# cache_req_responder_flat

### Gate-type map, cache_req_responder_flat

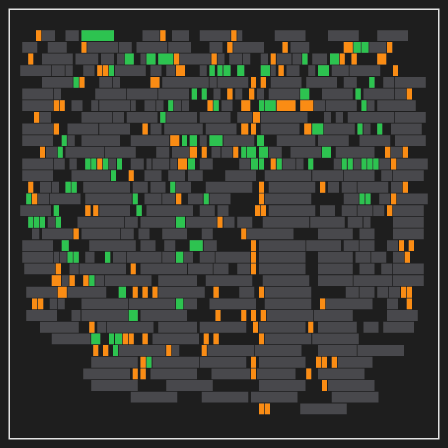

**src/rtl/cache_req_responder_pkg.sv**
```systemverilog
// Shared widths, FSM states and address helpers for the
// cache request responder.
package cache_pkg;

    localparam int ADDR_W  = 8;
    localparam int DATA_W  = 8;
    localparam int INDEX_W = 2;
    localparam int TAG_W   = ADDR_W - INDEX_W;

    typedef enum logic [2:0] {
        IDLE,
        LOOKUP,
        BUS_WAIT,
        MEM,
        DONE
    } state_t;

    function automatic logic [INDEX_W-1:0] get_index(
        input logic [ADDR_W-1:0] addr
    );
        return INDEX_W'(addr);
    endfunction

    function automatic logic [TAG_W-1:0] get_tag(
        input logic [ADDR_W-1:0] addr
    );
        return TAG_W'(addr >> INDEX_W);
    endfunction

endpackage

```
**src/rtl/cache_req_responder_if.sv**
```systemverilog
// Memory bus between the cache responder (master) and the
// shared memory (slave).
interface cache_req_responder_if #(
    parameter int ADDR_W = 8,
    parameter int DATA_W = 8
);

    logic              bus_busy;
    logic              mem_req;
    logic              mem_we;
    logic [ADDR_W-1:0] mem_addr;
    logic [DATA_W-1:0] mem_wdata;
    logic [DATA_W-1:0] mem_rdata;
    logic              mem_ack;

    modport master (
        output mem_req, mem_we, mem_addr, mem_wdata,
        input  mem_rdata, mem_ack, bus_busy
    );

    modport slave (
        input  mem_req, mem_we, mem_addr, mem_wdata,
        output mem_rdata, mem_ack, bus_busy
    );

endinterface

```
**src/rtl/cache_req_responder_line_array.sv**
```systemverilog
// Direct-mapped line storage: combinational lookup,
// one synchronous write port, cleared on reset.
module cache_line_array #(
    parameter int INDEX_W = 2,
    parameter int TAG_W   = 6,
    parameter int DATA_W  = 8
) (
    input  logic               clk,
    input  logic               rst,
    input  logic [INDEX_W-1:0] index,
    output logic               valid,
    output logic [TAG_W-1:0]   tag,
    output logic [DATA_W-1:0]  data,
    input  logic               we,
    input  logic [TAG_W-1:0]   wtag,
    input  logic [DATA_W-1:0]  wdata
);

    localparam int LINES = 1 << INDEX_W;

    logic [LINES-1:0]  valid_q;
    logic [TAG_W-1:0]  tag_q  [LINES];
    logic [DATA_W-1:0] data_q [LINES];

    assign valid = valid_q[index];
    assign tag   = tag_q[index];
    assign data  = data_q[index];

    always_ff @(posedge clk) begin
        if (rst) begin
            valid_q <= '0;
            for (int i = 0; i < LINES; i++) begin
                tag_q[i]  <= '0;
                data_q[i] <= '0;
            end
        end else if (we) begin
            valid_q[index] <= 1'b1;
            tag_q[index]   <= wtag;
            data_q[index]  <= wdata;
        end
    end

endmodule

```
**src/rtl/cache_req_responder.sv**
```systemverilog
// Write-through, no-write-allocate direct-mapped cache
// responder between the CPU request port and the memory bus.
module cache_req_responder
    import cache_pkg::*;
#(
    parameter int ADDR_W  = cache_pkg::ADDR_W,
    parameter int DATA_W  = cache_pkg::DATA_W,
    parameter int INDEX_W = cache_pkg::INDEX_W
) (
    input  logic              clk,
    input  logic              rst,
    input  logic              start_to_cache,
    input  logic              read_operation,
    input  logic [ADDR_W-1:0] address,
    input  logic [DATA_W-1:0] data,
    output logic              cache_busy,
    output logic              done,
    output logic              hit,
    output logic [DATA_W-1:0] read_data,
    cache_req_responder_if.master mem,
    output logic [7:0]        hit_count,
    output logic [7:0]        miss_count
);

    localparam int LINE_TAG_W = ADDR_W - INDEX_W;

    state_t state, state_next;

    logic [ADDR_W-1:0]     req_addr;
    logic [DATA_W-1:0]     req_data;
    logic                  req_read;
    logic [INDEX_W-1:0]    req_index;
    logic [LINE_TAG_W-1:0] req_tag;

    logic                  line_valid;
    logic [LINE_TAG_W-1:0] line_tag;
    logic [DATA_W-1:0]     line_data;
    logic                  line_we;
    logic [DATA_W-1:0]     line_wdata;
    logic                  lookup_hit;

    function automatic logic [7:0] sat_inc(input logic [7:0] c);
        return (c == 8'hFF) ? c : c + 8'd1;
    endfunction

    assign req_index  = get_index(req_addr);
    assign req_tag    = get_tag(req_addr);
    assign lookup_hit = line_valid && (line_tag == req_tag);

    cache_line_array #(
        .INDEX_W (INDEX_W),
        .TAG_W   (LINE_TAG_W),
        .DATA_W  (DATA_W)
    ) u_lines (
        .clk   (clk),
        .rst   (rst),
        .index (req_index),
        .valid (line_valid),
        .tag   (line_tag),
        .data  (line_data),
        .we    (line_we),
        .wtag  (req_tag),
        .wdata (line_wdata)
    );

    always_ff @(posedge clk) begin
        state <= rst ? IDLE : state_next;
    end

    always_comb begin
        state_next = state;
        line_we    = 1'b0;
        line_wdata = req_data;
        unique case (state)
            IDLE: begin
                if (start_to_cache && !cache_busy)
                    state_next = LOOKUP;
            end
            LOOKUP: begin
                if (req_read && lookup_hit) begin
                    state_next = DONE;
                end else begin
                    state_next = BUS_WAIT;
                    line_we    = !req_read && lookup_hit;
                end
            end
            BUS_WAIT: begin
                if (!mem.bus_busy)
                    state_next = MEM;
            end
            MEM: begin
                if (mem.mem_ack) begin
                    state_next = DONE;
                    line_we    = req_read;
                    line_wdata = mem.mem_rdata;
                end
            end
            DONE:    state_next = IDLE;
            default: state_next = IDLE;
        endcase
    end

    // cache_busy stays high through the done cycle, so a start
    // seen while done is high is dropped as well
    always_ff @(posedge clk) begin
        if (rst) begin
            cache_busy    <= 1'b0;
            done          <= 1'b0;
            hit           <= 1'b0;
            read_data     <= '0;
            hit_count     <= '0;
            miss_count    <= '0;
            req_addr      <= '0;
            req_data      <= '0;
            req_read      <= 1'b0;
            mem.mem_req   <= 1'b0;
            mem.mem_we    <= 1'b0;
            mem.mem_addr  <= '0;
            mem.mem_wdata <= '0;
        end else begin
            done <= 1'b0;
            unique case (state)
                IDLE: begin
                    if (cache_busy) begin
                        cache_busy <= 1'b0;
                    end else if (start_to_cache) begin
                        req_addr   <= address;
                        req_data   <= data;
                        req_read   <= read_operation;
                        cache_busy <= 1'b1;
                    end
                end
                LOOKUP: begin
                    hit <= lookup_hit;
                    if (lookup_hit) begin
                        hit_count <= sat_inc(hit_count);
                        if (req_read)
                            read_data <= line_data;
                    end else begin
                        miss_count <= sat_inc(miss_count);
                    end
                end
                BUS_WAIT: begin
                    if (!mem.bus_busy) begin
                        mem.mem_req   <= 1'b1;
                        mem.mem_we    <= !req_read;
                        mem.mem_addr  <= req_addr;
                        mem.mem_wdata <= req_read ? '0 : req_data;
                    end
                end
                MEM: begin
                    if (mem.mem_ack) begin
                        mem.mem_req   <= 1'b0;
                        mem.mem_we    <= 1'b0;
                        mem.mem_addr  <= '0;
                        mem.mem_wdata <= '0;
                        if (req_read) begin
                            read_data <= mem.mem_rdata;
                            hit       <= 1'b0;
                        end
                    end
                end
                DONE:    done <= 1'b1;
                default: ;
            endcase
        end
    end

endmodule

```
**src/flat_wrapper.sv**
```systemverilog
// flat-port wrapper written by rule: the top's interface ports become plain ports
module cache_req_responder_flat import cache_pkg::*;
#(
    parameter int ADDR_W  = cache_pkg::ADDR_W,
    parameter int DATA_W  = cache_pkg::DATA_W,
    parameter int INDEX_W = cache_pkg::INDEX_W
)
  (clk, rst, start_to_cache, read_operation, address, data, cache_busy, done, hit, read_data, hit_count, miss_count, mem_mem_req, mem_mem_we, mem_mem_addr, mem_mem_wdata, mem_mem_rdata, mem_mem_ack, mem_bus_busy);
  cache_req_responder_if #(.ADDR_W(ADDR_W), .DATA_W(DATA_W)) mem_i ();
  input  logic clk;
  input  logic rst;
  input  logic start_to_cache;
  input  logic read_operation;
  input  logic [ADDR_W-1:0] address;
  input  logic [DATA_W-1:0] data;
  output logic cache_busy;
  output logic done;
  output logic hit;
  output logic [DATA_W-1:0] read_data;
  output logic [7:0] hit_count;
  output logic [7:0] miss_count;
  output wire logic [$bits(mem_i.mem_req)-1:0] mem_mem_req;
  output wire logic [$bits(mem_i.mem_we)-1:0] mem_mem_we;
  output wire logic [$bits(mem_i.mem_addr)-1:0] mem_mem_addr;
  output wire logic [$bits(mem_i.mem_wdata)-1:0] mem_mem_wdata;
  input wire logic [$bits(mem_i.mem_rdata)-1:0] mem_mem_rdata;
  input wire logic [$bits(mem_i.mem_ack)-1:0] mem_mem_ack;
  input wire logic [$bits(mem_i.bus_busy)-1:0] mem_bus_busy;
  assign mem_mem_req = mem_i.mem_req;
  assign mem_mem_we = mem_i.mem_we;
  assign mem_mem_addr = mem_i.mem_addr;
  assign mem_mem_wdata = mem_i.mem_wdata;
  assign mem_i.mem_rdata = mem_mem_rdata;
  assign mem_i.mem_ack = mem_mem_ack;
  assign mem_i.bus_busy = mem_bus_busy;
  cache_req_responder #(.ADDR_W(ADDR_W), .DATA_W(DATA_W), .INDEX_W(INDEX_W)) u_core (.clk(clk), .rst(rst), .start_to_cache(start_to_cache), .read_operation(read_operation), .address(address), .data(data), .cache_busy(cache_busy), .done(done), .hit(hit), .read_data(read_data), .mem(mem_i), .hit_count(hit_count), .miss_count(miss_count));
endmodule
```
**config.mk**
```make
export PLATFORM = sky130hd
export DESIGN_NAME = cache_req_responder_flat
export DESIGN_NICKNAME = d
export VERILOG_FILES = /design/src/rtl/cache_req_responder_pkg.sv /design/src/rtl/cache_req_responder_if.sv /design/src/rtl/cache_req_responder_line_array.sv /design/src/rtl/cache_req_responder.sv /design/src/flat_wrapper.sv
export SDC_FILE = /design/constraint.sdc
export NUM_CORES = 1
export LEC_CHECK = 0
export ABC_CLOCK_PERIOD_IN_PS = 3350
export CAP_MARGIN = 25
export CORE_MARGIN = 2
export CORE_UTILIZATION = 60
export CTS_CLUSTER_SIZE = 12
export DETAILED_ROUTE_END_ITERATION = 10
export DONT_BUFFER_PORTS = 1
export PLACE_DENSITY = 0.77
export SETUP_SLACK_MARGIN = 0.3
export SKIP_CTS_REPAIR_TIMING = 1
export SLEW_MARGIN = 20
export SYNTH_ARGS = -nofsm -noshare
export SYNTH_HDL_FRONTEND = slang
export SYNTH_SLANG_ARGS = --single-unit
export TNS_END_PERCENT = 50
```
**constraint.sdc**
```tcl
create_clock -name clk -period 3.35 [get_ports clk]
set_input_delay 0.67 -clock clk [delete_from_list [all_inputs] [get_ports clk]]
set_output_delay 0.67 -clock clk [all_outputs]
set_load 0.02 [all_outputs]
```
# tilelink_ul_arbiter_flat

`config.mk`:
```
export PLATFORM = sky130hd
export DESIGN_NAME = tilelink_ul_arbiter_flat
export DESIGN_NICKNAME = d
export VERILOG_FILES = /design/src/rtl/tilelink_ul_arbiter_if.sv /design/src/rtl/tilelink_ul_arbiter.sv /design/src/flat_wrapper.sv
export SDC_FILE = /design/constraint.sdc
export NUM_CORES = 1
export LEC_CHECK = 0
export CORE_AREA = 2 2 133 135
export DETAILED_ROUTE_END_ITERATION = 16
export DIE_AREA = 0 0 135 137
export HOLD_SLACK_MARGIN = 0.1
export PLACE_DENSITY = 0.58
export REMOVE_ABC_BUFFERS = 1
export SYNTH_ARGS = -nofsm -noshare
export SYNTH_HDL_FRONTEND = slang
export SYNTH_SLANG_ARGS = --single-unit
```
`constraint.sdc`:
```
create_clock -name clock -period 5.6 [get_ports clock]
set_input_delay 0.84 -clock clock [delete_from_list [all_inputs] [get_ports clock]]
set_output_delay 0.84 -clock clock [all_outputs]
set_load 0.005 [all_outputs]
```
`src/rtl/tilelink_ul_arbiter_if.sv`:
```
// rtl/tilelink_ul_arbiter_if.sv - TL-UL A/D channel bundle, N-wide on the requester side, 1-wide downstream
interface tilelink_ul_arbiter_if #(
    parameter int N     = 1,
    parameter int SRC_W = 1
);
    logic [N-1:0]            a_valid;
    logic [N-1:0]            a_ready;
    logic [N-1:0][2:0]       a_bits_opcode;
    logic [N-1:0][2:0]       a_bits_param;
    logic [N-1:0][3:0]       a_bits_size;
    logic [N-1:0][SRC_W-1:0] a_bits_source;
    logic [N-1:0][31:0]      a_bits_address;
    logic [N-1:0][3:0]       a_bits_mask;
    logic [N-1:0][31:0]      a_bits_data;

    logic [N-1:0]            d_valid;
    logic [N-1:0]            d_ready;
    // D fields are shared by every lane; only the lane whose d_valid is set owns them
    logic [2:0]              d_bits_opcode;
    logic [1:0]              d_bits_param;
    logic [3:0]              d_bits_size;
    logic [SRC_W-1:0]        d_bits_source;
    logic                    d_bits_sink;
    logic [1:0]              d_bits_addr_lo;
    logic [31:0]             d_bits_data;
    logic                    d_bits_error;

    modport master (
        output a_valid, a_bits_opcode, a_bits_param, a_bits_size, a_bits_source,
               a_bits_address, a_bits_mask, a_bits_data, d_ready,
        input  a_ready, d_valid, d_bits_opcode, d_bits_param, d_bits_size,
               d_bits_source, d_bits_sink, d_bits_addr_lo, d_bits_data, d_bits_error
    );

    modport slave (
        input  a_valid, a_bits_opcode, a_bits_param, a_bits_size, a_bits_source,
               a_bits_address, a_bits_mask, a_bits_data, d_ready,
        output a_ready, d_valid, d_bits_opcode, d_bits_param, d_bits_size,
               d_bits_source, d_bits_sink, d_bits_addr_lo, d_bits_data, d_bits_error
    );
endinterface

```
`src/rtl/tilelink_ul_arbiter.sv`:
```
// rtl/tilelink_ul_arbiter.sv - round-robin TL-UL arbiter, one transaction outstanding, owner holds the slave A-first to D-last
module tilelink_ul_arbiter #(
    parameter int NUM_MASTERS = 2,
    parameter int SRC_W       = 1,
    parameter int MAX_SIZE    = 6
) (
    input  logic                   clock,
    input  logic                   reset,
    tilelink_ul_arbiter_if.slave   m,
    tilelink_ul_arbiter_if.master  s,
    output logic                   busy
);
    localparam int PW = (NUM_MASTERS > 1) ? $clog2(NUM_MASTERS) : 1;
    localparam int CW = MAX_SIZE - 1;

    typedef enum logic [1:0] {
        IDLE   = 2'd0,
        GRANT  = 2'd1,
        A_XFER = 2'd2,
        D_WAIT = 2'd3
    } state_t;

    state_t         state;
    logic [PW-1:0]  owner;
    logic [PW-1:0]  rr_ptr;
    logic [CW-1:0]  count;
    logic [3:0]     req_size;
    logic [2:0]     req_op;

    logic [PW-1:0]  pick;
    logic [PW-1:0]  idx;
    logic           a_fire;
    logic           d_fire;
    logic [3:0]     cur_size;
    logic [2:0]     cur_op;
    logic [CW-1:0]  a_beats;
    logic [CW-1:0]  d_beats;
    logic           a_last;
    logic           d_last;
    logic [PW-1:0]  owner_next;

    // Beats of a 32-bit bus for log2(bytes)=sz, oversize requests clamped to MAX_SIZE
    function automatic logic [CW-1:0] beats_of(input logic [3:0] sz);
        logic [3:0] s_clamp;
        s_clamp = (sz > 4'(MAX_SIZE)) ? 4'(MAX_SIZE) : sz;
        return (s_clamp <= 4'd2) ? CW'(1) : (CW'(1) << (s_clamp - 4'd2));
    endfunction

    // First requester at or after rr_ptr; scanning downward lets the nearest one win
    always_comb begin
        pick = owner;
        idx  = '0;
        for (int i = NUM_MASTERS - 1; i >= 0; i--) begin
            idx = PW'((int'(rr_ptr) + i) % NUM_MASTERS);
            if (m.a_valid[idx]) pick = idx;
        end
    end

    always_comb begin
        m.a_ready  = '0;
        m.d_valid  = '0;
        s.a_valid  = '0;
        s.d_ready  = '0;
        if (reset) begin
            case (state)
                GRANT, A_XFER: begin
                    s.a_valid[0]     = m.a_valid[owner];
                    m.a_ready[owner] = s.a_ready[0];
                end
                D_WAIT: begin
                    m.d_valid[owner] = s.d_valid[0];
                    s.d_ready[0]     = m.d_ready[owner];
                end
                default: ;
            endcase
        end
    end

    assign s.a_bits_opcode[0]  = m.a_bits_opcode[owner];
    assign s.a_bits_param[0]   = m.a_bits_param[owner];
    assign s.a_bits_size[0]    = m.a_bits_size[owner];
    assign s.a_bits_source[0]  = m.a_bits_source[owner];
    assign s.a_bits_address[0] = m.a_bits_address[owner];
    assign s.a_bits_mask[0]    = m.a_bits_mask[owner];
    assign s.a_bits_data[0]    = m.a_bits_data[owner];

    assign m.d_bits_opcode  = s.d_bits_opcode;
    assign m.d_bits_param   = s.d_bits_param;
    assign m.d_bits_size    = s.d_bits_size;
    assign m.d_bits_source  = s.d_bits_source;
    assign m.d_bits_sink    = s.d_bits_sink;
    assign m.d_bits_addr_lo = s.d_bits_addr_lo;
    assign m.d_bits_data    = s.d_bits_data;
    assign m.d_bits_error   = s.d_bits_error;

    assign a_fire = s.a_valid[0] && s.a_ready[0];
    assign d_fire = s.d_valid[0] && s.d_ready[0];

    // The first beat is sized from the live request; later beats use the latched copy
    assign cur_size = (count == '0) ? m.a_bits_size[owner]   : req_size;
    assign cur_op   = (count == '0) ? m.a_bits_opcode[owner] : req_op;
    assign a_beats  = (cur_op == 3'd0 || cur_op == 3'd1) ? beats_of(cur_size) : CW'(1);
    assign a_last   = (count == a_beats - CW'(1));
    assign d_beats  = (s.d_bits_opcode == 3'd1) ? beats_of(req_size) : CW'(1);
    assign d_last   = (count == d_beats - CW'(1));

    assign owner_next = (owner == PW'(NUM_MASTERS - 1)) ? '0 : owner + PW'(1);
    assign busy       = reset && (state != IDLE);

    always_ff @(posedge clock) begin
        if (!reset) begin
            state    <= IDLE;
            owner    <= '0;
            rr_ptr   <= '0;
            count    <= '0;
            req_size <= '0;
            req_op   <= '0;
        end else begin
            case (state)
                IDLE: begin
                    if (|m.a_valid) begin
                        owner <= pick;
                        state <= GRANT;
                    end
                end
                GRANT, A_XFER: begin
                    if (a_fire) begin
                        if (count == '0) begin
                            req_size <= m.a_bits_size[owner];
                            req_op   <= m.a_bits_opcode[owner];
                        end
                        if (a_last) begin
                            state <= D_WAIT;
                            count <= '0;
                        end else begin
                            state <= A_XFER;
                            count <= count + CW'(1);
                        end
                    end else begin
                        state <= A_XFER;
                    end
                end
                D_WAIT: begin
                    if (d_fire) begin
                        if (d_last) begin
                            state  <= IDLE;
                            rr_ptr <= owner_next;
                            count  <= '0;
                        end else begin
                            count <= count + CW'(1);
                        end
                    end
                end
                default: state <= IDLE;
            endcase
        end
    end
endmodule

```
`src/flat_wrapper.sv`:
```
// flat-port wrapper written by rule: the top's interface ports become plain ports
module tilelink_ul_arbiter_flat 
#(
    parameter int NUM_MASTERS = 2,
    parameter int SRC_W       = 1,
    parameter int MAX_SIZE    = 6
)
  (clock, reset, busy, m_a_valid, m_a_bits_opcode, m_a_bits_param, m_a_bits_size, m_a_bits_source, m_a_bits_address, m_a_bits_mask, m_a_bits_data, m_d_ready, m_a_ready, m_d_valid, m_d_bits_opcode, m_d_bits_param, m_d_bits_size, m_d_bits_source, m_d_bits_sink, m_d_bits_addr_lo, m_d_bits_data, m_d_bits_error, s_a_valid, s_a_bits_opcode, s_a_bits_param, s_a_bits_size, s_a_bits_source, s_a_bits_address, s_a_bits_mask, s_a_bits_data, s_d_ready, s_a_ready, s_d_valid, s_d_bits_opcode, s_d_bits_param, s_d_bits_size, s_d_bits_source, s_d_bits_sink, s_d_bits_addr_lo, s_d_bits_data, s_d_bits_error);
  tilelink_ul_arbiter_if #(.N((2)), .SRC_W(SRC_W)) m_i ();
  tilelink_ul_arbiter_if #(.N(1), .SRC_W(SRC_W)) s_i ();
  input  logic clock;
  input  logic reset;
  output logic busy;
  input wire logic [$bits(m_i.a_valid)-1:0] m_a_valid;
  input wire logic [$bits(m_i.a_bits_opcode)-1:0] m_a_bits_opcode;
  input wire logic [$bits(m_i.a_bits_param)-1:0] m_a_bits_param;
  input wire logic [$bits(m_i.a_bits_size)-1:0] m_a_bits_size;
  input wire logic [$bits(m_i.a_bits_source)-1:0] m_a_bits_source;
  input wire logic [$bits(m_i.a_bits_address)-1:0] m_a_bits_address;
  input wire logic [$bits(m_i.a_bits_mask)-1:0] m_a_bits_mask;
  input wire logic [$bits(m_i.a_bits_data)-1:0] m_a_bits_data;
  input wire logic [$bits(m_i.d_ready)-1:0] m_d_ready;
  output wire logic [$bits(m_i.a_ready)-1:0] m_a_ready;
  output wire logic [$bits(m_i.d_valid)-1:0] m_d_valid;
  output wire logic [$bits(m_i.d_bits_opcode)-1:0] m_d_bits_opcode;
  output wire logic [$bits(m_i.d_bits_param)-1:0] m_d_bits_param;
  output wire logic [$bits(m_i.d_bits_size)-1:0] m_d_bits_size;
  output wire logic [$bits(m_i.d_bits_source)-1:0] m_d_bits_source;
  output wire logic [$bits(m_i.d_bits_sink)-1:0] m_d_bits_sink;
  output wire logic [$bits(m_i.d_bits_addr_lo)-1:0] m_d_bits_addr_lo;
  output wire logic [$bits(m_i.d_bits_data)-1:0] m_d_bits_data;
  output wire logic [$bits(m_i.d_bits_error)-1:0] m_d_bits_error;
  output wire logic [$bits(s_i.a_valid)-1:0] s_a_valid;
  output wire logic [$bits(s_i.a_bits_opcode)-1:0] s_a_bits_opcode;
  output wire logic [$bits(s_i.a_bits_param)-1:0] s_a_bits_param;
  output wire logic [$bits(s_i.a_bits_size)-1:0] s_a_bits_size;
  output wire logic [$bits(s_i.a_bits_source)-1:0] s_a_bits_source;
  output wire logic [$bits(s_i.a_bits_address)-1:0] s_a_bits_address;
  output wire logic [$bits(s_i.a_bits_mask)-1:0] s_a_bits_mask;
  output wire logic [$bits(s_i.a_bits_data)-1:0] s_a_bits_data;
  output wire logic [$bits(s_i.d_ready)-1:0] s_d_ready;
  input wire logic [$bits(s_i.a_ready)-1:0] s_a_ready;
  input wire logic [$bits(s_i.d_valid)-1:0] s_d_valid;
  input wire logic [$bits(s_i.d_bits_opcode)-1:0] s_d_bits_opcode;
  input wire logic [$bits(s_i.d_bits_param)-1:0] s_d_bits_param;
  input wire logic [$bits(s_i.d_bits_size)-1:0] s_d_bits_size;
  input wire logic [$bits(s_i.d_bits_source)-1:0] s_d_bits_source;
  input wire logic [$bits(s_i.d_bits_sink)-1:0] s_d_bits_sink;
  input wire logic [$bits(s_i.d_bits_addr_lo)-1:0] s_d_bits_addr_lo;
  input wire logic [$bits(s_i.d_bits_data)-1:0] s_d_bits_data;
  input wire logic [$bits(s_i.d_bits_error)-1:0] s_d_bits_error;
  assign m_i.a_valid = m_a_valid;
  assign m_i.a_bits_opcode = m_a_bits_opcode;
  assign m_i.a_bits_param = m_a_bits_param;
  assign m_i.a_bits_size = m_a_bits_size;
  assign m_i.a_bits_source = m_a_bits_source;
  assign m_i.a_bits_address = m_a_bits_address;
  assign m_i.a_bits_mask = m_a_bits_mask;
  assign m_i.a_bits_data = m_a_bits_data;
  assign m_i.d_ready = m_d_ready;
  assign m_a_ready = m_i.a_ready;
  assign m_d_valid = m_i.d_valid;
  assign m_d_bits_opcode = m_i.d_bits_opcode;
  assign m_d_bits_param = m_i.d_bits_param;
  assign m_d_bits_size = m_i.d_bits_size;
  assign m_d_bits_source = m_i.d_bits_source;
  assign m_d_bits_sink = m_i.d_bits_sink;
  assign m_d_bits_addr_lo = m_i.d_bits_addr_lo;
  assign m_d_bits_data = m_i.d_bits_data;
  assign m_d_bits_error = m_i.d_bits_error;
  assign s_a_valid = s_i.a_valid;
  assign s_a_bits_opcode = s_i.a_bits_opcode;
  assign s_a_bits_param = s_i.a_bits_param;
  assign s_a_bits_size = s_i.a_bits_size;
  assign s_a_bits_source = s_i.a_bits_source;
  assign s_a_bits_address = s_i.a_bits_address;
  assign s_a_bits_mask = s_i.a_bits_mask;
  assign s_a_bits_data = s_i.a_bits_data;
  assign s_d_ready = s_i.d_ready;
  assign s_i.a_ready = s_a_ready;
  assign s_i.d_valid = s_d_valid;
  assign s_i.d_bits_opcode = s_d_bits_opcode;
  assign s_i.d_bits_param = s_d_bits_param;
  assign s_i.d_bits_size = s_d_bits_size;
  assign s_i.d_bits_source = s_d_bits_source;
  assign s_i.d_bits_sink = s_d_bits_sink;
  assign s_i.d_bits_addr_lo = s_d_bits_addr_lo;
  assign s_i.d_bits_data = s_d_bits_data;
  assign s_i.d_bits_error = s_d_bits_error;
  tilelink_ul_arbiter #(.NUM_MASTERS(NUM_MASTERS), .SRC_W(SRC_W), .MAX_SIZE(MAX_SIZE)) u_core (.clock(clock), .reset(reset), .m(m_i), .s(s_i), .busy(busy));
endmodule
```
# mod3_sequence_monitor

## config.mk

```make
export PLATFORM = sky130hd
export DESIGN_NAME = mod3_sequence_monitor
export DESIGN_NICKNAME = d
export VERILOG_FILES = /design/src/rtl/mod3_sequence_monitor.sv
export SDC_FILE = /design/constraint.sdc
export NUM_CORES = 1
export LEC_CHECK = 0
export CORE_ASPECT_RATIO = 0.5
export CORE_MARGIN = 2
export CORE_UTILIZATION = 30
export CTS_BUF_LIST = sky130_fd_sc_hd__clkbuf_8 sky130_fd_sc_hd__clkbuf_16
export CTS_CLUSTER_DIAMETER = 100
export DETAILED_ROUTE_END_ITERATION = 8
export GPL_ROUTABILITY_DRIVEN = 0
export GPL_TIMING_DRIVEN = 0
export SYNTH_ARGS = -nofsm -noshare
export SYNTH_HDL_FRONTEND = slang
export SYNTH_SLANG_ARGS = --single-unit
```

## constraint.sdc

```tcl
create_clock -name clockpulse -period 2.2 [get_ports clockpulse]
set_clock_uncertainty 0.1 [all_clocks]
set_input_delay 0.44 -clock clockpulse [delete_from_list [all_inputs] [get_ports clockpulse]]
set_output_delay 0.44 -clock clockpulse [all_outputs]
set_load 0.005 [all_outputs]
```

## src/rtl/mod3_sequence_monitor.sv

```systemverilog
// Monitor for the two-bit modulo-3 counter: registered one-hot phase, BCD count of
// completed 0->1->2->0 cycles, and sticky/saturating flags for illegal states or steps.
module mod3_sequence_monitor #(
    parameter bit CHECK_SEQUENCE = 1'b1
) (
    input  logic       clockpulse,
    input  logic       clear_,
    input  logic [1:0] signal_q,
    input  logic       error_ack,
    output logic [2:0] phase,
    output logic       wrap,
    output logic [7:0] cycle_bcd,
    output logic       overflow,
    output logic       seq_error,
    output logic [3:0] error_count
);

    typedef enum logic {SYNC, TRACK} state_t;

    state_t     state, state_nxt;
    logic [1:0] prev_p0;
    logic       legal_step;
    logic       err_event;
    logic       wrap_event;
    logic [8:0] bcd_next;

    function automatic logic [3:0] sat_inc(input logic [3:0] v);
        return (v == 4'hF) ? v : v + 4'd1;
    endfunction

    // Returns {carry_out_of_99, next_tens, next_units}; each digit stays within 0..9.
    function automatic logic [8:0] bcd_inc(input logic [7:0] v);
        logic [3:0] units;
        logic [3:0] tens;
        logic       carry;
        units = v[3:0];
        tens  = v[7:4];
        carry = 1'b0;
        if (units >= 4'd9) begin
            units = 4'd0;
            if (tens >= 4'd9) begin
                tens  = 4'd0;
                carry = 1'b1;
            end else begin
                tens = tens + 4'd1;
            end
        end else begin
            units = units + 4'd1;
        end
        return {carry, tens, units};
    endfunction

    function automatic logic [2:0] decode_phase(input logic [1:0] v);
        logic [2:0] p;
        case (v)
            2'b00:   p = 3'b001;
            2'b01:   p = 3'b010;
            2'b10:   p = 3'b100;
            default: p = 3'b000;
        endcase
        return p;
    endfunction

    always_ff @(posedge clockpulse or negedge clear_) begin
        if (!clear_) state <= SYNC;
        else         state <= state_nxt;
    end

    // 11->00 is the counter's own recovery step, so it is accepted but never wraps.
    always_comb begin
        state_nxt  = state;
        legal_step = 1'b0;
        err_event  = 1'b0;
        wrap_event = 1'b0;
        if (state == SYNC) begin
            state_nxt = TRACK;
        end else begin
            legal_step = (prev_p0 == 2'b00 && signal_q == 2'b01) ||
                         (prev_p0 == 2'b01 && signal_q == 2'b10) ||
                         (prev_p0 == 2'b10 && signal_q == 2'b00) ||
                         (prev_p0 == 2'b11 && signal_q == 2'b00);
            if (signal_q == 2'b11)
                err_event = 1'b1;
            else if (CHECK_SEQUENCE && !legal_step)
                err_event = 1'b1;
            wrap_event = (prev_p0 == 2'b10) && (signal_q == 2'b00);
        end
    end

    assign bcd_next = bcd_inc(cycle_bcd);

    always_ff @(posedge clockpulse or negedge clear_) begin
        if (!clear_) begin
            prev_p0     <= 2'b00;
            phase       <= 3'b000;
            wrap        <= 1'b0;
            cycle_bcd   <= 8'h00;
            overflow    <= 1'b0;
            seq_error   <= 1'b0;
            error_count <= 4'h0;
        end else begin
            prev_p0 <= signal_q;
            phase   <= decode_phase(signal_q);
            wrap    <= wrap_event;
            if (wrap_event) begin
                cycle_bcd <= bcd_next[7:0];
                if (bcd_next[8]) overflow <= 1'b1;
            end
            // An error on the acknowledge edge wins and restarts the count at one.
            if (err_event) begin
                seq_error   <= 1'b1;
                error_count <= error_ack ? 4'h1 : sat_inc(error_count);
            end else if (error_ack) begin
                seq_error   <= 1'b0;
                error_count <= 4'h0;
            end
        end
    end

endmodule

```

### Where the registers sit, tilelink_ul_arbiter_flat

Scale bar: 50 um.
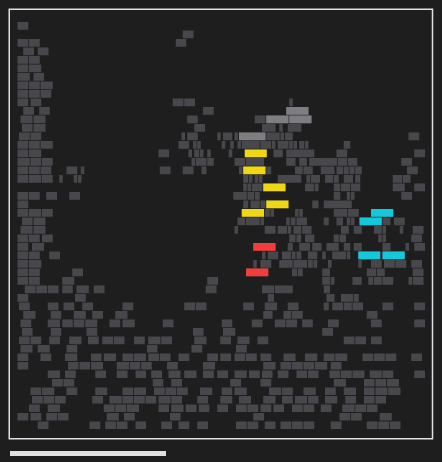
`u_core.req_op` -> red  # flops 2
`u_core.req_size` -> cyan  # flops 4, where east
`u_core.count` -> yellow  # flops 5, where centre
sequential share of cell area: 5.79%
sequential group power: 172 uW
Sequential cell area: 304 um^2

==> run summary, tilelink_ul_arbiter_flat <==
Notes on the physical design

The number of nets with antenna violations after routing is 0. The met2 usage is between 30 and 40%. The count of buffers added by post-CTS timing repair for setup is 0. The routed length on met2 is slightly above 9000 um.

The utilization of the core after routing is between 30% and 40%. The final hold violation count is 0. The basic-gate share of the synthesized area counting and, or, nand and nor cells is around 18%. The run finished with clean final reports. The die outline width is 135 um. Per the synthesis report, the AND-OR/OR-AND share of the synthesized area is a little over an eighth. The post-synthesis sequential element count is 15.

The number of buffers and inverters on the critical path is 1. By count the netlist is led by mux2_2 (76), buf_4 (46), nor2_1 (29). STA classifies the critical path startpoint as an input pin. The endpoint identified for the worst register-to-register timing path is u_core.state[1]. Looking at the group totals, the largest power group turns out to be combinational logic. The end point of the most critical hold path is u_core.state[0]. The post-route clock period utilization is ~69%.

In the final design database the tool counted roughly 740 nets. The initial antenna violation count is 1. The routing usage on met1 is ~16%. Global routing used about a fifth of the available tracks. Measured in cells, the most critical reg-to-reg path has a length of 13.

The first detailed-routing pass took 4 iterations. The combinational power reported by the tool is 793 uW. The sum of net half-perimeters after detailed placement is 16400 um. The maximum fanout along the worst path is 4. The largest register by flop count is u_core.count. The design area is about 5300 um^2. The clock slew seen by the registers of the worst setup and hold paths is around 50 ps. The worst register-to-register path has a setup slack of ~2200 ps. The synthesized netlist devotes about 3.7% of its cell area to adder and majority cells. In the floorplan report the effective utilization is around 16%. The run reported a max-capacitance violation count of 0.

The placed standard-cell area is 5170 um^2.
-- tilelink_ul_arbiter_flat: cell type report --
| class | count | area [um^2] | share of cell area (%) |
|---|---|---|---|
| clock buffers | 3 | 75.1 | 1.43 |
| inverters | 15 | 56.3 | 1.07 |
| multi-input cells | 231 | 1950 | 37.1 |
| clock inverters | 1 | 5.00 | 0.0953 |
| well taps | 225 | 282 | 5.36 |
| repair buffers | 258 | 2580 | 49.1 |
| flip-flops and latches | 15 | 304 | 5.79 |
### Where the registers sit, cache_req_responder_flat

Scale bar: 20 um.
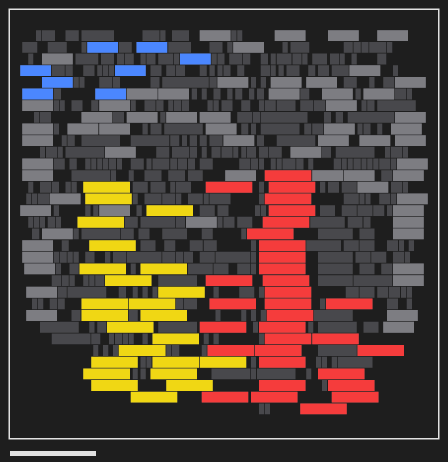
`u_core.u_lines.data_q` -> red  # flops 32
`u_core.hit_count` -> blue  # flops 8, where north-west
`u_core.u_lines.tag_q` -> yellow  # flops 24
not coloured = 63
Post-Route Utilization: 70.6%
sequential share of cell area: 49.9%
Sequential cell area: 3100 um^2

## Picture notes: 'Gate-type map' of cache_req_responder_flat
NAND gates -> green  # cells 85, most used nand2_1
NOR gates -> orange  # cells 120, most used nor2_1, where widely spread
filler-free cell count of the finished design: 631
Commonest Layout Cell: nor2_1

==> run summary, cache_req_responder_flat <==
Notes on the physical design

Yosys reports that the most numerous cell types are nor2_1 (105), dfxtp_1 (71), edfxtp_1 (56), nand2_1 (56), a21oi_1 (36). CTS reports a maximum clock tree buffer depth of 2. The power spent charging and discharging nets is 1.14 mW. OpenSTA, run right after detailed placement, puts the worst setup slack at 365 ps. The origin of the worst min-delay path is rst. Data arrives at the worst endpoint at about 3200 ps. The number of global-route vias before repair is 3700. The total negative slack for setup checks is 0 ps. The share of total power in sequential cells is between 40 and 50%.

The xor and xnor fraction of the mapped netlist area is about 1.2%. The number of buffers and inverters on the critical path is 0. The post-route clock period utilization is between 80% and 90%.

The post-synthesis sequential element count is between 100 and 150. The initial antenna violation count is 0. The clock H-tree reported by CTS has 4 levels. The first global-routing pass estimated approximately 19000 um of wire. Per STA, the highest per-stage delay on the worst path measures around 470 ps. The flow ran to the end, and the final reports show no timing, DRC or antenna violations. The worst setup path is captured at a flop. The layout stage reports a final design area of between 6000 and 7000 um^2.

The number of cells in the yosys synthesis report is 508. The post-route netlist has 15.9% of its cells at a drive strength greater than 1. Clock skew on the completed layout was measured at 12.3 ps. The kind of launch point of the worst setup path is a flop. The total routing resource utilization after global routing is between 20% and 30%.

After Yosys synthesis, full adders, half adders and majority gates account for less than 1% of the synthesized area. The area of the core is a little under 9000 um^2. In this run, the combinational gates consume between 10% and 20% of the power.

In the setup report, the worst path falls into the class flop to flop. The final worst setup slack is about 360 ps. The floorplan has 34 rows.
==> cache_req_responder_flat: area by class of cell <==
class / instances / area, um^2
fillers: 618 / 2590
flip-flops and latches: 127 / 3100
repair buffers: 6 / 45.0
clock buffers: 21 / 514
inverters: 6 / 22.5
clock inverters: 10 / 143
multi-input cells: 353 / 2250
well taps: 108 / 135
==> cache_req_responder_flat: routing by layer <==
metal / vias to the layer above / GRT usage [%] / wire [um]
met2: 198 / 41.1 / 5940
li1: 1831 / - / -
met3: 27 / 8.77 / 1140
met1: 1835 / 33.0 / 4910
met5: - / 0 / 0
met4: 0 / 10.5 / 337
### Routing congestion, mod3_sequence_monitor

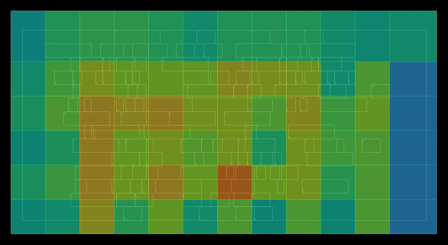
GRT met2 Usage: 15.9%
global-route track usage on met3: 3.73%
Post-Route Utilization: 43.0%
wire per inst: 11.4 um
global-route layer with the greatest usage: met2

==> run summary, mod3_sequence_monitor <==
Notes on the physical design

The number of levels in the clock H-tree is 1. The startpoint identified for the worst register-to-register timing path is cycle_bcd[0]. The count of cells resized by post-cts repair is 0.

The number of instances in the synthesized netlist is between 90 and 100. The initial core utilization is ~32%. The fraction of the mapped netlist area in compound gates is 14.4%. Counting the buffers created by CTS gives 3. The pin count of the biggest net entering global routing is 22. The count of buffers added by post-CTS timing repair for setup is 0. Derived from the worst setup path, the maximum achievable clock frequency is between 0.5 and 0.6 GHz. Setup repair after global routing left no endpoint under its margin. The critical path in this run is classified as input pin to flop. In the layout the commonest cells are clkdlybuf4s50_1 (22), dfrtp_1 (21), inv_1 (11), nand2_1 (11), ha_1 (7).

The reg-to-reg setup timing slack is 410 ps. The number of I/O pins is 23. The routing usage on met1 is roughly 14%. Along the worst path, the maximum fanout reaches 7. The worst-case setup slack after placement is -58.1 ps. The power density over the cells is between 600 and 700 nW/um^2. The clock slew seen by the registers of the worst setup and hold paths is 70 ps. The first detailed-routing pass ran for 4 iterations. The timing report attributes the biggest portion of critical-path delay to simple AND/OR/NAND/NOR gates.

The endpoint arrival time on the critical path is 2000 ps. The number of buffers added to fix hold violations after cts is 0. The script extracted a total leakage power of approximately 0.6 nW. The run finished with clean final reports. Setup slack on the critical path of the routed design comes to approximately 300 ps. TritonCTS built the clock tree. The top logic cell family in the synthesized netlist is simple AND/OR/NAND/NOR gates. The endpoint identified for the worst register-to-register timing path is cycle_bcd[7].

On the critical path, the stage with the largest delay is an instance of clkdlybuf4s50_1. Dividing the synthesized area by the synthesized cell count gives roughly 11 um^2. The library cell used most frequently in the layout, excluding fill and tap cells, is clkdlybuf4s50_1. The layout clock buffer count is 3. The tree is rooted in a clkbuf_8. The number of antenna cells inserted is 0. The type of the worst min-delay path is flop to flop. Headroom to the max-slew limit came out at a little under two fifths.

For this design, the sink count on the clock tree is 21. OpenSTA lists the critical path startpoint as signal_q[1]. Global routing finished with a remaining overflow of 0. The post-route report lists met1 wire length as 936 um. The tally of max-capacitance violations is 0. The initial antenna violation count is 0.
-- mod3_sequence_monitor: state kept, by name (all words and copies together) (netlist names) --
register     count
cycle_bcd        8
phase            3
error_count      4
seq_error        1
prev_p0          2
overflow         1
state            1
wrap             1
-- mod3_sequence_monitor: power breakdown --
| group | switching (mW) | internal (mW) | total, mW |
|---|---|---|---|
| Combinational | 0.0784 | 0.0962 | 0.175 |
| Clock | 0.126 | 0.128 | 0.254 |
| Sequential | 0.0380 | 0.420 | 0.458 |

==> gallery <==
Routed metal, one colour a layer.
Plate I
Scale bar: 50 um. Only two layers are drawn.
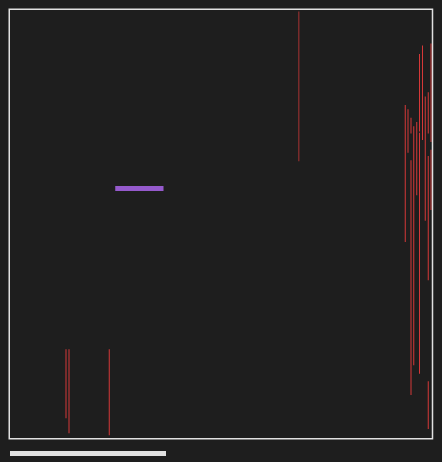
Plate II
Scale bar: 20 um. Only two layers are drawn.
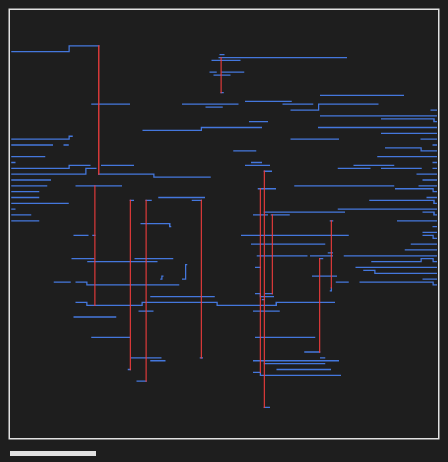
Plate III
Scale bar: 20 um. Only two layers are drawn.
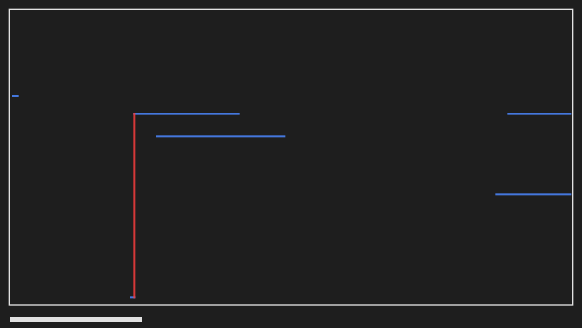
Plate I comes from tilelink_ul_arbiter_flat.
Plate III comes from mod3_sequence_monitor.
Plate II comes from cache_req_responder_flat.
Of these, smallest die: Plate III


# mmio_gpio_bank

### Placement by cell class, mmio_gpio_bank

Scale bar: 20 um.
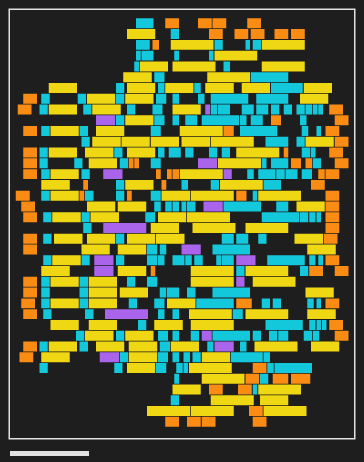

--- src/rtl/mmio_gpio_bank.sv ---
// Memory-mapped GPIO bank: NPORTS ports of DW bits, each with an output
// register, a synchronised input view, rising-edge capture (write-1-to-clear)
// and an interrupt mask. Register map per port: 0 OUT, 1 IN, 2 EDGE, 3 IRQEN.
module mmio_gpio_bank #(
  parameter int  DW          = 8,
  parameter int  NPORTS      = 2,
  parameter int  SYNC_STAGES = 2,
  localparam int AW          = $clog2(NPORTS * 4)
) (
  input  logic                 clk,
  input  logic                 reset,
  input  logic                 cs,
  input  logic                 rw,
  input  logic [AW-1:0]        addr,
  input  logic [DW-1:0]        data_in,
  output logic [DW-1:0]        data_out,
  input  logic [NPORTS*DW-1:0] gpio_in,
  output logic [NPORTS*DW-1:0] gpio_out,
  output logic                 irq
);

  // Edge capture stays disabled until the synchroniser and prev-sample
  // flops hold real input values rather than their reset zeros.
  localparam int ARM_CYCLES = SYNC_STAGES + 1;
  localparam int CW         = $clog2(ARM_CYCLES + 1);

  typedef enum logic [1:0] {
    REG_OUT   = 2'd0,
    REG_IN    = 2'd1,
    REG_EDGE  = 2'd2,
    REG_IRQEN = 2'd3
  } reg_e;

  logic [DW-1:0]        out_q   [NPORTS];
  logic [DW-1:0]        edge_q  [NPORTS];
  logic [DW-1:0]        irqen_q [NPORTS];
  logic [NPORTS*DW-1:0] sync_q  [SYNC_STAGES];
  logic [NPORTS*DW-1:0] prev_q;
  logic [NPORTS*DW-1:0] synced;
  logic [CW-1:0]        arm_cnt_q;
  logic                 armed;

  logic [AW-1:0]        port_sel;
  reg_e                 reg_sel;
  logic                 wr_en;
  logic [NPORTS-1:0]    hit;
  logic [DW-1:0]        set_v   [NPORTS];
  logic [DW-1:0]        clr_v   [NPORTS];
  logic [DW-1:0]        rd_mux;
  logic                 irq_next;

  assign port_sel = addr >> 2;
  assign reg_sel  = reg_e'(addr[1:0]);
  assign wr_en    = cs & ~rw;
  assign synced   = sync_q[SYNC_STAGES-1];
  assign armed    = (arm_cnt_q == CW'(ARM_CYCLES));

  // Port decode: an out-of-range port matches no hit bit, so it reads 0
  // and ignores writes instead of aliasing onto a real port.
  always_comb begin
    for (int p = 0; p < NPORTS; p++) begin
      hit[p] = (32'(port_sel) == 32'(p));
    end
  end

  // Edge set/clear terms, read-data mux and the next interrupt level.
  always_comb begin
    // NOTE: every output of this block gets a default first, so no path
    // leaves a value unassigned and no latch is inferred.
    rd_mux   = '0;
    irq_next = 1'b0;
    for (int p = 0; p < NPORTS; p++) begin
      set_v[p] = armed ? (synced[p*DW +: DW] & ~prev_q[p*DW +: DW]) : '0;
      clr_v[p] = (wr_en && hit[p] && reg_sel == REG_EDGE) ? data_in : '0;
      irq_next = irq_next | (|(edge_q[p] & irqen_q[p]));
      if (hit[p]) begin
        case (reg_sel)
          REG_OUT:   rd_mux = out_q[p];
          REG_IN:    rd_mux = synced[p*DW +: DW];
          REG_EDGE:  rd_mux = edge_q[p];
          REG_IRQEN: rd_mux = irqen_q[p];
        endcase
      end
    end
  end

  // Input synchroniser chain, previous-sample register and arming counter.
  always_ff @(posedge clk) begin
    if (reset) begin
      for (int s = 0; s < SYNC_STAGES; s++) sync_q[s] <= '0;
      prev_q    <= '0;
      arm_cnt_q <= '0;
    end else begin
      // NOTE: non-blocking assignments let every stage shift on the same
      // edge; blocking ones would collapse the chain into a single flop.
      sync_q[0] <= gpio_in;
      for (int s = 1; s < SYNC_STAGES; s++) sync_q[s] <= sync_q[s-1];
      prev_q <= synced;
      if (!armed) arm_cnt_q <= arm_cnt_q + CW'(1);
    end
  end

  // Per-port OUT, IRQEN and EDGE registers; a set beats a same-cycle clear.
  always_ff @(posedge clk) begin
    if (reset) begin
      // NOTE: these arrays are a handful of flops, not a RAM, so they take
      // the reset explicitly; a real memory array would not.
      for (int p = 0; p < NPORTS; p++) begin
        out_q[p]   <= '0;
        edge_q[p]  <= '0;
        irqen_q[p] <= '0;
      end
    end else begin
      for (int p = 0; p < NPORTS; p++) begin
        if (wr_en && hit[p] && reg_sel == REG_OUT)   out_q[p]   <= data_in;
        if (wr_en && hit[p] && reg_sel == REG_IRQEN) irqen_q[p] <= data_in;
        edge_q[p] <= (edge_q[p] & ~clr_v[p]) | set_v[p];
      end
    end
  end

  // Registered read data (held between reads) and interrupt request.
  always_ff @(posedge clk) begin
    if (reset) begin
      data_out <= '0;
      irq      <= 1'b0;
    end else begin
      if (cs && rw) data_out <= rd_mux;
      irq <= irq_next;
    end
  end

  for (genvar p = 0; p < NPORTS; p++) begin : g_out
    assign gpio_out[p*DW +: DW] = out_q[p];
  end

endmodule

--- config.mk ---
export PLATFORM = sky130hd
export DESIGN_NAME = mmio_gpio_bank
export DESIGN_NICKNAME = d
export VERILOG_FILES = /design/src/rtl/mmio_gpio_bank.sv
export SDC_FILE = /design/constraint.sdc
export NUM_CORES = 1
export LEC_CHECK = 0
export ABC_CLOCK_PERIOD_IN_PS = 5800
export CAP_MARGIN = 5
export CORE_ASPECT_RATIO = 1.25
export CORE_UTILIZATION = 45
export CTS_CLUSTER_SIZE = 25
export DETAILED_ROUTE_END_ITERATION = 16
export GPL_TIMING_DRIVEN = 0
export MAX_ROUTING_LAYER = met4
export PLACE_DENSITY = 0.68
export SLEW_MARGIN = 10
export SYNTH_ARGS = -nofsm -noshare
export SYNTH_HDL_FRONTEND = slang
export SYNTH_SLANG_ARGS = --single-unit
--- constraint.sdc ---
create_clock -name clk -period 5.8 [get_ports clk]
set_input_delay 1.16 -clock clk [delete_from_list [all_inputs] [get_ports clk]]
set_output_delay 1.16 -clock clk [all_outputs]
set_load 0.05 [all_outputs]
# pipe_ctrl

`src/rtl/pipe_ctrl.sv`:
```
// Pipeline stall/flush controller with ex multi-cycle wait and watchdog; optional stall counter under PIPE_CTRL_STALL_CNT_EN.
// stall/flush/ex_timeout are combinational from state and requests; state updates one cycle later; no backpressure of its own.
module pipe_ctrl #(
  parameter int unsigned EX_TIMEOUT = 32
) (
  input  logic        clk,
  input  logic        rst,
  input  logic        id_stall_req,
  input  logic        ex_stall_req,
  input  logic        ex_done,
  input  logic        mem_stall_req,
  input  logic        flush_req,
  output logic [5:0]  stall,
  output logic        flush,
  output logic        ex_timeout,
  output logic [1:0]  ctrl_state,
  output logic [31:0] stall_cycles
);

  typedef enum logic [1:0] {
    RUN     = 2'd0,
    EX_WAIT = 2'd1
  } state_e;

  localparam logic [7:0] TMO = 8'(EX_TIMEOUT);

  state_e     state_q;
  logic [7:0] ex_cnt_q;

  logic ex_start;
  logic wait_hold;
  logic wdog_fire;
  logic ex_hold;

  assign ex_start  = (state_q == RUN) && ex_stall_req && !ex_done;
  assign wait_hold = (state_q == EX_WAIT) && !ex_done && (ex_cnt_q < TMO);
  assign wdog_fire = (state_q == EX_WAIT) && !ex_done && (ex_cnt_q >= TMO);
  assign ex_hold   = ex_start || wait_hold;

  // Flush outranks every hold; reset forces all strobes low.
  always_comb begin
    stall = 6'b000000;
    if (!rst && !flush_req) begin
      if (mem_stall_req)     stall = 6'b011111;
      else if (ex_hold)      stall = 6'b001111;
      else if (id_stall_req) stall = 6'b000111;
    end
  end

  assign flush      = !rst && flush_req;
  assign ex_timeout = !rst && !flush_req && wdog_fire;
  assign ctrl_state = state_q;

  // The ex wait keeps counting under a mem stall: the ex unit is busy either way.
  always_ff @(posedge clk or posedge rst) begin
    if (rst) begin
      state_q  <= RUN;
      ex_cnt_q <= 8'd0;
    end else if (flush_req) begin
      state_q  <= RUN;
      ex_cnt_q <= 8'd0;
    end else begin
      case (state_q)
        RUN: begin
          if (ex_start) begin
            state_q  <= EX_WAIT;
            ex_cnt_q <= 8'd1;
          end
        end
        EX_WAIT: begin
          if (wait_hold) begin
            ex_cnt_q <= ex_cnt_q + 8'd1;
          end else begin
            state_q  <= RUN;
            ex_cnt_q <= 8'd0;
          end
        end
        default: begin
          state_q  <= RUN;
          ex_cnt_q <= 8'd0;
        end
      endcase
    end
  end

`ifdef PIPE_CTRL_STALL_CNT_EN
  logic [31:0] stall_cycles_q;
  logic [31:0] stall_cycles_d;

  assign stall_cycles_d = (stall[0] && (stall_cycles_q != 32'hFFFF_FFFF)) ?
                          stall_cycles_q + 32'd1 : stall_cycles_q;

  always_ff @(posedge clk or posedge rst) begin
    if (rst) stall_cycles_q <= 32'd0;
    else     stall_cycles_q <= stall_cycles_d;
  end

  assign stall_cycles = stall_cycles_q;
`else
  assign stall_cycles = 32'h0;
`endif

endmodule

```
`config.mk`:
```
export PLATFORM = sky130hd
export DESIGN_NAME = pipe_ctrl
export DESIGN_NICKNAME = d
export VERILOG_FILES = /design/src/rtl/pipe_ctrl.sv
export SDC_FILE = /design/constraint.sdc
export NUM_CORES = 1
export LEC_CHECK = 0
export ABC_AREA = 1
export CORE_ASPECT_RATIO = 1.25
export CORE_MARGIN = 1
export CORE_UTILIZATION = 33
export CTS_CLUSTER_SIZE = 14
export DETAILED_ROUTE_END_ITERATION = 12
export GPL_TIMING_DRIVEN = 0
export PLACE_DENSITY = 0.77
export SYNTH_ARGS = -nofsm -noshare
export SYNTH_HDL_FRONTEND = slang
export SYNTH_SLANG_ARGS = --single-unit
```
`constraint.sdc`:
```
create_clock -name clk -period 1.1 [get_ports clk]
set_input_delay 0.22 -clock clk [delete_from_list [all_inputs] [get_ports clk]]
set_output_delay 0.22 -clock clk [all_outputs]
set_load 0.02 [all_outputs]
```
# ctrlport_gain_regs

**src/rtl/ctrlport_gain_regs.sv**
```systemverilog
// rtl/ctrlport_gain_regs.sv - control-port register block for a gain/enable stage
//
// Registers at BASE_ADDR (32-byte window, word offsets addr[4:2]):
//   0x00 COMPAT RO, 0x04 SCRATCH RW, 0x08 GAIN RW[15:0], 0x0C CTRL RW[0]
//   (bit1 write = clear counters, self-clearing), 0x10 WR_COUNT RO,
//   0x14 ERR_COUNT RO, 0x18/0x1C reserved (read 0).
// Optional feature: define CTRLPORT_GAIN_REGS_ERR_CNT_EN to implement ERR_COUNT;
// otherwise offset 0x14 reads 0 and no counter logic exists.
//
// Ports:
//   ctrlport_clk, ctrlport_rst_n   clock, async active-low reset
//   s_ctrlport_req_wr/_rd          one-cycle write/read strobes
//   s_ctrlport_req_addr[19:0]      byte address
//   s_ctrlport_req_data[31:0]      write data
//   s_ctrlport_resp_ack            one-cycle response, RESP_LATENCY after request
//   s_ctrlport_resp_data[31:0]     read data, zero when ack is low
//   gain[15:0], enable             live GAIN register and CTRL[0]

`timescale 1ns/1ps

module ctrlport_gain_regs #(
  parameter logic [19:0] BASE_ADDR    = 20'h0,
  parameter int          RESP_LATENCY = 1,
  parameter logic [31:0] COMPAT_NUM   = 32'h0001_0000
) (
  input  logic        ctrlport_clk,
  input  logic        ctrlport_rst_n,
  input  logic        s_ctrlport_req_wr,
  input  logic        s_ctrlport_req_rd,
  input  logic [19:0] s_ctrlport_req_addr,
  input  logic [31:0] s_ctrlport_req_data,
  output logic        s_ctrlport_resp_ack,
  output logic [31:0] s_ctrlport_resp_data,
  output logic [15:0] gain,
  output logic        enable
);

  localparam logic [0:0] ST_IDLE = 1'b0;
  localparam logic [0:0] ST_BUSY = 1'b1;

  localparam logic [1:0] LAT_M1 = 2'(RESP_LATENCY - 1);

  localparam logic [2:0] OFF_COMPAT  = 3'd0;
  localparam logic [2:0] OFF_SCRATCH = 3'd1;
  localparam logic [2:0] OFF_GAIN    = 3'd2;
  localparam logic [2:0] OFF_CTRL    = 3'd3;
  localparam logic [2:0] OFF_WRCNT   = 3'd4;
  localparam logic [2:0] OFF_ERRCNT  = 3'd5;

  logic [0:0]  state;
  logic [1:0]  lat_cnt;
  logic        ack_q;
  logic [31:0] rdata_q;

  logic [31:0] scratch;
  logic [15:0] gain_q;
  logic        ctrl_en;
  logic [31:0] wr_count;
  logic [31:0] err_rd;

  // Reset release is asynchronous to the clock, so requests are held off
  // until this flag has been clocked high once: the first request is taken
  // on the second edge after release.
  logic        req_ready;

  always_ff @(posedge ctrlport_clk or negedge ctrlport_rst_n) begin
    if (!ctrlport_rst_n) begin
      req_ready <= 1'b0;
    end else begin
      req_ready <= 1'b1;
    end
  end

  // Byte lanes are not decoded; only whole 32-bit registers exist.
  logic addr_unused;
  assign addr_unused = ^s_ctrlport_req_addr[1:0];

  logic [2:0] offset;
  logic       hit;
  logic       any_req;
  logic       accept;
  logic       do_write;
  logic       ctrl_clr;

  assign offset   = s_ctrlport_req_addr[4:2];
  assign hit      = (s_ctrlport_req_addr[19:5] == BASE_ADDR[19:5]);
  assign any_req  = (s_ctrlport_req_wr | s_ctrlport_req_rd) & hit & req_ready;
  assign accept   = any_req & (state == ST_IDLE);
  assign do_write = accept & s_ctrlport_req_wr;
  assign ctrl_clr = do_write & (offset == OFF_CTRL) & s_ctrlport_req_data[1];

  // Read mux sees the pre-write register values, which is what a combined
  // write+read returns.
  logic [31:0] rd_mux;
  always_comb begin
    rd_mux = 32'h0;
    case (offset)
      OFF_COMPAT:  rd_mux = COMPAT_NUM;
      OFF_SCRATCH: rd_mux = scratch;
      OFF_GAIN:    rd_mux = {16'h0, gain_q};
      OFF_CTRL:    rd_mux = {31'h0, ctrl_en};
      OFF_WRCNT:   rd_mux = wr_count;
      OFF_ERRCNT:  rd_mux = err_rd;
      default:     rd_mux = 32'h0;
    endcase
  end

  // Response sequencing: BUSY covers every cycle up to and including the
  // ack cycle, so a request landing on the ack cycle is also dropped.
  always_ff @(posedge ctrlport_clk or negedge ctrlport_rst_n) begin
    if (!ctrlport_rst_n) begin
      state   <= ST_IDLE;
      lat_cnt <= 2'd0;
      ack_q   <= 1'b0;
      rdata_q <= 32'h0;
    end else begin
      case (state)
        ST_IDLE: begin
          if (accept) begin
            state   <= ST_BUSY;
            lat_cnt <= LAT_M1;
            ack_q   <= (LAT_M1 == 2'd0);
            rdata_q <= s_ctrlport_req_rd ? rd_mux : 32'h0;
          end
        end
        ST_BUSY: begin
          if (ack_q) begin
            state   <= ST_IDLE;
            ack_q   <= 1'b0;
            rdata_q <= 32'h0;
          end else begin
            lat_cnt <= lat_cnt - 2'd1;
            if (lat_cnt == 2'd1) begin
              ack_q <= 1'b1;
            end
          end
        end
        default: begin
          state <= ST_IDLE;
          ack_q <= 1'b0;
        end
      endcase
    end
  end

  assign s_ctrlport_resp_ack  = ack_q;
  assign s_ctrlport_resp_data = rdata_q & {32{ack_q}};

  // Writes land on the accepting edge regardless of response latency.
  always_ff @(posedge ctrlport_clk or negedge ctrlport_rst_n) begin
    if (!ctrlport_rst_n) begin
      scratch <= 32'h0;
      gain_q  <= 16'h0100;
      ctrl_en <= 1'b0;
    end else if (do_write) begin
      case (offset)
        OFF_SCRATCH: scratch <= s_ctrlport_req_data;
        OFF_GAIN:    gain_q  <= s_ctrlport_req_data[15:0];
        OFF_CTRL:    ctrl_en <= s_ctrlport_req_data[0];
        default:     ;
      endcase
    end
  end

  // Counter clear from CTRL bit1 wins over the increment of the same write.
  always_ff @(posedge ctrlport_clk or negedge ctrlport_rst_n) begin
    if (!ctrlport_rst_n) begin
      wr_count <= 32'h0;
    end else if (ctrl_clr) begin
      wr_count <= 32'h0;
    end else if (do_write) begin
      wr_count <= wr_count + 32'd1;
    end
  end

`ifdef CTRLPORT_GAIN_REGS_ERR_CNT_EN
  logic [31:0] err_count;
  logic        err_evt;

  // A dropped request while busy and a combined write+read are both errors.
  assign err_evt = (any_req & (state == ST_BUSY)) |
                   (accept & s_ctrlport_req_wr & s_ctrlport_req_rd);

  always_ff @(posedge ctrlport_clk or negedge ctrlport_rst_n) begin
    if (!ctrlport_rst_n) begin
      err_count <= 32'h0;
    end else if (ctrl_clr) begin
      err_count <= 32'h0;
    end else if (err_evt && (err_count != 32'hFFFF_FFFF)) begin
      err_count <= err_count + 32'd1;
    end
  end

  assign err_rd = err_count;
`else
  assign err_rd = 32'h0;
`endif

  assign gain   = gain_q;
  assign enable = ctrl_en;

endmodule
```
**config.mk**
```make
export PLATFORM = sky130hd
export DESIGN_NAME = ctrlport_gain_regs
export DESIGN_NICKNAME = d
export VERILOG_FILES = /design/src/rtl/ctrlport_gain_regs.sv
export SDC_FILE = /design/constraint.sdc
export NUM_CORES = 1
export LEC_CHECK = 0
export CAP_MARGIN = 25
export CELL_PAD_IN_SITES_DETAIL_PLACEMENT = 0
export CELL_PAD_IN_SITES_GLOBAL_PLACEMENT = 2
export CORE_ASPECT_RATIO = 1.75
export CORE_MARGIN = 2
export CORE_UTILIZATION = 37
export CTS_BUF_LIST = sky130_fd_sc_hd__clkbuf_4 sky130_fd_sc_hd__clkbuf_8 sky130_fd_sc_hd__clkbuf_16
export DETAILED_ROUTE_END_ITERATION = 10
export GPL_TIMING_DRIVEN = 1
export PLACE_DENSITY_LB_ADDON = 0.1
export SLEW_MARGIN = 20
export SYNTH_ARGS = -nofsm -noshare
export SYNTH_HDL_FRONTEND = slang
export SYNTH_SLANG_ARGS = --single-unit
```
**constraint.sdc**
```tcl
create_clock -name ctrlport_clk -period 3 [get_ports ctrlport_clk]
set_clock_uncertainty 0.05 [all_clocks]
set_input_delay 0.75 -clock ctrlport_clk [delete_from_list [all_inputs] [get_ports ctrlport_clk]]
set_output_delay 0.75 -clock ctrlport_clk [all_outputs]
set_load 0.005 [all_outputs]
```
# sq_req_feeder

===== config.mk =====
export PLATFORM = sky130hd
export DESIGN_NAME = sq_req_feeder
export DESIGN_NICKNAME = d
export VERILOG_FILES = /design/src/rtl/sq_pkg.sv /design/src/rtl/sq_req_fifo.sv /design/src/rtl/sq_req_feeder.sv
export SDC_FILE = /design/constraint.sdc
export NUM_CORES = 1
export LEC_CHECK = 0
export ABC_AREA = 1
export ABC_CLOCK_PERIOD_IN_PS = 2450
export CAP_MARGIN = 5
export CORE_AREA = 2 2 62 64
export CTS_CLUSTER_DIAMETER = 60
export DETAILED_ROUTE_END_ITERATION = 10
export DIE_AREA = 0 0 64 66
export GPL_TIMING_DRIVEN = 0
export SYNTH_ARGS = -nofsm -noshare
export SYNTH_HDL_FRONTEND = slang
export SYNTH_HIERARCHICAL = 1
export SYNTH_SLANG_ARGS = --single-unit

===== constraint.sdc =====
create_clock -name clk -period 2.45 [get_ports clk]
set_clock_uncertainty 0.1 [all_clocks]
set_input_delay 0.49 -clock clk [delete_from_list [all_inputs] [get_ports clk]]
set_output_delay 0.49 -clock clk [all_outputs]
set_load 0.02 [all_outputs]

===== src/rtl/sq_pkg.sv =====
// sq_pkg: shared widths and feeder state encoding for the square-accumulator request path.
package sq_pkg;
  localparam int SQ_N_W   = 4;
  localparam int SQ_SUM_W = 8;
  localparam logic [1:0] ST_IDLE   = 2'd0;
  localparam logic [1:0] ST_LAUNCH = 2'd1;
  localparam logic [1:0] ST_WAIT   = 2'd2;
endpackage


===== src/rtl/sq_req_fifo.sv =====
// sq_req_fifo: synchronous FIFO, DEPTH a power of 2 so pointers wrap naturally.
module sq_req_fifo #(
  parameter int DEPTH = 4,
  parameter int W     = 4
) (
  input  logic                       clk,
  input  logic                       rst,
  input  logic                       push_i,
  input  logic                       pop_i,
  input  logic [W-1:0]               din_i,
  output logic [W-1:0]               dout_o,
  output logic [$clog2(DEPTH+1)-1:0] count_o,
  output logic                       full_o,
  output logic                       empty_o
);
  localparam int AW = $clog2(DEPTH);
  localparam int CW = $clog2(DEPTH+1);
  logic [W-1:0]  mem_q [DEPTH];
  logic [AW-1:0] wr_q, rd_q;
  logic [CW-1:0] cnt_q, cnt_d;
  logic          do_push, do_pop;
  assign full_o  = cnt_q == CW'(DEPTH);
  assign empty_o = cnt_q == '0;
  assign count_o = cnt_q;
  assign dout_o  = mem_q[rd_q];
  assign do_push = push_i && !full_o;
  assign do_pop  = pop_i && !empty_o;
  assign cnt_d   = cnt_q + CW'(do_push) - CW'(do_pop);
  always_ff @(posedge clk or posedge rst)
    if (rst) begin
      wr_q  <= '0;
      rd_q  <= '0;
      cnt_q <= '0;
    end else begin
      wr_q  <= wr_q + AW'(do_push);
      rd_q  <= rd_q + AW'(do_pop);
      cnt_q <= cnt_d;
    end
  always_ff @(posedge clk)
    if (do_push) mem_q[wr_q] <= din_i;
endmodule


===== src/rtl/sq_req_feeder.sv =====
// sq_req_feeder: queues N requests and issues them one at a time to the square accumulator.
// Optional WAIT-state watchdog enabled by defining SQ_FEED_WATCHDOG_EN.
module sq_req_feeder
  import sq_pkg::*;
#(
  parameter int DEPTH       = 4,
  parameter int MAX_N       = 8,
  parameter int WDOG_CYCLES = 128
) (
  input  logic                       clk,
  input  logic                       reset,
  input  logic [SQ_N_W-1:0]          req_n,
  input  logic                       req_valid,
  output logic                       req_ready,
  output logic [SQ_N_W-1:0]          acc_N,
  output logic                       acc_N_valid,
  input  logic                       acc_sum_valid,
  output logic                       busy,
  output logic [$clog2(DEPTH+1)-1:0] fifo_count,
  output logic                       drop_err,
  output logic                       wdog_err
);
  logic [1:0]        state_q, state_d;
  logic [SQ_N_W-1:0] acc_n_q, acc_n_d, fifo_dout;
  logic              drop_q, drop_d, wdog_q, timeout;
  logic              full, empty, push, pop, hs, in_range;
  assign in_range = int'(req_n) <= MAX_N;
  assign req_ready = !full;
  assign hs = req_valid && req_ready;
  assign push = hs && in_range;
  assign drop_d = hs && !in_range;
  assign pop = state_q == ST_IDLE && !empty;
  sq_req_fifo #(.DEPTH(DEPTH), .W(SQ_N_W)) u_fifo (
    .clk(clk), .rst(reset), .push_i(push), .pop_i(pop), .din_i(req_n),
    .dout_o(fifo_dout), .count_o(fifo_count), .full_o(full), .empty_o(empty)
  );
`ifdef SQ_FEED_WATCHDOG_EN
  localparam int WW = $clog2(WDOG_CYCLES+1);
  logic [WW-1:0] wcnt_q;
  // completion in the timeout cycle takes priority, so timeout requires no sum_valid
  assign timeout = state_q == ST_WAIT && !acc_sum_valid && wcnt_q == WW'(WDOG_CYCLES-1);
  always_ff @(posedge clk or posedge reset)
    if (reset) wcnt_q <= '0;
    else wcnt_q <= state_q == ST_WAIT ? wcnt_q + 1'b1 : '0;
`else
  assign timeout = 1'b0;
`endif
  always_comb begin
    state_d = pop ? ST_LAUNCH :
              state_q == ST_LAUNCH ? ST_WAIT :
              (state_q == ST_WAIT && !acc_sum_valid && !timeout) ? ST_WAIT : ST_IDLE;
    acc_n_d = pop ? fifo_dout : acc_n_q;
  end
  always_ff @(posedge clk or posedge reset)
    if (reset) begin
      state_q <= ST_IDLE;
      acc_n_q <= '0;
      drop_q  <= 1'b0;
      wdog_q  <= 1'b0;
    end else begin
      state_q <= state_d;
      acc_n_q <= acc_n_d;
      drop_q  <= drop_d;
      wdog_q  <= timeout;
    end
  assign acc_N       = acc_n_q;
  assign acc_N_valid = state_q == ST_LAUNCH;
  assign busy        = state_q == ST_LAUNCH || state_q == ST_WAIT;
  assign drop_err    = drop_q;
  assign wdog_err    = wdog_q;
endmodule

### Routed metal, one colour a layer, pipe_ctrl

Scale bar: 10 um. Only two layers are drawn.
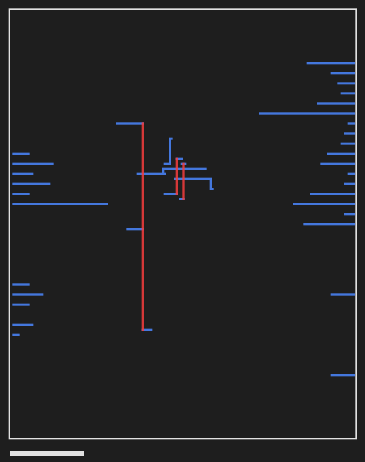
met3 -> blue  # wire length 142 um
met4 -> red  # wire length 37.4 um
wire length after detailed routing: 1970 um
wire per inst: 9.30 um
via count: 814
global routing usage summed across all routing layers: 14.8%

==> run summary, pipe_ctrl <==
Notes on the physical design

The met2 usage is 28.4%. The final hold slack is -27.1 ps. Checking hold timing, the worst path is listed with class input pin to async pin. The part of the power in the clock network is between 20% and 30%. Per Yosys stat, the portion of area used by sequential elements is between 20 and 30%. Summed over all failing endpoints, the final setup total negative slack is -4270 ps. TritonCTS built the clock tree. In this run the biggest area consumer among cell types represents roughly a third of the synthesized area. The area of the core is 2280 um^2. The sum of net half-perimeters after detailed placement is between 1000 and 1500 um.

The initial antenna violation count is 0. The inverter count is 16. The flow ran to the end, but the final reports show violations.

STA lists the endpoint of the worst register-to-register path as ex_cnt_q[1]. Max-cap violations in this run came to 0. Synthesis inferred 9 register bits. The first global-routing pass estimated 2920 um of wire.

The checks that failed: hold timing, setup timing. The weighted congestion at the end of routability-driven global placement is roughly 0.79. In this run the static leakage power is about 0.8 nW.

Endpoints failing hold in the final report were tallied at 9. The final worst setup slack is -531 ps. The setup-violating endpoint count in the final report is 10. The number of rows in the core area is 19. The power in combinational cells is approximately 400 uW.

The cell type with the largest total area after synthesis is buf_4. The layout has 4 clock buffers. The multi-input combinational cells in the finished layout cover a total of about 450 um^2. The reg-to-reg setup timing slack is -400 ps. In this run the worst setup path begins at ex_cnt_q[6].

The relative area change from synthesis to final layout is 64.4%.
==> pipe_ctrl: critical path, cell delays in order, from the launching register on <==
cell	delay, ps
dfrtp_1	400
nor2_4	120
nand2_2	70
nor2_4	120
nor2_4	50
a21oi_4	130
buf_4	130
buf_6	100
==> pipe_ctrl: kinds of logic after synthesis <==
logic type / count (synthesis)
AOI/OAI and AO/OA: 3
adders and majority gates: 2
and+or+nand+nor: 45
buffers and inverters: 52
other: 1
DFF: 9
==> pipe_ctrl: state kept, by name (all words and copies together) (netlist names) <==
name	flops
ex_cnt_q	8
ctrl_state	1
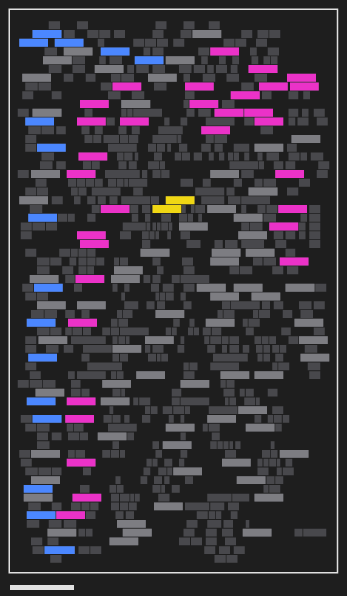
*Where the registers sit, ctrlport_gain_regs*
Scale bar: 20 um.
`rdata_q` -> magenta  # flops 32
`gain` -> blue  # flops 16
`lat_cnt` -> yellow  # flops 2
not coloured = 68
Post-Route Utilization: 50.0%
sequential share of cell area: 36.1%
Sequential cell area: 2950 um^2
sequential group power: 1.60 mW

### Placement by cell class, ctrlport_gain_regs

Scale bar: 20 um.
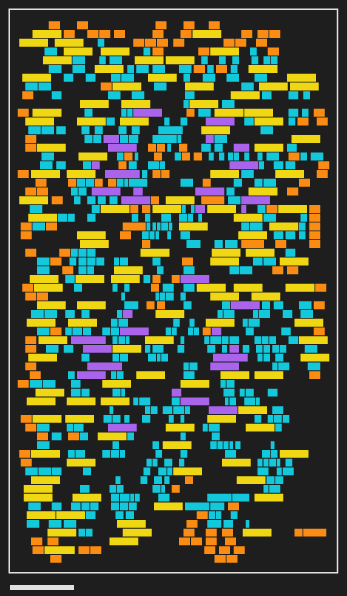
flip-flops -> yellow  # cells 118, share of their area 37%
other buffers and delay cells -> orange  # cells 134, share of their area 17%
clock drivers and dummy loads -> purple  # cells 32, share of their area 8.2%
all other logic -> cyan  # cells 391, share of their area 38%
final design instance area without fill: 8190 um^2
Core ar.: 16400 um^2

==> run summary, ctrlport_gain_regs <==
Notes on the physical design

Averaged over all synthesized cells, the footprint is between 10 and 15 um^2. The script computed a power per unit cell area of 492 nW/um^2. The layout summary lists the proportion of cells stronger than drive strength 1 as 15.1%. By area the synthesized netlist is led by dfrtp_1 (48%), mux2_1 (5.7%), mux2_2 (5.1%), a22o_1 (4.5%), and2_1 (3.2%). Setup repair after global routing left no endpoint under its margin. The relative area change from synthesis to final layout is 32.9%.

The run finished with clean final reports. The overall power after layout is 4.03 mW. The data required time at the worst endpoint is 3230 ps.

The part of the power in the clock network is 55.5%. The arrival time of data at the worst endpoint is listed as between 2000 and 3000 ps. The post-synth count of flops with an enable pin is 0.

The count of cells resized by post-cts repair is 0. The first global-routing pass estimated 27700 um of wire. Setup slack on the worst reg-to-reg path comes out at 750 ps. The post-synthesis sequential element count is 118.

The final layout net count is between 700 and 800. The registers reported with the highest flop counts are rdata_q (32), scratch (32), wr_count (32). The critical path endpoint is scratch[18]. Once layout is complete, the cells apart from fillers number ~900. Walking the critical path from launch to capture passes 6 cell instances. The final weighted congestion recorded by global placement is roughly 0.80.

The count of warnings emitted by yosys is 0. The initial antenna violation count was 0. The total congestion overflow after global routing is 0. The number of cells reported by Yosys stat comes to around 560. For this run, the final setup violation count is recorded as 0. The height of the die is between 150 and 200 um. The cell count after synthesis came out at between 500 and 600. Summing the areas of all xor and xnor instances in the mapped netlist gives 0.142% of the synthesized area. The origin of the critical flop-to-flop path is wr_count[0]. The yosys-reported design area after synthesis is between 6000 and 7000 um^2. In this run, placement finished with an instance count of 867.

The clock network power reported by the tool is around 2.2 mW. The number of distinct standard cells referenced by the synthesized netlist is around 50. The repair_antennas step left the layout with diodes totalling 0. The number of I/O pins is 106.
[ctrlport_gain_regs: layer usage]
layer | share of wire [%] | up-vias | wire length (um)
met2 | 55 | 121 | 9410
li1 | - | 2327 | -
met3 | 3.9 | 19 | 670
met5 | 0 | - | 0
met4 | 3.0 | 0 | 516
met1 | 38 | 2452 | 6390
[ctrlport_gain_regs: layout make-up]
cell class,count,area (um^2)
Clock buffer,19,453
Clock inverter,13,193
Fill cell,1531,8180
Inverter,7,26.3
Multi-Input combinational cell,384,2970
Sequential cell,118,2950
Tap cell,224,280
Timing Repair Buffer,134,1310
### Where the registers sit, mmio_gpio_bank

Scale bar: 20 um.
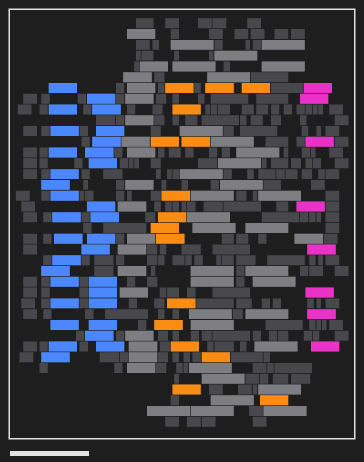
`edge_q` -> orange  # flops 16
`sync_q` -> blue  # flops 32
`data_out` -> magenta  # flops 8
Sequential cell area: 2460 um^2
sequential share of cell area: 49.3%
sequential group power: 825 uW
Post-Route Utilization: 57.4%

Notes on 'Placement by cell class' of mmio_gpio_bank above:
clock drivers and dummy loads -> purple  # cells 16, share of their area 4.6%
flip-flops -> yellow  # cells 107, share of their area 51%
other buffers and delay cells -> orange  # cells 75, share of their area 14%
all other logic -> cyan  # cells 190, share of their area 31%
Core ar.: 8700 um^2
final design instance area without fill: 5000 um^2
row count: 38

==> run summary, mmio_gpio_bank <==
Notes on the physical design

The cell at the root of the clock tree is clkbuf_8. The signal on the critical path passes through clkdlybuf4s50_1, buf_4, buf_6, nand2_1, o21ai_0. The tally of max-capacitance violations is 0.

The number of I/O pins is 56. The flow ran to the end, and the final reports show no timing, DRC or antenna violations. For this design, the CTS-stage hold fixing added 0 buffers.

The slowest library cell on the worst path is o21ai_0. 0 antenna diodes ended up in the layout. After detailed routing, the total wire length is approximately 8400 um. In the final layout, excluding clock buffers the buffer count is 75. In the final run the clock tree shows a worst skew of roughly 16 ps.

The number of cells in the yosys synthesis report is 316. In the hold report, the worst path ends at sync_q[0][29]. The highest signal layer in the routed design is met4.

The iteration count recorded for the first detailed-route pass is 5. In the final routing, the length of wire on met1 measures ~3400 um. The reg-to-reg setup timing slack is around 4300 ps. The layout has 12 clock buffers.
mmio_gpio_bank: sequential cells by signal (all words and copies together), names as in the netlist:
signal	flops
edge_q	16
data_out	8
out_q	16
prev_q	16
arm_cnt_q	2
irq	1
irqen_q	16
sync_q	32
mmio_gpio_bank: per-stage QoR:
step	cell area, um^2	std cells	setup WS (ps)
floorplan	4050	316	2910
global placement	4740	490	1600
detailed placement	4770	492	1860
CTS	4990	508	2230
global route	5000	508	2280
finish	5000	508	2350
### Where the registers sit, sq_req_feeder

Scale bar: 20 um.
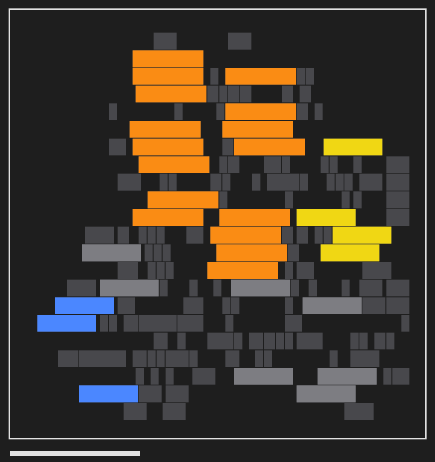
`acc_N` -> yellow  # flops 4, where east
`u_fifo/mem_q` -> orange  # flops 16
`u_fifo/count_o` -> blue  # flops 3
Post-Route Utilization: 46.6%
sequential group power: 786 uW
Sequential cell area: 831 um^2
sequential share of cell area: 50.2%

==> run summary, sq_req_feeder <==
Notes on the physical design

Note that the worst hold path type here is input pin to async pin. The synthesized netlist devotes around 1.3% of its cell area to XOR and XNOR gates. The yosys-reported design area after synthesis is between 1000 and 1500 um^2.

The first detailed-routing pass ran for 4 iterations. CTS added clock buffers totalling 5. Dividing total power by cell area gives a power density of approximately 1200 nW/um^2. The post-route clock period utilization is between 90% and 100%.

After synthesis, the share of cell area in mux cells is 0%. The placed standard-cell area is between 1500 and 2000 um^2. The inverter count is 16. The flow ran to the end, and the final reports show no timing, DRC or antenna violations.

The script logs the ratio of routed vias to standard cells as around 4.4. Summed over all nets, wire length on met3 after detailed routing comes to around 150 um. In this run the critical register-to-register path is launched from u_fifo/count_o[0].

The power in combinational cells is about 980 uW. The commonest cells after synthesis are nand2_1 (29), nor2_1 (20), edfxtp_1 (16). The category of the critical setup timing path is input pin to flop. The share of total power in sequential cells is 38.1%.

The overall routed net length is 2250 um. Setup repair after global routing left no endpoint under its margin. The number of I/O pins is 20.
## sq_req_feeder: worst max-delay path, stage by stage
cell and delay, ps:
clkdlybuf4s50_1 470, nor2_1 130, nand2_1 100, a21oi_2 190
a21boi_2 230, nand2_1 70, nand2_1 70, ha_1 160
fa_1 410
## sq_req_feeder: layout by cell type, fill, tap and decap left out, drive strengths merged
cell type,instances
nand2,32
nor2,22
clkdlybuf4s50,18
edfxtp,16
inv,16
dfrtp,14
o21ai,13
clkbuf,7
ha,5
buf,2
a21boi,2
a21oi,2
conb,1
clkinv,1
xor2,1
nand3,1
nand4,1
xnor2,1
fa,1

==> notes/layouts.md <==
Pictures saved along the way, in no particular order.

Gate-type map.
image #1
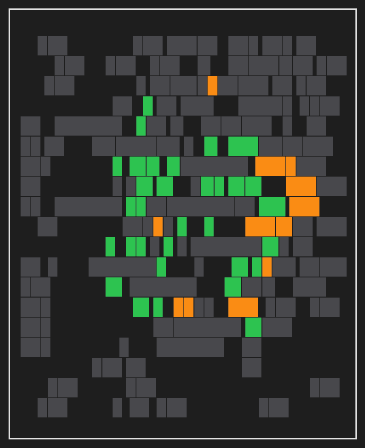
image #2
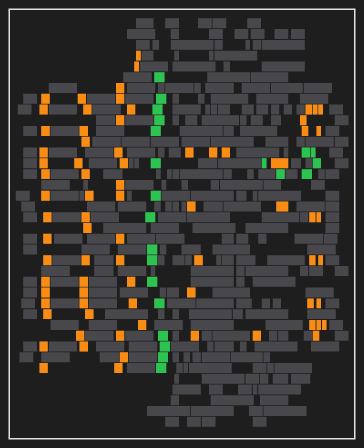
image #3
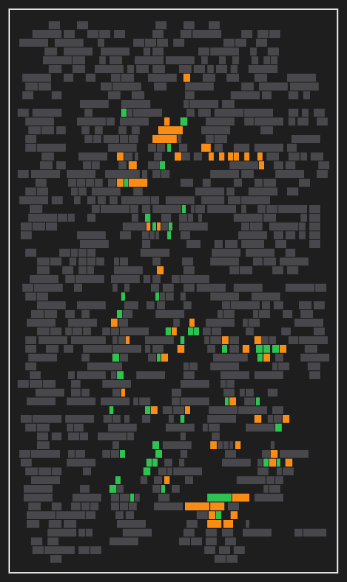
image #4
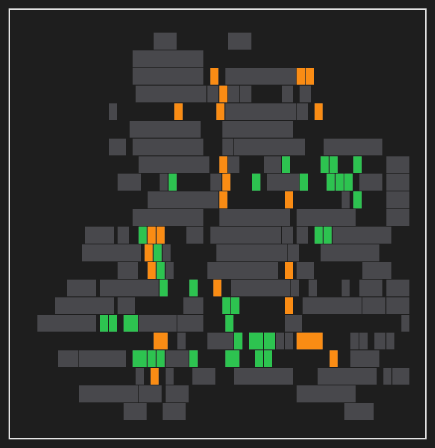
image #2 -> mmio_gpio_bank
image #1 -> pipe_ctrl
image #4 -> sq_req_feeder
image #3 -> ctrlport_gain_regs
- most cells: image #3


# if_fetch_queue

### Routing congestion, if_fetch_queue

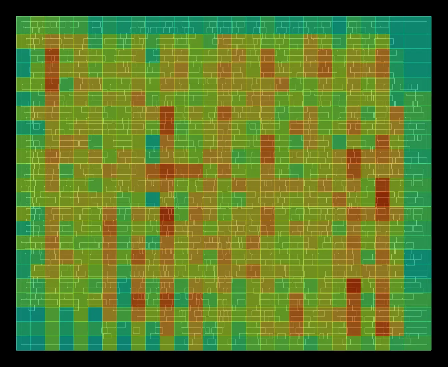

[src/rtl/if_fetch_queue.sv]
// Instruction-fetch queue: issues in-order fetches at the current PC, buffers the returned
// words with their PCs and hands them to decode; a flush drops queued and in-flight fetches.
module if_fetch_queue #(
   parameter int unsigned DEPTH = 4
) (
   input  logic        clk,
   input  logic        Reset,
   input  logic [31:0] pc_in,
   output logic        pc_enable,
   input  logic        flush,
   output logic        imem_req,
   output logic [31:0] imem_addr,
   input  logic        imem_ready,
   input  logic        imem_rsp_valid,
   input  logic [31:0] imem_rsp_data,
   output logic        id_valid,
   output logic [31:0] id_instr,
   output logic [31:0] id_pc,
   input  logic        id_ready
);

   localparam int unsigned CNT_W = $clog2(DEPTH) + 1;
   localparam int unsigned PTR_W = $clog2(DEPTH);

   localparam logic [CNT_W-1:0] CntOne   = CNT_W'(1);
   localparam logic [CNT_W-1:0] CntDepth = CNT_W'(DEPTH);
   localparam logic [PTR_W-1:0] PtrOne   = PTR_W'(1);

   logic [31:0]      pc_q    [DEPTH];
   logic [31:0]      pc_d    [DEPTH];
   logic [31:0]      instr_q [DEPTH];
   logic [31:0]      instr_d [DEPTH];
   logic [DEPTH-1:0] filled_q, filled_d;

   logic [PTR_W-1:0] head_q, head_d;
   logic [PTR_W-1:0] tail_q, tail_d;
   logic [PTR_W-1:0] fill_q, fill_d;

   logic [CNT_W-1:0] alloc_cnt_q, alloc_cnt_d;
   logic [CNT_W-1:0] inflight_q, inflight_d;
   logic [CNT_W-1:0] drop_cnt_q, drop_cnt_d;

   logic fire;
   logic pop;
   logic rsp_take;

   // Handshake outputs; imem_req is gated by Reset so it drops the moment reset asserts.
   always_comb begin
      imem_req  = Reset && !flush && (alloc_cnt_q < CntDepth);
      imem_addr = pc_in;
      fire      = imem_req && imem_ready;
      pc_enable = fire;
      id_valid  = !flush && filled_q[head_q] && (alloc_cnt_q != '0);
      id_instr  = instr_q[head_q];
      id_pc     = pc_q[head_q];
      pop       = id_valid && id_ready;
      rsp_take  = imem_rsp_valid && (inflight_q != '0);
   end

   always_comb begin
      pc_d        = pc_q;
      instr_d     = instr_q;
      filled_d    = filled_q;
      head_d      = head_q;
      tail_d      = tail_q;
      fill_d      = fill_q;
      alloc_cnt_d = alloc_cnt_q;
      drop_cnt_d  = drop_cnt_q;
      inflight_d  = inflight_q;

      // fire is already forced low during flush, so this holds in both paths.
      if (fire && !rsp_take) begin
         inflight_d = inflight_q + CntOne;
      end else if (!fire && rsp_take) begin
         inflight_d = inflight_q - CntOne;
      end

      if (flush) begin
         head_d      = '0;
         tail_d      = '0;
         fill_d      = '0;
         alloc_cnt_d = '0;
         filled_d    = '0;
         // Everything still outstanding after this edge belongs to the discarded stream.
         drop_cnt_d  = rsp_take ? (inflight_q - CntOne) : inflight_q;
      end else begin
         if (rsp_take) begin
            if (drop_cnt_q != '0) begin
               drop_cnt_d = drop_cnt_q - CntOne;
            end else begin
               instr_d[fill_q]  = imem_rsp_data;
               filled_d[fill_q] = 1'b1;
               fill_d           = fill_q + PtrOne;
            end
         end

         if (fire) begin
            pc_d[tail_q]     = pc_in;
            filled_d[tail_q] = 1'b0;
            tail_d           = tail_q + PtrOne;
         end

         if (pop) begin
            filled_d[head_q] = 1'b0;
            head_d           = head_q + PtrOne;
         end

         if (fire && !pop) begin
            alloc_cnt_d = alloc_cnt_q + CntOne;
         end else if (!fire && pop) begin
            alloc_cnt_d = alloc_cnt_q - CntOne;
         end
      end
   end

   always_ff @(posedge clk or negedge Reset) begin
      if (!Reset) begin
         for (int i = 0; i < DEPTH; i++) begin
            pc_q[i]    <= '0;
            instr_q[i] <= '0;
         end
         filled_q    <= '0;
         head_q      <= '0;
         tail_q      <= '0;
         fill_q      <= '0;
         alloc_cnt_q <= '0;
         inflight_q  <= '0;
         drop_cnt_q  <= '0;
      end else begin
         for (int i = 0; i < DEPTH; i++) begin
            pc_q[i]    <= pc_d[i];
            instr_q[i] <= instr_d[i];
         end
         filled_q    <= filled_d;
         head_q      <= head_d;
         tail_q      <= tail_d;
         fill_q      <= fill_d;
         alloc_cnt_q <= alloc_cnt_d;
         inflight_q  <= inflight_d;
         drop_cnt_q  <= drop_cnt_d;
      end
   end

endmodule

[config.mk]
export PLATFORM = sky130hd
export DESIGN_NAME = if_fetch_queue
export DESIGN_NICKNAME = d
export VERILOG_FILES = /design/src/rtl/if_fetch_queue.sv
export SDC_FILE = /design/constraint.sdc
export NUM_CORES = 1
export LEC_CHECK = 0
export CAP_MARGIN = 10
export CELL_PAD_IN_SITES_DETAIL_PLACEMENT = 0
export CELL_PAD_IN_SITES_GLOBAL_PLACEMENT = 1
export CORE_ASPECT_RATIO = 0.8
export CORE_MARGIN = 2
export CORE_UTILIZATION = 42
export DETAILED_ROUTE_END_ITERATION = 6
export GPL_TIMING_DRIVEN = 0
export PLACE_DENSITY_LB_ADDON = 0.1
export SYNTH_ARGS = -nofsm -noshare
export SYNTH_HDL_FRONTEND = slang
export SYNTH_SLANG_ARGS = --single-unit
export TNS_END_PERCENT = 20
[constraint.sdc]
create_clock -name clk -period 2.3 [get_ports clk]
set_clock_uncertainty 0.15 [all_clocks]
set_input_delay 0.46 -clock clk [delete_from_list [all_inputs] [get_ports clk]]
set_output_delay 0.46 -clock clk [all_outputs]
set_load 0.01 [all_outputs]
# seg7_display_driver

**config.mk**
```make
export PLATFORM = sky130hd
export DESIGN_NAME = seg7_display_driver
export DESIGN_NICKNAME = d
export VERILOG_FILES = /design/src/rtl/seg7_pkg.sv /design/src/rtl/seg7_display_driver_bcd.sv /design/src/rtl/seg7_display_driver.sv
export SDC_FILE = /design/constraint.sdc
export NUM_CORES = 1
export LEC_CHECK = 0
export CAP_MARGIN = 0
export CORE_MARGIN = 4
export CORE_UTILIZATION = 61
export DETAILED_ROUTE_END_ITERATION = 7
export GPL_TIMING_DRIVEN = 1
export PLACE_DENSITY = 0.83
export SYNTH_ARGS = -nofsm -noshare
export SYNTH_HDL_FRONTEND = slang
export SYNTH_SLANG_ARGS = --single-unit
```
**constraint.sdc**
```tcl
create_clock -name clk -period 2.9 [get_ports clk]
set_input_delay 0.58 -clock clk [delete_from_list [all_inputs] [get_ports clk]]
set_output_delay 0.58 -clock clk [all_outputs]
set_load 0.005 [all_outputs]
```
**src/rtl/seg7_pkg.sv**
```systemverilog
// ---------------------------------------------------------------------------
// seg7_pkg
// Shared definitions for the seven-segment display driver:
//   - conv_state_e : converter FSM states (IDLE, SHIFT, COMMIT)
//   - NUM_DIGITS   : number of multiplexed digits on the display
//   - SEG_BLANK    : active-low pattern with every segment off
//   - seg_decode() : hex digit to active-low segment pattern (seg[0]=a .. seg[6]=g)
// ---------------------------------------------------------------------------
package seg7_pkg;

  typedef enum logic [1:0] {
    ST_IDLE   = 2'd0,
    ST_SHIFT  = 2'd1,
    ST_COMMIT = 2'd2
  } conv_state_e;

  localparam int NUM_DIGITS = 4;

  localparam logic [6:0] SEG_BLANK = 7'h7F;

  // Common-anode display, so a segment is lit by driving it low.
  function automatic logic [6:0] seg_decode(input logic [3:0] digit);
    logic [6:0] pattern;
    case (digit)
      4'h0:    pattern = 7'h40;
      4'h1:    pattern = 7'h79;
      4'h2:    pattern = 7'h24;
      4'h3:    pattern = 7'h30;
      4'h4:    pattern = 7'h19;
      4'h5:    pattern = 7'h12;
      4'h6:    pattern = 7'h02;
      4'h7:    pattern = 7'h78;
      4'h8:    pattern = 7'h00;
      4'h9:    pattern = 7'h10;
      4'hA:    pattern = 7'h08;
      4'hB:    pattern = 7'h03;
      4'hC:    pattern = 7'h46;
      4'hD:    pattern = 7'h21;
      4'hE:    pattern = 7'h06;
      4'hF:    pattern = 7'h0E;
      default: pattern = SEG_BLANK;
    endcase
    return pattern;
  endfunction

endpackage

```
**src/rtl/seg7_display_driver_bcd.sv**
```systemverilog
// ---------------------------------------------------------------------------
// bin16_to_bcd
// Sequential double-dabble converter: 16-bit binary to 20-bit BCD, one
// iteration per clock, 16 iterations per conversion.
// Ports:
//   clk, reset_n : clock, asynchronous active-low reset
//   start_i      : load bin_i and clear the BCD register and bit counter
//   bin_i        : binary value sampled on start_i
//   busy_o       : iterations still outstanding
//   done_o       : high during the cycle whose edge performs the final
//                  iteration, so bcd_o is complete right after that edge
//   bcd_o        : BCD result (five digits, [19:16] is the ten-thousands)
// ---------------------------------------------------------------------------
module bin16_to_bcd (
  input  logic        clk,
  input  logic        reset_n,
  input  logic        start_i,
  input  logic [15:0] bin_i,
  output logic        busy_o,
  output logic        done_o,
  output logic [19:0] bcd_o
);

  logic [19:0] bcd_q, bcd_d;
  logic [15:0] shadow_q, shadow_d;
  logic [3:0]  count_q, count_d;
  logic        busy_q, busy_d;
  logic [19:0] adj;

  // Add-3 correction on every BCD nibble that is 5 or more, then shift the
  // corrected BCD and the binary shadow left together as one long register.
  always_comb begin
    adj = bcd_q;
    for (int i = 0; i < 5; i++) begin
      if (bcd_q[4*i +: 4] >= 4'd5) begin
        adj[4*i +: 4] = bcd_q[4*i +: 4] + 4'd3;
      end
    end

    bcd_d    = bcd_q;
    shadow_d = shadow_q;
    count_d  = count_q;
    busy_d   = busy_q;

    if (start_i) begin
      bcd_d    = '0;
      shadow_d = bin_i;
      count_d  = '0;
      busy_d   = 1'b1;
    end else if (busy_q) begin
      bcd_d    = {adj[18:0], shadow_q[15]};
      shadow_d = {shadow_q[14:0], 1'b0};
      count_d  = count_q + 4'd1;
      if (count_q == 4'd15) begin
        busy_d = 1'b0;
      end
    end
  end

  // Converter state registers.
  always_ff @(posedge clk or negedge reset_n) begin
    if (!reset_n) begin
      bcd_q    <= '0;
      shadow_q <= '0;
      count_q  <= '0;
      busy_q   <= 1'b0;
    end else begin
      bcd_q    <= bcd_d;
      shadow_q <= shadow_d;
      count_q  <= count_d;
      busy_q   <= busy_d;
    end
  end

  assign busy_o = busy_q;
  assign done_o = busy_q && (count_q == 4'd15);
  assign bcd_o  = bcd_q;

endmodule

```
**src/rtl/seg7_display_driver.sv**
```systemverilog
// ---------------------------------------------------------------------------
// seg7_display_driver
// Shows a 16-bit debug value on a multiplexed common-anode 4-digit
// seven-segment display, in hex or decimal. Decimal goes through the
// sequential double-dabble engine; the shown digits only ever change at a
// commit, so a partial conversion is never visible.
// Parameters:
//   REFRESH_DIV   : clock cycles each digit stays lit (>= 2)
//   BLANK_LEADING : 1 blanks leading zero digits (digit 0 is never blanked)
// Ports:
//   clk, reset_n : clock, asynchronous active-low reset
//   value        : value to display
//   hex_mode     : 1 = hexadecimal, 0 = decimal
//   seg          : active-low segments, seg[0]=a .. seg[6]=g
//   dp           : active-low decimal point, lit on all digits on overflow
//   an           : active-low anodes, an[0] = rightmost digit
//   conv_busy    : capture/conversion in progress
// ---------------------------------------------------------------------------
module seg7_display_driver
  import seg7_pkg::*;
#(
  parameter int REFRESH_DIV   = 50000,
  parameter int BLANK_LEADING = 1
) (
  input  logic        clk,
  input  logic        reset_n,
  input  logic [15:0] value,
  input  logic        hex_mode,
  output logic [6:0]  seg,
  output logic        dp,
  output logic [3:0]  an,
  output logic        conv_busy
);

  localparam int               CNT_W    = $clog2(REFRESH_DIV);
  localparam logic [CNT_W-1:0] CNT_LAST = CNT_W'(REFRESH_DIV - 1);

  conv_state_e      state_q;
  logic [15:0]      last_value_q;
  logic             last_mode_q;
  logic [15:0]      pend_q;
  logic [15:0]      digits_q;
  logic             ovf_q;
  logic [CNT_W-1:0] refresh_q;
  logic [1:0]       idx_q;
  logic [3:0]       an_q;
  logic [6:0]       seg_q;
  logic             dp_q;

  logic             changed;
  logic             bcd_start;
  logic             bcd_busy;
  logic             bcd_done;
  logic [19:0]      bcd;
  logic [3:0]       cur_digit;
  logic             upper_zero;
  logic             blank;

  // Changes are only looked at in IDLE; anything that arrives mid-conversion
  // is picked up by this same compare once the FSM is back in IDLE.
  assign changed   = (state_q == ST_IDLE) &&
                     ((value != last_value_q) || (hex_mode != last_mode_q));
  assign bcd_start = changed && !hex_mode;

  bin16_to_bcd u_bcd (
    .clk     (clk),
    .reset_n (reset_n),
    .start_i (bcd_start),
    .bin_i   (value),
    .busy_o  (bcd_busy),
    .done_o  (bcd_done),
    .bcd_o   (bcd)
  );

  // Converter FSM: capture on change, wait for the BCD engine in decimal,
  // then copy the finished digits into the displayed registers in COMMIT.
  always_ff @(posedge clk or negedge reset_n) begin
    if (!reset_n) begin
      state_q      <= ST_IDLE;
      last_value_q <= '0;
      last_mode_q  <= 1'b0;
      pend_q       <= '0;
      digits_q     <= '0;
      ovf_q        <= 1'b0;
    end else begin
      case (state_q)
        ST_IDLE: begin
          if (changed) begin
            last_value_q <= value;
            last_mode_q  <= hex_mode;
            if (hex_mode) begin
              pend_q  <= value;
              state_q <= ST_COMMIT;
            end else begin
              state_q <= ST_SHIFT;
            end
          end
        end
        ST_SHIFT: begin
          // done marks the final shift edge, so the result is ready in COMMIT.
          if (bcd_busy && bcd_done) begin
            state_q <= ST_COMMIT;
          end
        end
        ST_COMMIT: begin
          if (last_mode_q) begin
            digits_q <= pend_q;
            ovf_q    <= 1'b0;
          end else begin
            digits_q <= bcd[15:0];
            ovf_q    <= |bcd[19:16];
          end
          state_q <= ST_IDLE;
        end
        default: state_q <= ST_IDLE;
      endcase
    end
  end

  // Current digit and leading-zero blanking: a digit is blanked when it and
  // every digit to its left are zero.
  always_comb begin
    cur_digit  = digits_q[{idx_q, 2'b00} +: 4];
    upper_zero = 1'b1;
    for (int i = 0; i < NUM_DIGITS; i++) begin
      if ((i >= int'(idx_q)) && (digits_q[4*i +: 4] != 4'd0)) begin
        upper_zero = 1'b0;
      end
    end
    blank = (BLANK_LEADING != 0) && (idx_q != 2'd0) && upper_zero;
  end

  // Scanner: refresh counter steps the digit index, outputs are registered
  // from the index and digits as they stood before this edge.
  always_ff @(posedge clk or negedge reset_n) begin
    if (!reset_n) begin
      refresh_q <= '0;
      idx_q     <= '0;
      an_q      <= 4'hF;
      seg_q     <= SEG_BLANK;
      dp_q      <= 1'b1;
    end else begin
      if (refresh_q == CNT_LAST) begin
        refresh_q <= '0;
        idx_q     <= idx_q + 2'd1;
      end else begin
        refresh_q <= refresh_q + CNT_W'(1);
      end
      an_q  <= ~(4'b0001 << idx_q);
      seg_q <= blank ? SEG_BLANK : seg_decode(cur_digit);
      dp_q  <= ~ovf_q;
    end
  end

  assign an        = an_q;
  assign seg       = seg_q;
  assign dp        = dp_q;
  assign conv_busy = (state_q != ST_IDLE);

endmodule
```
# segment_capture

$ cat src/rtl/seg7_pkg.sv
// Shared 7-segment definitions: hex glyph table (active-high, bit 0 = segment a)
// and display geometry constants.
package seg7_pkg;

    localparam int unsigned DIGITS   = 8;
    localparam int unsigned NIBBLE_W = 4;
    localparam int unsigned SEG_W    = 7;
    localparam int unsigned DIG_IDX_W = 3;
    localparam int unsigned VALUE_W  = DIGITS * NIBBLE_W;

    // Glyphs 0-9, A, b, C, d, E, F encoded as {g,f,e,d,c,b,a}
    localparam logic [SEG_W-1:0] GLYPH_TABLE [16] = '{
        7'h3F, 7'h06, 7'h5B, 7'h4F, 7'h66, 7'h6D, 7'h7D, 7'h07,
        7'h7F, 7'h6F, 7'h77, 7'h7C, 7'h39, 7'h5E, 7'h79, 7'h71
    };

    function automatic logic [SEG_W-1:0] seg7_encode(input logic [NIBBLE_W-1:0] nib);
        return GLYPH_TABLE[nib];
    endfunction

endpackage

$ cat src/rtl/seg7_decode.sv
// Combinational reverse lookup of an active-high segment pattern into a hex nibble.
module seg7_decode
    import seg7_pkg::*;
(
    input  logic [SEG_W-1:0]    pattern_i,
    output logic                valid_o,
    output logic [NIBBLE_W-1:0] nibble_o
);

    always_comb begin
        valid_o  = 1'b0;
        nibble_o = '0;
        for (int i = 0; i < 16; i++) begin
            if (pattern_i == GLYPH_TABLE[i]) begin
                valid_o  = 1'b1;
                nibble_o = NIBBLE_W'(i);
            end
        end
    end

endmodule

$ cat src/rtl/segment_capture.sv
// Rebuilds the 32-bit value shown on a multiplexed 8-digit 7-segment display by
// sampling each stable anode/cathode pair and assembling a frame of all 8 digits.
module segment_capture
    import seg7_pkg::*;
#(
    parameter int unsigned STABLE_CYCLES = 4
) (
    input  logic                 clk,
    input  logic                 rst,
    input  logic [DIGITS-1:0]    anodes,
    input  logic [7:0]           cathodes,
    output logic [VALUE_W-1:0]   numb,
    output logic                 numb_valid,
    output logic                 digit_err,
    output logic [DIG_IDX_W-1:0] err_digit
);

    localparam int unsigned CNT_W = 8;
    localparam logic [CNT_W-1:0] CNT_MAX = CNT_W'(STABLE_CYCLES - 1);

    logic [DIGITS-1:0]    an_q;
    logic [7:0]           ca_q;
    logic [CNT_W-1:0]     cnt_q, cnt_d;
    logic                 cap_done_q, cap_done_d;
    logic [VALUE_W-1:0]   shadow_q, shadow_d;
    logic [DIGITS-1:0]    seen_q, seen_d;
    logic                 frame_err_q, frame_err_d;
    logic [VALUE_W-1:0]   numb_q, numb_d;
    logic                 numb_valid_q, numb_valid_d;
    logic                 digit_err_q, digit_err_d;
    logic [DIG_IDX_W-1:0] err_digit_q, err_digit_d;

    logic                 changed;
    logic                 capture;
    logic [DIGITS-1:0]    sel;
    logic [3:0]           sel_cnt;
    logic [DIG_IDX_W-1:0] sel_idx;
    logic                 glyph_ok;
    logic [NIBBLE_W-1:0]  glyph_nib;
    logic [DIGITS-1:0]    seen_next;
    logic                 frame_err_next;

    seg7_decode u_decode (
        .pattern_i (~ca_q[SEG_W-1:0]),
        .valid_o   (glyph_ok),
        .nibble_o  (glyph_nib)
    );

    // Active-low anodes: exactly one low bit names the driven digit
    always_comb begin
        sel     = ~an_q;
        sel_cnt = '0;
        sel_idx = '0;
        for (int i = 0; i < int'(DIGITS); i++) begin
            if (sel[i]) begin
                sel_cnt = sel_cnt + 4'd1;
                sel_idx = DIG_IDX_W'(i);
            end
        end
    end

    always_comb begin
        cnt_d          = cnt_q;
        cap_done_d     = cap_done_q;
        shadow_d       = shadow_q;
        seen_d         = seen_q;
        frame_err_d    = frame_err_q;
        numb_d         = numb_q;
        numb_valid_d   = 1'b0;
        digit_err_d    = 1'b0;
        err_digit_d    = err_digit_q;
        seen_next      = seen_q;
        frame_err_next = frame_err_q;

        changed = {anodes, cathodes} != {an_q, ca_q};
        // Capture fires once, on the first cycle the counter sits at its ceiling
        capture = (cnt_q == CNT_MAX) && !cap_done_q;

        if (changed) begin
            cnt_d      = '0;
            cap_done_d = 1'b0;
        end else begin
            if (cnt_q != CNT_MAX) cnt_d = cnt_q + CNT_W'(1);
            if (capture)          cap_done_d = 1'b1;
        end

        if (capture && (sel_cnt == 4'd1)) begin
            seen_next = seen_q | sel;
            if (glyph_ok) begin
                shadow_d[{sel_idx, 2'b00} +: NIBBLE_W] = glyph_nib;
            end else begin
                frame_err_next = 1'b1;
                digit_err_d    = 1'b1;
                err_digit_d    = sel_idx;
            end

            if (seen_next == {DIGITS{1'b1}}) begin
                if (!frame_err_next) begin
                    numb_d       = shadow_d;
                    numb_valid_d = 1'b1;
                end
                seen_d      = '0;
                frame_err_d = 1'b0;
            end else begin
                seen_d      = seen_next;
                frame_err_d = frame_err_next;
            end
        end
    end

    always_ff @(posedge clk) begin
        if (!rst) begin
            an_q         <= '1;
            ca_q         <= '1;
            cnt_q        <= '0;
            cap_done_q   <= 1'b0;
            shadow_q     <= '0;
            seen_q       <= '0;
            frame_err_q  <= 1'b0;
            numb_q       <= '0;
            numb_valid_q <= 1'b0;
            digit_err_q  <= 1'b0;
            err_digit_q  <= '0;
        end else begin
            an_q         <= anodes;
            ca_q         <= cathodes;
            cnt_q        <= cnt_d;
            cap_done_q   <= cap_done_d;
            shadow_q     <= shadow_d;
            seen_q       <= seen_d;
            frame_err_q  <= frame_err_d;
            numb_q       <= numb_d;
            numb_valid_q <= numb_valid_d;
            digit_err_q  <= digit_err_d;
            err_digit_q  <= err_digit_d;
        end
    end

    assign numb       = numb_q;
    assign numb_valid = numb_valid_q;
    assign digit_err  = digit_err_q;
    assign err_digit  = err_digit_q;

endmodule

$ cat config.mk
export PLATFORM = sky130hd
export DESIGN_NAME = segment_capture
export DESIGN_NICKNAME = d
export VERILOG_FILES = /design/src/rtl/seg7_pkg.sv /design/src/rtl/seg7_decode.sv /design/src/rtl/segment_capture.sv
export SDC_FILE = /design/constraint.sdc
export NUM_CORES = 1
export LEC_CHECK = 0
export CORE_ASPECT_RATIO = 2
export CORE_MARGIN = 2
export CORE_UTILIZATION = 62
export CTS_CLUSTER_DIAMETER = 40
export DETAILED_ROUTE_END_ITERATION = 10
export PLACE_DENSITY = 0.85
export SYNTH_ARGS = -nofsm -noshare
export SYNTH_HDL_FRONTEND = slang
export SYNTH_SLANG_ARGS = --single-unit
$ cat constraint.sdc
create_clock -name clk -period 12.87 [get_ports clk]
set_clock_uncertainty 0.2 [all_clocks]
set_input_delay 2.574 -clock clk [delete_from_list [all_inputs] [get_ports clk]]
set_output_delay 2.574 -clock clk [all_outputs]
set_load 0.02 [all_outputs]
# tbu_lifo

==> config.mk <==
export PLATFORM = sky130hd
export DESIGN_NAME = tbu_lifo
export DESIGN_NICKNAME = d
export VERILOG_FILES = /design/src/rtl/tbu_lifo.sv
export SDC_FILE = /design/constraint.sdc
export NUM_CORES = 1
export LEC_CHECK = 0
export ABC_CLOCK_PERIOD_IN_PS = 3900
export CORE_MARGIN = 10
export CORE_UTILIZATION = 30
export CTS_BUF_LIST = sky130_fd_sc_hd__clkbuf_4 sky130_fd_sc_hd__clkbuf_8
export DETAILED_ROUTE_END_ITERATION = 16
export GPL_TIMING_DRIVEN = 1
export RECOVER_POWER = 50
export SLEW_MARGIN = 20
export SYNTH_ARGS = -nofsm -noshare
export SYNTH_HDL_FRONTEND = slang
export SYNTH_SLANG_ARGS = --single-unit
==> constraint.sdc <==
create_clock -name clk -period 3.9 [get_ports clk]
set_input_delay 0.78 -clock clk [delete_from_list [all_inputs] [get_ports clk]]
set_output_delay 0.78 -clock clk [all_outputs]
set_load 0.05 [all_outputs]
==> src/rtl/tbu_lifo.sv <==
// Ping-pong LIFO reorder stage behind the Viterbi traceback unit.
// Each block arrives newest-first and leaves oldest-first; blocks leave in the order they closed.
module tbu_lifo #(
  parameter int DEPTH = 64
) (
  input  logic clk,
  input  logic rst,
  input  logic d_in,
  input  logic wr_en,
  input  logic flush,
  input  logic dout_ready,
  output logic d_out,
  output logic d_valid,
  output logic d_last,
  output logic overflow
);

  localparam int AW = $clog2(DEPTH);

  typedef enum logic {IDLE, DRAIN} state_e;

  logic [DEPTH-1:0] mem_q [2];
  logic [1:0]       full_q, full_d;
  logic [AW:0]      len_q [2];
  logic [AW:0]      len_d [2];
  logic             wbank_q, wbank_d;
  logic [AW-1:0]    wcnt_q, wcnt_d;
  logic             overflow_q, overflow_d;

  state_e           state_q, state_d;
  logic             rbank_q, rbank_d;
  logic [AW-1:0]    rptr_q, rptr_d;
  logic             d_out_q, d_out_d;
  logic             d_valid_q, d_valid_d;
  logic             d_last_q, d_last_d;

  logic             wr_ok, close_full, close_any;
  logic [AW:0]      close_len;
  logic             handshake, last_hs, nbank;
  logic [AW:0]      len_m1_cur, len_m1_nxt;
  logic [AW-1:0]    ptr_cur, ptr_nxt, ptr_dec;

  // A full write bank blocks the writer; the reader frees it only from the next cycle on.
  assign wr_ok      = wr_en && !full_q[wbank_q];
  assign close_full = wr_ok && (wcnt_q == AW'(DEPTH - 1));
  assign close_any  = close_full || (flush && (wr_ok || (wcnt_q != '0)));
  assign close_len  = {1'b0, wcnt_q} + (AW+1)'(wr_ok);

  assign handshake  = d_valid_q && dout_ready;
  assign last_hs    = handshake && (rptr_q == '0);
  assign nbank      = ~rbank_q;
  assign len_m1_cur = len_q[rbank_q] - (AW+1)'(1);
  assign len_m1_nxt = len_q[nbank] - (AW+1)'(1);
  assign ptr_cur    = len_m1_cur[AW-1:0];
  assign ptr_nxt    = len_m1_nxt[AW-1:0];
  assign ptr_dec    = rptr_q - AW'(1);

  always_comb begin
    wbank_d    = wbank_q;
    wcnt_d     = wcnt_q;
    overflow_d = overflow_q;
    len_d      = len_q;
    if (wr_en && full_q[wbank_q]) overflow_d = 1'b1;
    if (close_any) begin
      len_d[wbank_q] = close_len;
      wbank_d        = ~wbank_q;
      wcnt_d         = '0;
    end else if (wr_ok) begin
      wcnt_d = wcnt_q + AW'(1);
    end
  end

  // Reader only clears full banks and writer only closes non-full ones, so they never collide.
  always_comb begin
    full_d = full_q;
    if (last_hs)   full_d[rbank_q] = 1'b0;
    if (close_any) full_d[wbank_q] = 1'b1;
  end

  always_comb begin
    state_d   = state_q;
    rbank_d   = rbank_q;
    rptr_d    = rptr_q;
    d_out_d   = d_out_q;
    d_valid_d = d_valid_q;
    d_last_d  = d_last_q;
    case (state_q)
      IDLE: begin
        if (full_q[rbank_q]) begin
          state_d   = DRAIN;
          rptr_d    = ptr_cur;
          d_out_d   = mem_q[rbank_q][ptr_cur];
          d_valid_d = 1'b1;
          d_last_d  = (ptr_cur == '0);
        end
      end
      DRAIN: begin
        if (handshake) begin
          if (rptr_q != '0) begin
            rptr_d   = ptr_dec;
            d_out_d  = mem_q[rbank_q][ptr_dec];
            d_last_d = (ptr_dec == '0);
          end else begin
            rbank_d = nbank;
            if (full_q[nbank]) begin
              rptr_d   = ptr_nxt;
              d_out_d  = mem_q[nbank][ptr_nxt];
              d_last_d = (ptr_nxt == '0);
            end else begin
              state_d   = IDLE;
              d_valid_d = 1'b0;
              d_out_d   = 1'b0;
              d_last_d  = 1'b0;
            end
          end
        end
      end
      default: state_d = IDLE;
    endcase
  end

  always_ff @(posedge clk) begin
    if (wr_ok) mem_q[wbank_q][wcnt_q] <= d_in;
  end

  always_ff @(posedge clk) begin
    if (rst) begin
      full_q     <= '0;
      len_q      <= '{default: '0};
      wbank_q    <= 1'b0;
      wcnt_q     <= '0;
      overflow_q <= 1'b0;
      state_q    <= IDLE;
      rbank_q    <= 1'b0;
      rptr_q     <= '0;
      d_out_q    <= 1'b0;
      d_valid_q  <= 1'b0;
      d_last_q   <= 1'b0;
    end else begin
      full_q     <= full_d;
      len_q      <= len_d;
      wbank_q    <= wbank_d;
      wcnt_q     <= wcnt_d;
      overflow_q <= overflow_d;
      state_q    <= state_d;
      rbank_q    <= rbank_d;
      rptr_q     <= rptr_d;
      d_out_q    <= d_out_d;
      d_valid_q  <= d_valid_d;
      d_last_q   <= d_last_d;
    end
  end

  assign d_out    = d_out_q;
  assign d_valid  = d_valid_q;
  assign d_last   = d_last_q;
  assign overflow = overflow_q;

endmodule

### Routed metal, one colour a layer, tbu_lifo

Scale bar: 50 um. Only two layers are drawn.
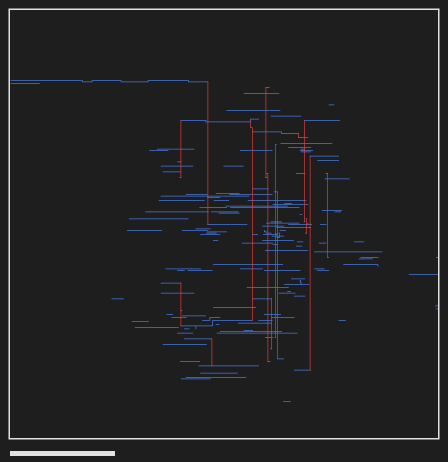
met3 -> blue  # wire length 1660 um
met4 -> red  # wire length 753 um
wire length after detailed routing: 27800 um
wire per inst: 21.8 um
global routing usage summed across all routing layers: 13.4%
via count: 7014

==> run summary, tbu_lifo <==
Notes on the physical design

The run finished, with violations left. The checks that failed: capacitance limit, slew limit. The final hold slack is around 490 ps. In the post-route analysis, the smallest setup slack over all paths is ~700 ps. Post-synth the commonest register cell is edfxtp_1. The basic-gate share of the synthesized area counting and, or, nand and nor cells is a little over an eighth.

The clock reaches the later pin of the worst-skew pair after about 480 ps. Setup repair after global routing left no endpoint under its margin. In this run the VDD rail shows a maximum IR drop of 0.000200 V. Per the timing report, the most critical flop-to-flop path finishes at d_out.

The leading cell category by total area is multi-input combinational cells. The utilization of the core after routing is about 33%. The initial core utilization is between 30% and 40%. The overall power after layout is about 4.5 mW. By instance count after routing, the leading logic cell types are nor2_1 (182), edfxtp_1 (128), mux4_2 (83).

The final-layout clock-cell area share is roughly 3.8%. Per the slew report, the remaining headroom to the max-slew limit stands at -5.71%. The sum of net half-perimeters after detailed placement is 19100 um. The number of warnings in the stage logs is 31. In this run the maximum-capacitance check reported violations numbering 1. The STA report counts the stages on the worst setup path as 11.

The count of warnings emitted by yosys is 0. The category of the critical setup timing path is flop to flop. The adder-cell share of the synthesized area is 1.36%.

The net switching fraction of the power is 31.7%. The report lists the cells along the critical path as inv_1, ha_1, xnor2_4, buf_4, mux2i_1, o211ai_1, a21oi_1, a2111o_1, o2111ai_1, a211oi_1, o2bb2ai_1. The number of pins exceeding their max-slew limit in the final report is around 90.

The power consumed by sequential cells is ~2 mW. between 500 and 600 cells are multi-input combinational gates. The script extracted a total leakage power of ~3.4 nW. The number of rows in the core area is about 67. At the placement stage, the worst setup path has a slack of 731 ps.

The number of well taps is roughly 450. Adding up every negative setup slack in the final design gives 0 ps. The first global-routing pass estimated about 43000 um of wire.

The number of global-route vias before repair was 6871. Looking at area per cell type in the netlist, the leader is edfxtp_1. For the worst reg-to-reg path, the startpoint reported by OpenROAD is rptr_q[0].

Summing all non-filler instances in the final layout gives an area of between 10000 and 15000 um^2. The area of the mapped netlist is 10200 um^2.
tbu_lifo: sequential cells by signal (all words and copies together) (netlist names), named ones only:
signal,cells
rptr_q,6
d_last,1
d_valid,1
overflow,1
wbank_q,1
full_q,2
len_q,12
rbank_q,1
d_out,1
wcnt_q,6
state_q,1
mem_q,128
tbu_lifo: routing by layer:
| layer | global-route usage [%] | up-vias |
|---|---|---|
| met5 | 0 | - |
| met4 | 4.84 | 0 |
| met2 | 21.4 | 278 |
| met3 | 2.30 | 40 |
| li1 | - | 3134 |
| met1 | 18.1 | 3562 |
### Routing congestion, seg7_display_driver

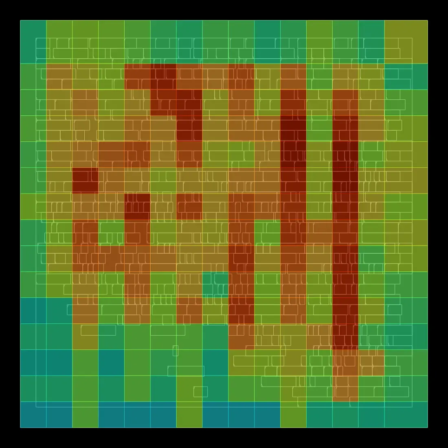
GRT met2 Usage: 40.2%
GR Layer Usage met1: 30.7%

==> run summary, seg7_display_driver <==
Notes on the physical design

Per the detail_route report, routed wire per instance is 17.8 um. The fraction of the mapped netlist area in compound gates is under 10%. The initial core utilization is 62.5%. The number of synthesized flops with an enable pin is 0. For reference, the critical path is launched at state_q[0].

The number of I/O pins is 32. Per the detail_route report, DRC violations left total 0. In the layout the commonest cells are dfrtp_1 (111), mux2_2 (42), nor2_1 (40).

The smallest clock period supported by the final layout is computed as roughly 2400 ps. Per the layout area report, the sequential fraction of cell area is a little over two fifths. The required time at the worst endpoint is listed as about 2300 ps. The flow ran to the end, and the final reports show no timing, DRC or antenna violations.

Per the layout area report, the register area comes to around 3100 um^2. Summed over all combinational cells, the power is 2.74 mW. RePlAce ended its routability-driven mode at a weighted congestion of roughly 0.86. Setup total negative slack on the finished layout was measured at 0 ps. The cell-mix breakdown from Yosys lists the XOR/XNOR area share as under 10%. Sorting the synthesized cells by how often they occur yields dfrtp_1 (111), mux2_2 (42), nor2_1 (40).

The overall routed net length is 12800 um. According to the hold report, the worst path is of the input pin to async pin type. On the final layout, the worst hold slack is ~76 ps.

Multi-input combinational cells in the finished layout were counted as between 300 and 400. For the clock group, total power comes out at roughly 2.1 mW. After clock tree synthesis, the clock-pin slew on the worst setup and hold paths is around 60 ps. The number of cells in the yosys synthesis report is approximately 530. The synthesized netlist handed to floorplanning was reported with a cell count of roughly 530. Per the OpenROAD power report, switching power amounts to between 2 and 3 mW. The adder-cell share of the synthesized area is around 4.5%. STA classifies the critical path startpoint as a flop. The path depth of the worst reg2reg path is 6. The yosys-reported design area after synthesis is slightly above 6000 um^2. Once placement completed, the tool counted placed cells totaling 686.

The number of nets with antenna violations after routing is 0. Per the placement log, port buffering inserted 31 buffers. The busiest layer in global routing is met2. For reference, the top cells by area after synthesis are dfrtp_1 (45%), mux2_2 (7.7%), dfstp_2 (5.2%), ha_1 (4.5%), xor2_1 (3.7%).

STA classifies the critical path endpoint as a primary output. The floorplan report lists the tap cell count as 133. The overall power after layout is ~7.8 mW. The cell type with the largest total area after synthesis is dfrtp_1. Per the TritonCTS log, the buffer count is 17. The origin of the critical flop-to-flop path is idx_q[0].

CTS placed an instance of clkbuf_8 at the clock tree root. The global-route wire length before repair is 21700 um. The design area is around 7200 um^2.
[seg7_display_driver: worst max-delay path: stages, from the launching register on]
cell             delay [ps]
dfrtp_1                 420
nor2_2                  120
buf_4                   200
inv_1                    70
clkdlybuf4s50_1         460
[seg7_display_driver: flip-flops by register name, indices dropped and copies added (netlist names), 4 cells and up]
| name | flops |
|---|---|
| u_bcd.shadow_q | 16 |
| an | 4 |
| last_value_q | 16 |
| u_bcd.bcd_o | 20 |
| pend_q | 16 |
| seg | 7 |
| refresh_q | 16 |
| u_bcd.count_q | 4 |
| digits_q | 16 |
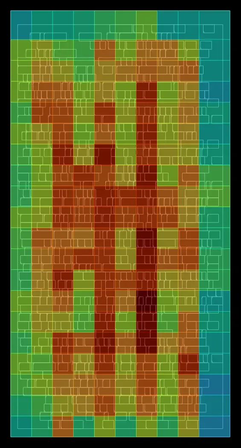
*Routing congestion, segment_capture*
global-route track usage on met3: 4.65%
GRT met2 Usage: 51.4%
GR Layer Usage met1: 31.5%
wire per inst: 17.3 um

==> run summary, segment_capture <==
Notes on the physical design

The flow ran to the end, and the final reports show no timing, DRC or antenna violations. The internal portion of the total power is between 500 and 600 uW. Summed over all layers, the global routing overflow is 0. STA classifies the critical path startpoint as a flop. Per the OpenROAD floorplan log, the area of the die is approximately 10000 um^2. The path depth of the worst reg2reg path is 23. The initial antenna violation count came to 0. Global routing put the most usage on met2. In this run the worst path has a maximum fanout of 38. The critical path ends at numb[28]. The report lists the cells along the critical path as inv_1, ha_1, xnor2_1, ha_1, nor2_1, a31oi_1, ha_1, mux2_2, ha_1, o22a_1, o21ai_0, inv_1, ha_1, inv_1, o21ai_0, ha_1, nor2_1, nand3_1, a22o_1, a21oi_2, buf_4, and2_1, a31o_2. In this run the worst setup path begins at an_q[1]. The plain and repair buffers instantiated in the layout total slightly above 60. In the synthesized netlist, the dominant kind of combinational cell is simple AND/OR/NAND/NOR gates. For this run, the detailed router's first-pass iteration total came to 5. The minimum clock period after layout is about 6300 ps. The tightest hold path in the finished design has a slack of roughly 260 ps.

The sink count of the clock tree is approximately 100. The power consumed by sequential cells is between 300 and 400 uW. The layout clock buffer count is 11.

The flow reports power dissipated in the clock network as 289 uW. The number of pins exceeding their max-slew limit in the final report is 0. Per the layout area report, the register area comes to 2060 um^2. The die outline width is 72.3 um.

Per the synth stats, the flop cell with the highest instance count is dfxtp_1. The post-synthesis sequential element count is slightly above 100. Of the total synthesized cell area, the portion taken by AND, OR, NAND and NOR gates is ~22%.

The number of well taps is about 100. Summed over all nets, wire length on met3 after detailed routing comes to ~500 um. The number of buffers added to fix hold violations after cts is 0.

After clock tree synthesis, the setup repair step added 0 buffers. The origin of the worst min-delay path is cap_done_q. In this run switching power makes up between 20% and 30% of total power. The number of standard cells in the layout, taps in and fillers out is 796. The sum of net half-perimeters after detailed placement is slightly below 10000 um. No sink is reached through more buffers than the 2 on the longest clock path. Warnings reported by Yosys during synthesis add up to 0. The number of flip-flops and latches is around 100. In this run the clock root is driven by a clkbuf_16.
segment_capture: Yosys cell counts (4+ instances only):
cell        n
nor2b_1    14
nand2b_1   22
ha_1       13
buf_1       4
a31o_2     25
mux2_2     22
nor4_1      9
mux2i_1     9
nor3b_1     5
or2_2       5
nor2_1     26
a31oi_1     5
nand2_1    50
nand4_1     5
clkbuf_1   23
xor2_1      7
xnor2_1    24
o22ai_1     4
a311oi_1   10
inv_1      23
dfxtp_1   103
a21oi_1    77
buf_6       4
a41o_1      4
nand3_1    36
buf_2      18
o21ai_0    34
and3_1      5
nand3b_1    6
and2_1      6
nor3_1     14
### Gate-type map, if_fetch_queue

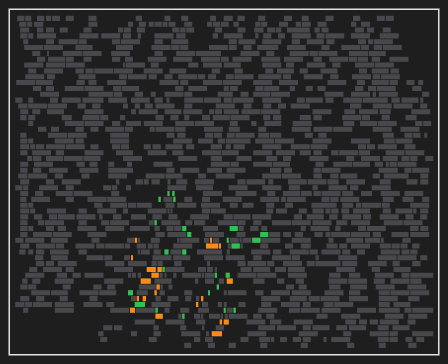
NOR gates -> orange  # cells 21, most used nor2_1
NAND gates -> green  # cells 25, most used nand2_1
logic share of the area: 31.3%
Commonest Layout Cell: dfrtp_1
filler-free cell count of the finished design: 1470

## Picture notes: 'Routing congestion' of if_fetch_queue
global routing usage summed across all routing layers: 19.4%
GRT met2 Usage: 30.1%

==> run summary, if_fetch_queue <==
Notes on the physical design

The clock network accounts for 32.4% of the total power. According to the floorplan report, the total die area is ~32000 um^2. The clock tree buffer depth is 3. The clock network power consumption is between 4 and 5 mW.

The inverter count is 14. The run finished, with violations left. The share of total power in sequential cells is 41.6%. The die outline width is 199 um. The final reports fail on setup timing. 420 cells are multi-input combinational gates.

The synthesized design devotes to its leading area cell type about 54% of total area. The initial antenna violation count was 2. Global routing finished with a remaining overflow of 0. The final worst setup slack is -465 ps.

The number of design rule violations left after detail routing is 0. The number of global-route vias before repair is 8119. According to the timing report, the critical path is captured at id_instr[19]. The global routing stage identified its most utilized layer as met2.

Setup repair after global routing could not meet its margin everywhere. The number of distinct standard cells referenced by the synthesized netlist is roughly 42. The total stage count of the critical path is 5. After synthesis, the most frequently instantiated cells are dfrtp_1 (275), mux2_2 (181), mux4_2 (65). Looking at the VDD voltage map, the peak drop is about 0.00053 V. The number of levels in the clock H-tree is 1. Along the critical path, the tally of buffer and inverter instances is 4. The initial utilization of the core area, before any placement, comes to between 40% and 50%.

The height of the die is 160 um. OpenROAD reports that the post-layout worst path occupies 120% of the period. The final timing report counts setup violations totalling roughly 190.
==> if_fetch_queue: worst reg2reg max path, stage by stage (launching register included) <==
cell and delay [ps]:
dfrtp_2 440, mux4_2 540, and4b_2 270, buf_8 160
nor2b_4 110, fa_2 450, nor4_2 140, o21bai_1 90
nand2_1 60
==> if_fetch_queue: registers in the layout, summed over array words and instances (netlist names) <==
signal	cells
tail_q	2
pc_q	128
filled_q	4
instr_q	128
head_q	2
inflight_q	3
fill_q	2
alloc_cnt_q	3
drop_cnt_q	3

==> screenshots <==
Placement by cell class.
picture 1
Scale bar: 50 um.
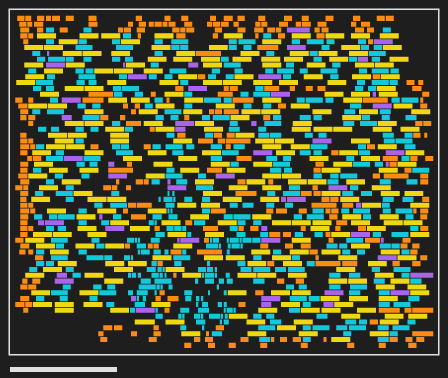
picture 2
Scale bar: 20 um.
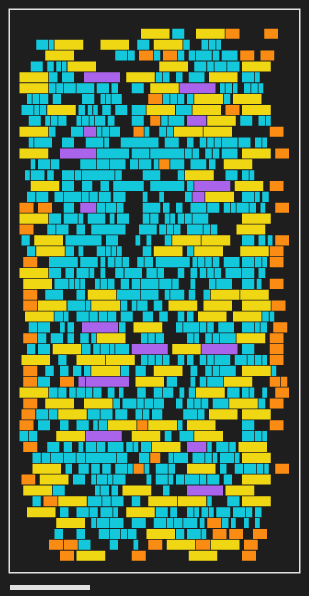
picture 3
Scale bar: 20 um.
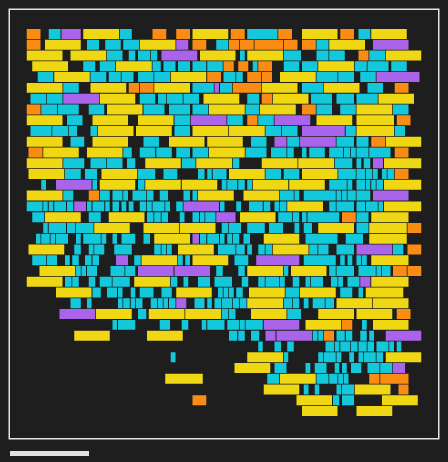
picture 4
Scale bar: 50 um.
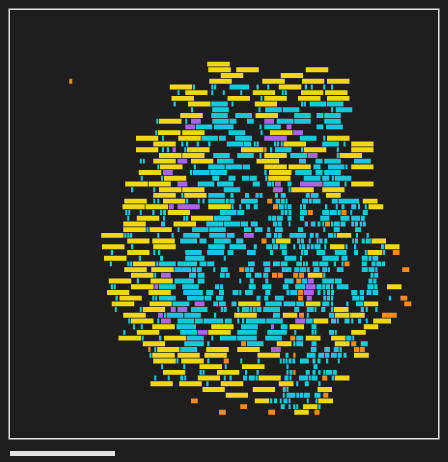
For tbu_lifo, see picture 4.
For if_fetch_queue, see picture 1.
For segment_capture, see picture 2.
For seg7_display_driver, see picture 3.
The one with the fewest sequential cells is picture 2.
The one with the most cells is picture 1.



==> screenshots <==
Routed metal, one colour a layer.
panel A
Scale bar: 20 um. Only two layers are drawn.
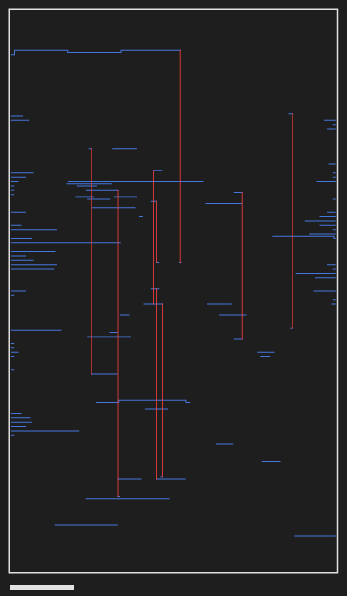
panel B
Scale bar: 20 um. Only two layers are drawn.
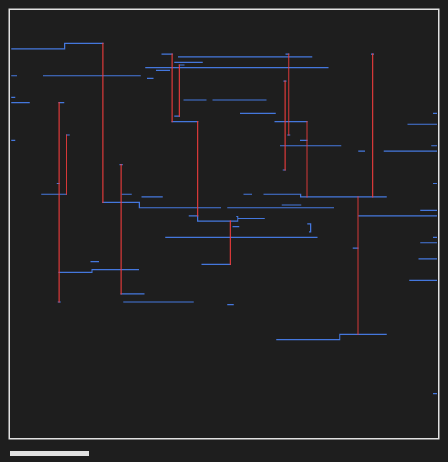
panel C
Scale bar: 20 um. Only two layers are drawn.
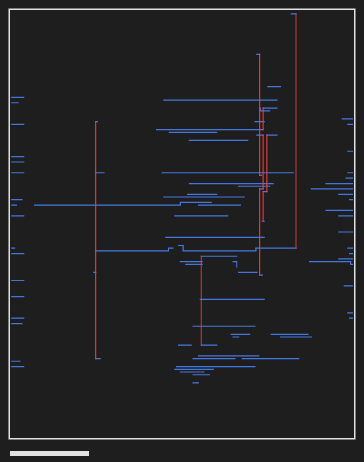
panel D
Scale bar: 20 um. Only two layers are drawn.
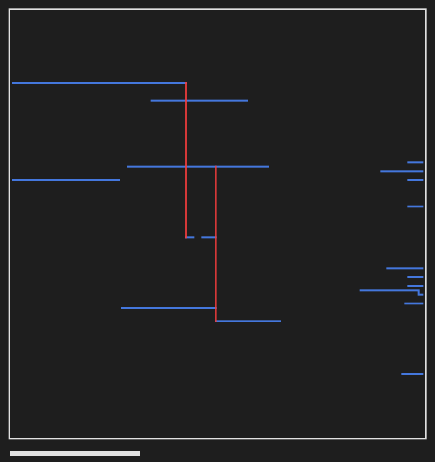
panel E
Scale bar: 20 um. Only two layers are drawn.
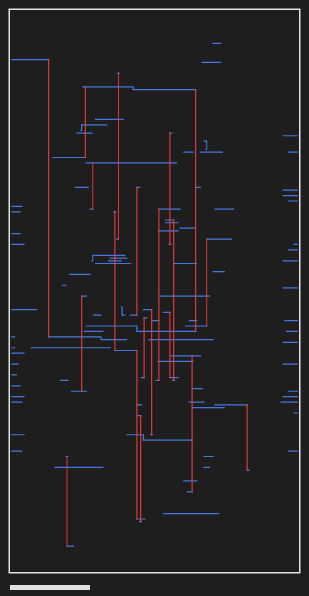
panel F
Scale bar: 50 um. Only two layers are drawn.
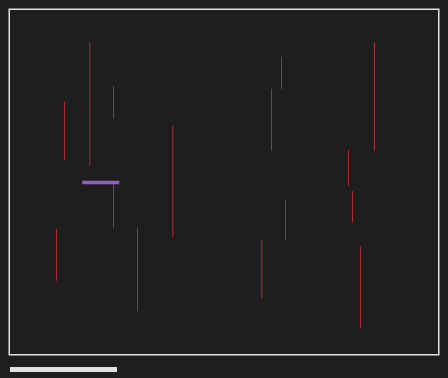
mmio_gpio_bank is panel C.
if_fetch_queue is panel F.
sq_req_feeder is panel D.
segment_capture is panel E.
ctrlport_gain_regs is panel A.
seg7_display_driver is panel B.

Key to panel A:
met4 -> red  # wire length 517 um
met3 -> blue  # wire length 671 um


==> gallery <==
Placement by cell class.
(a)
Scale bar: 50 um.
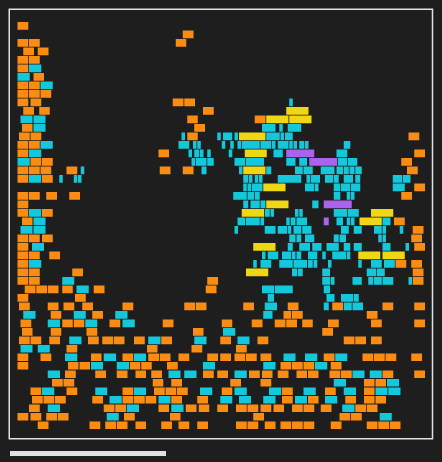
(b)
Scale bar: 20 um.
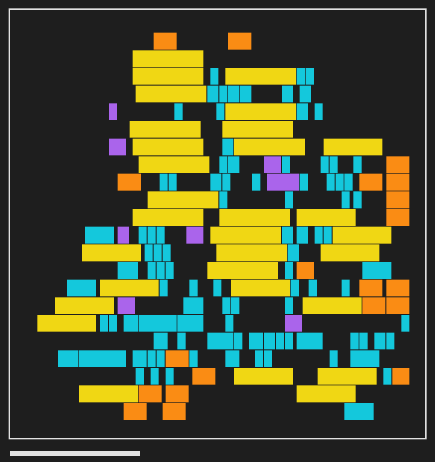
(c)
Scale bar: 10 um.
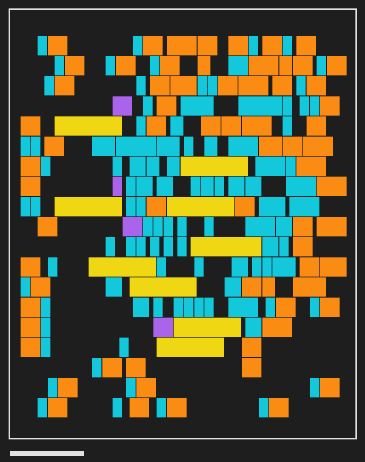
(d)
Scale bar: 20 um.
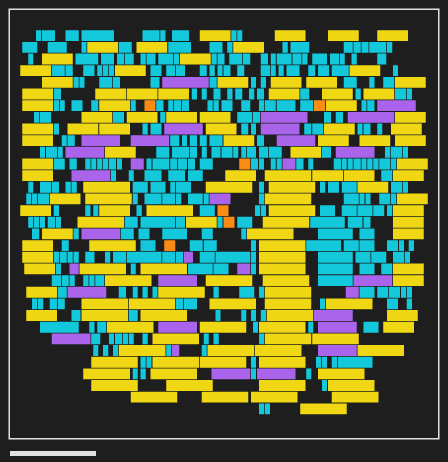
(e)
Scale bar: 20 um.
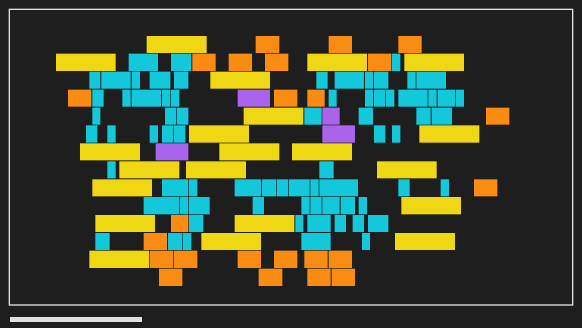
- most sequential cells: (d)
(d): cache_req_responder_flat
(e): mod3_sequence_monitor
(b): sq_req_feeder
(a): tilelink_ul_arbiter_flat
(c): pipe_ctrl

No activity file was given, so power comes from the tool's default toggle rates.
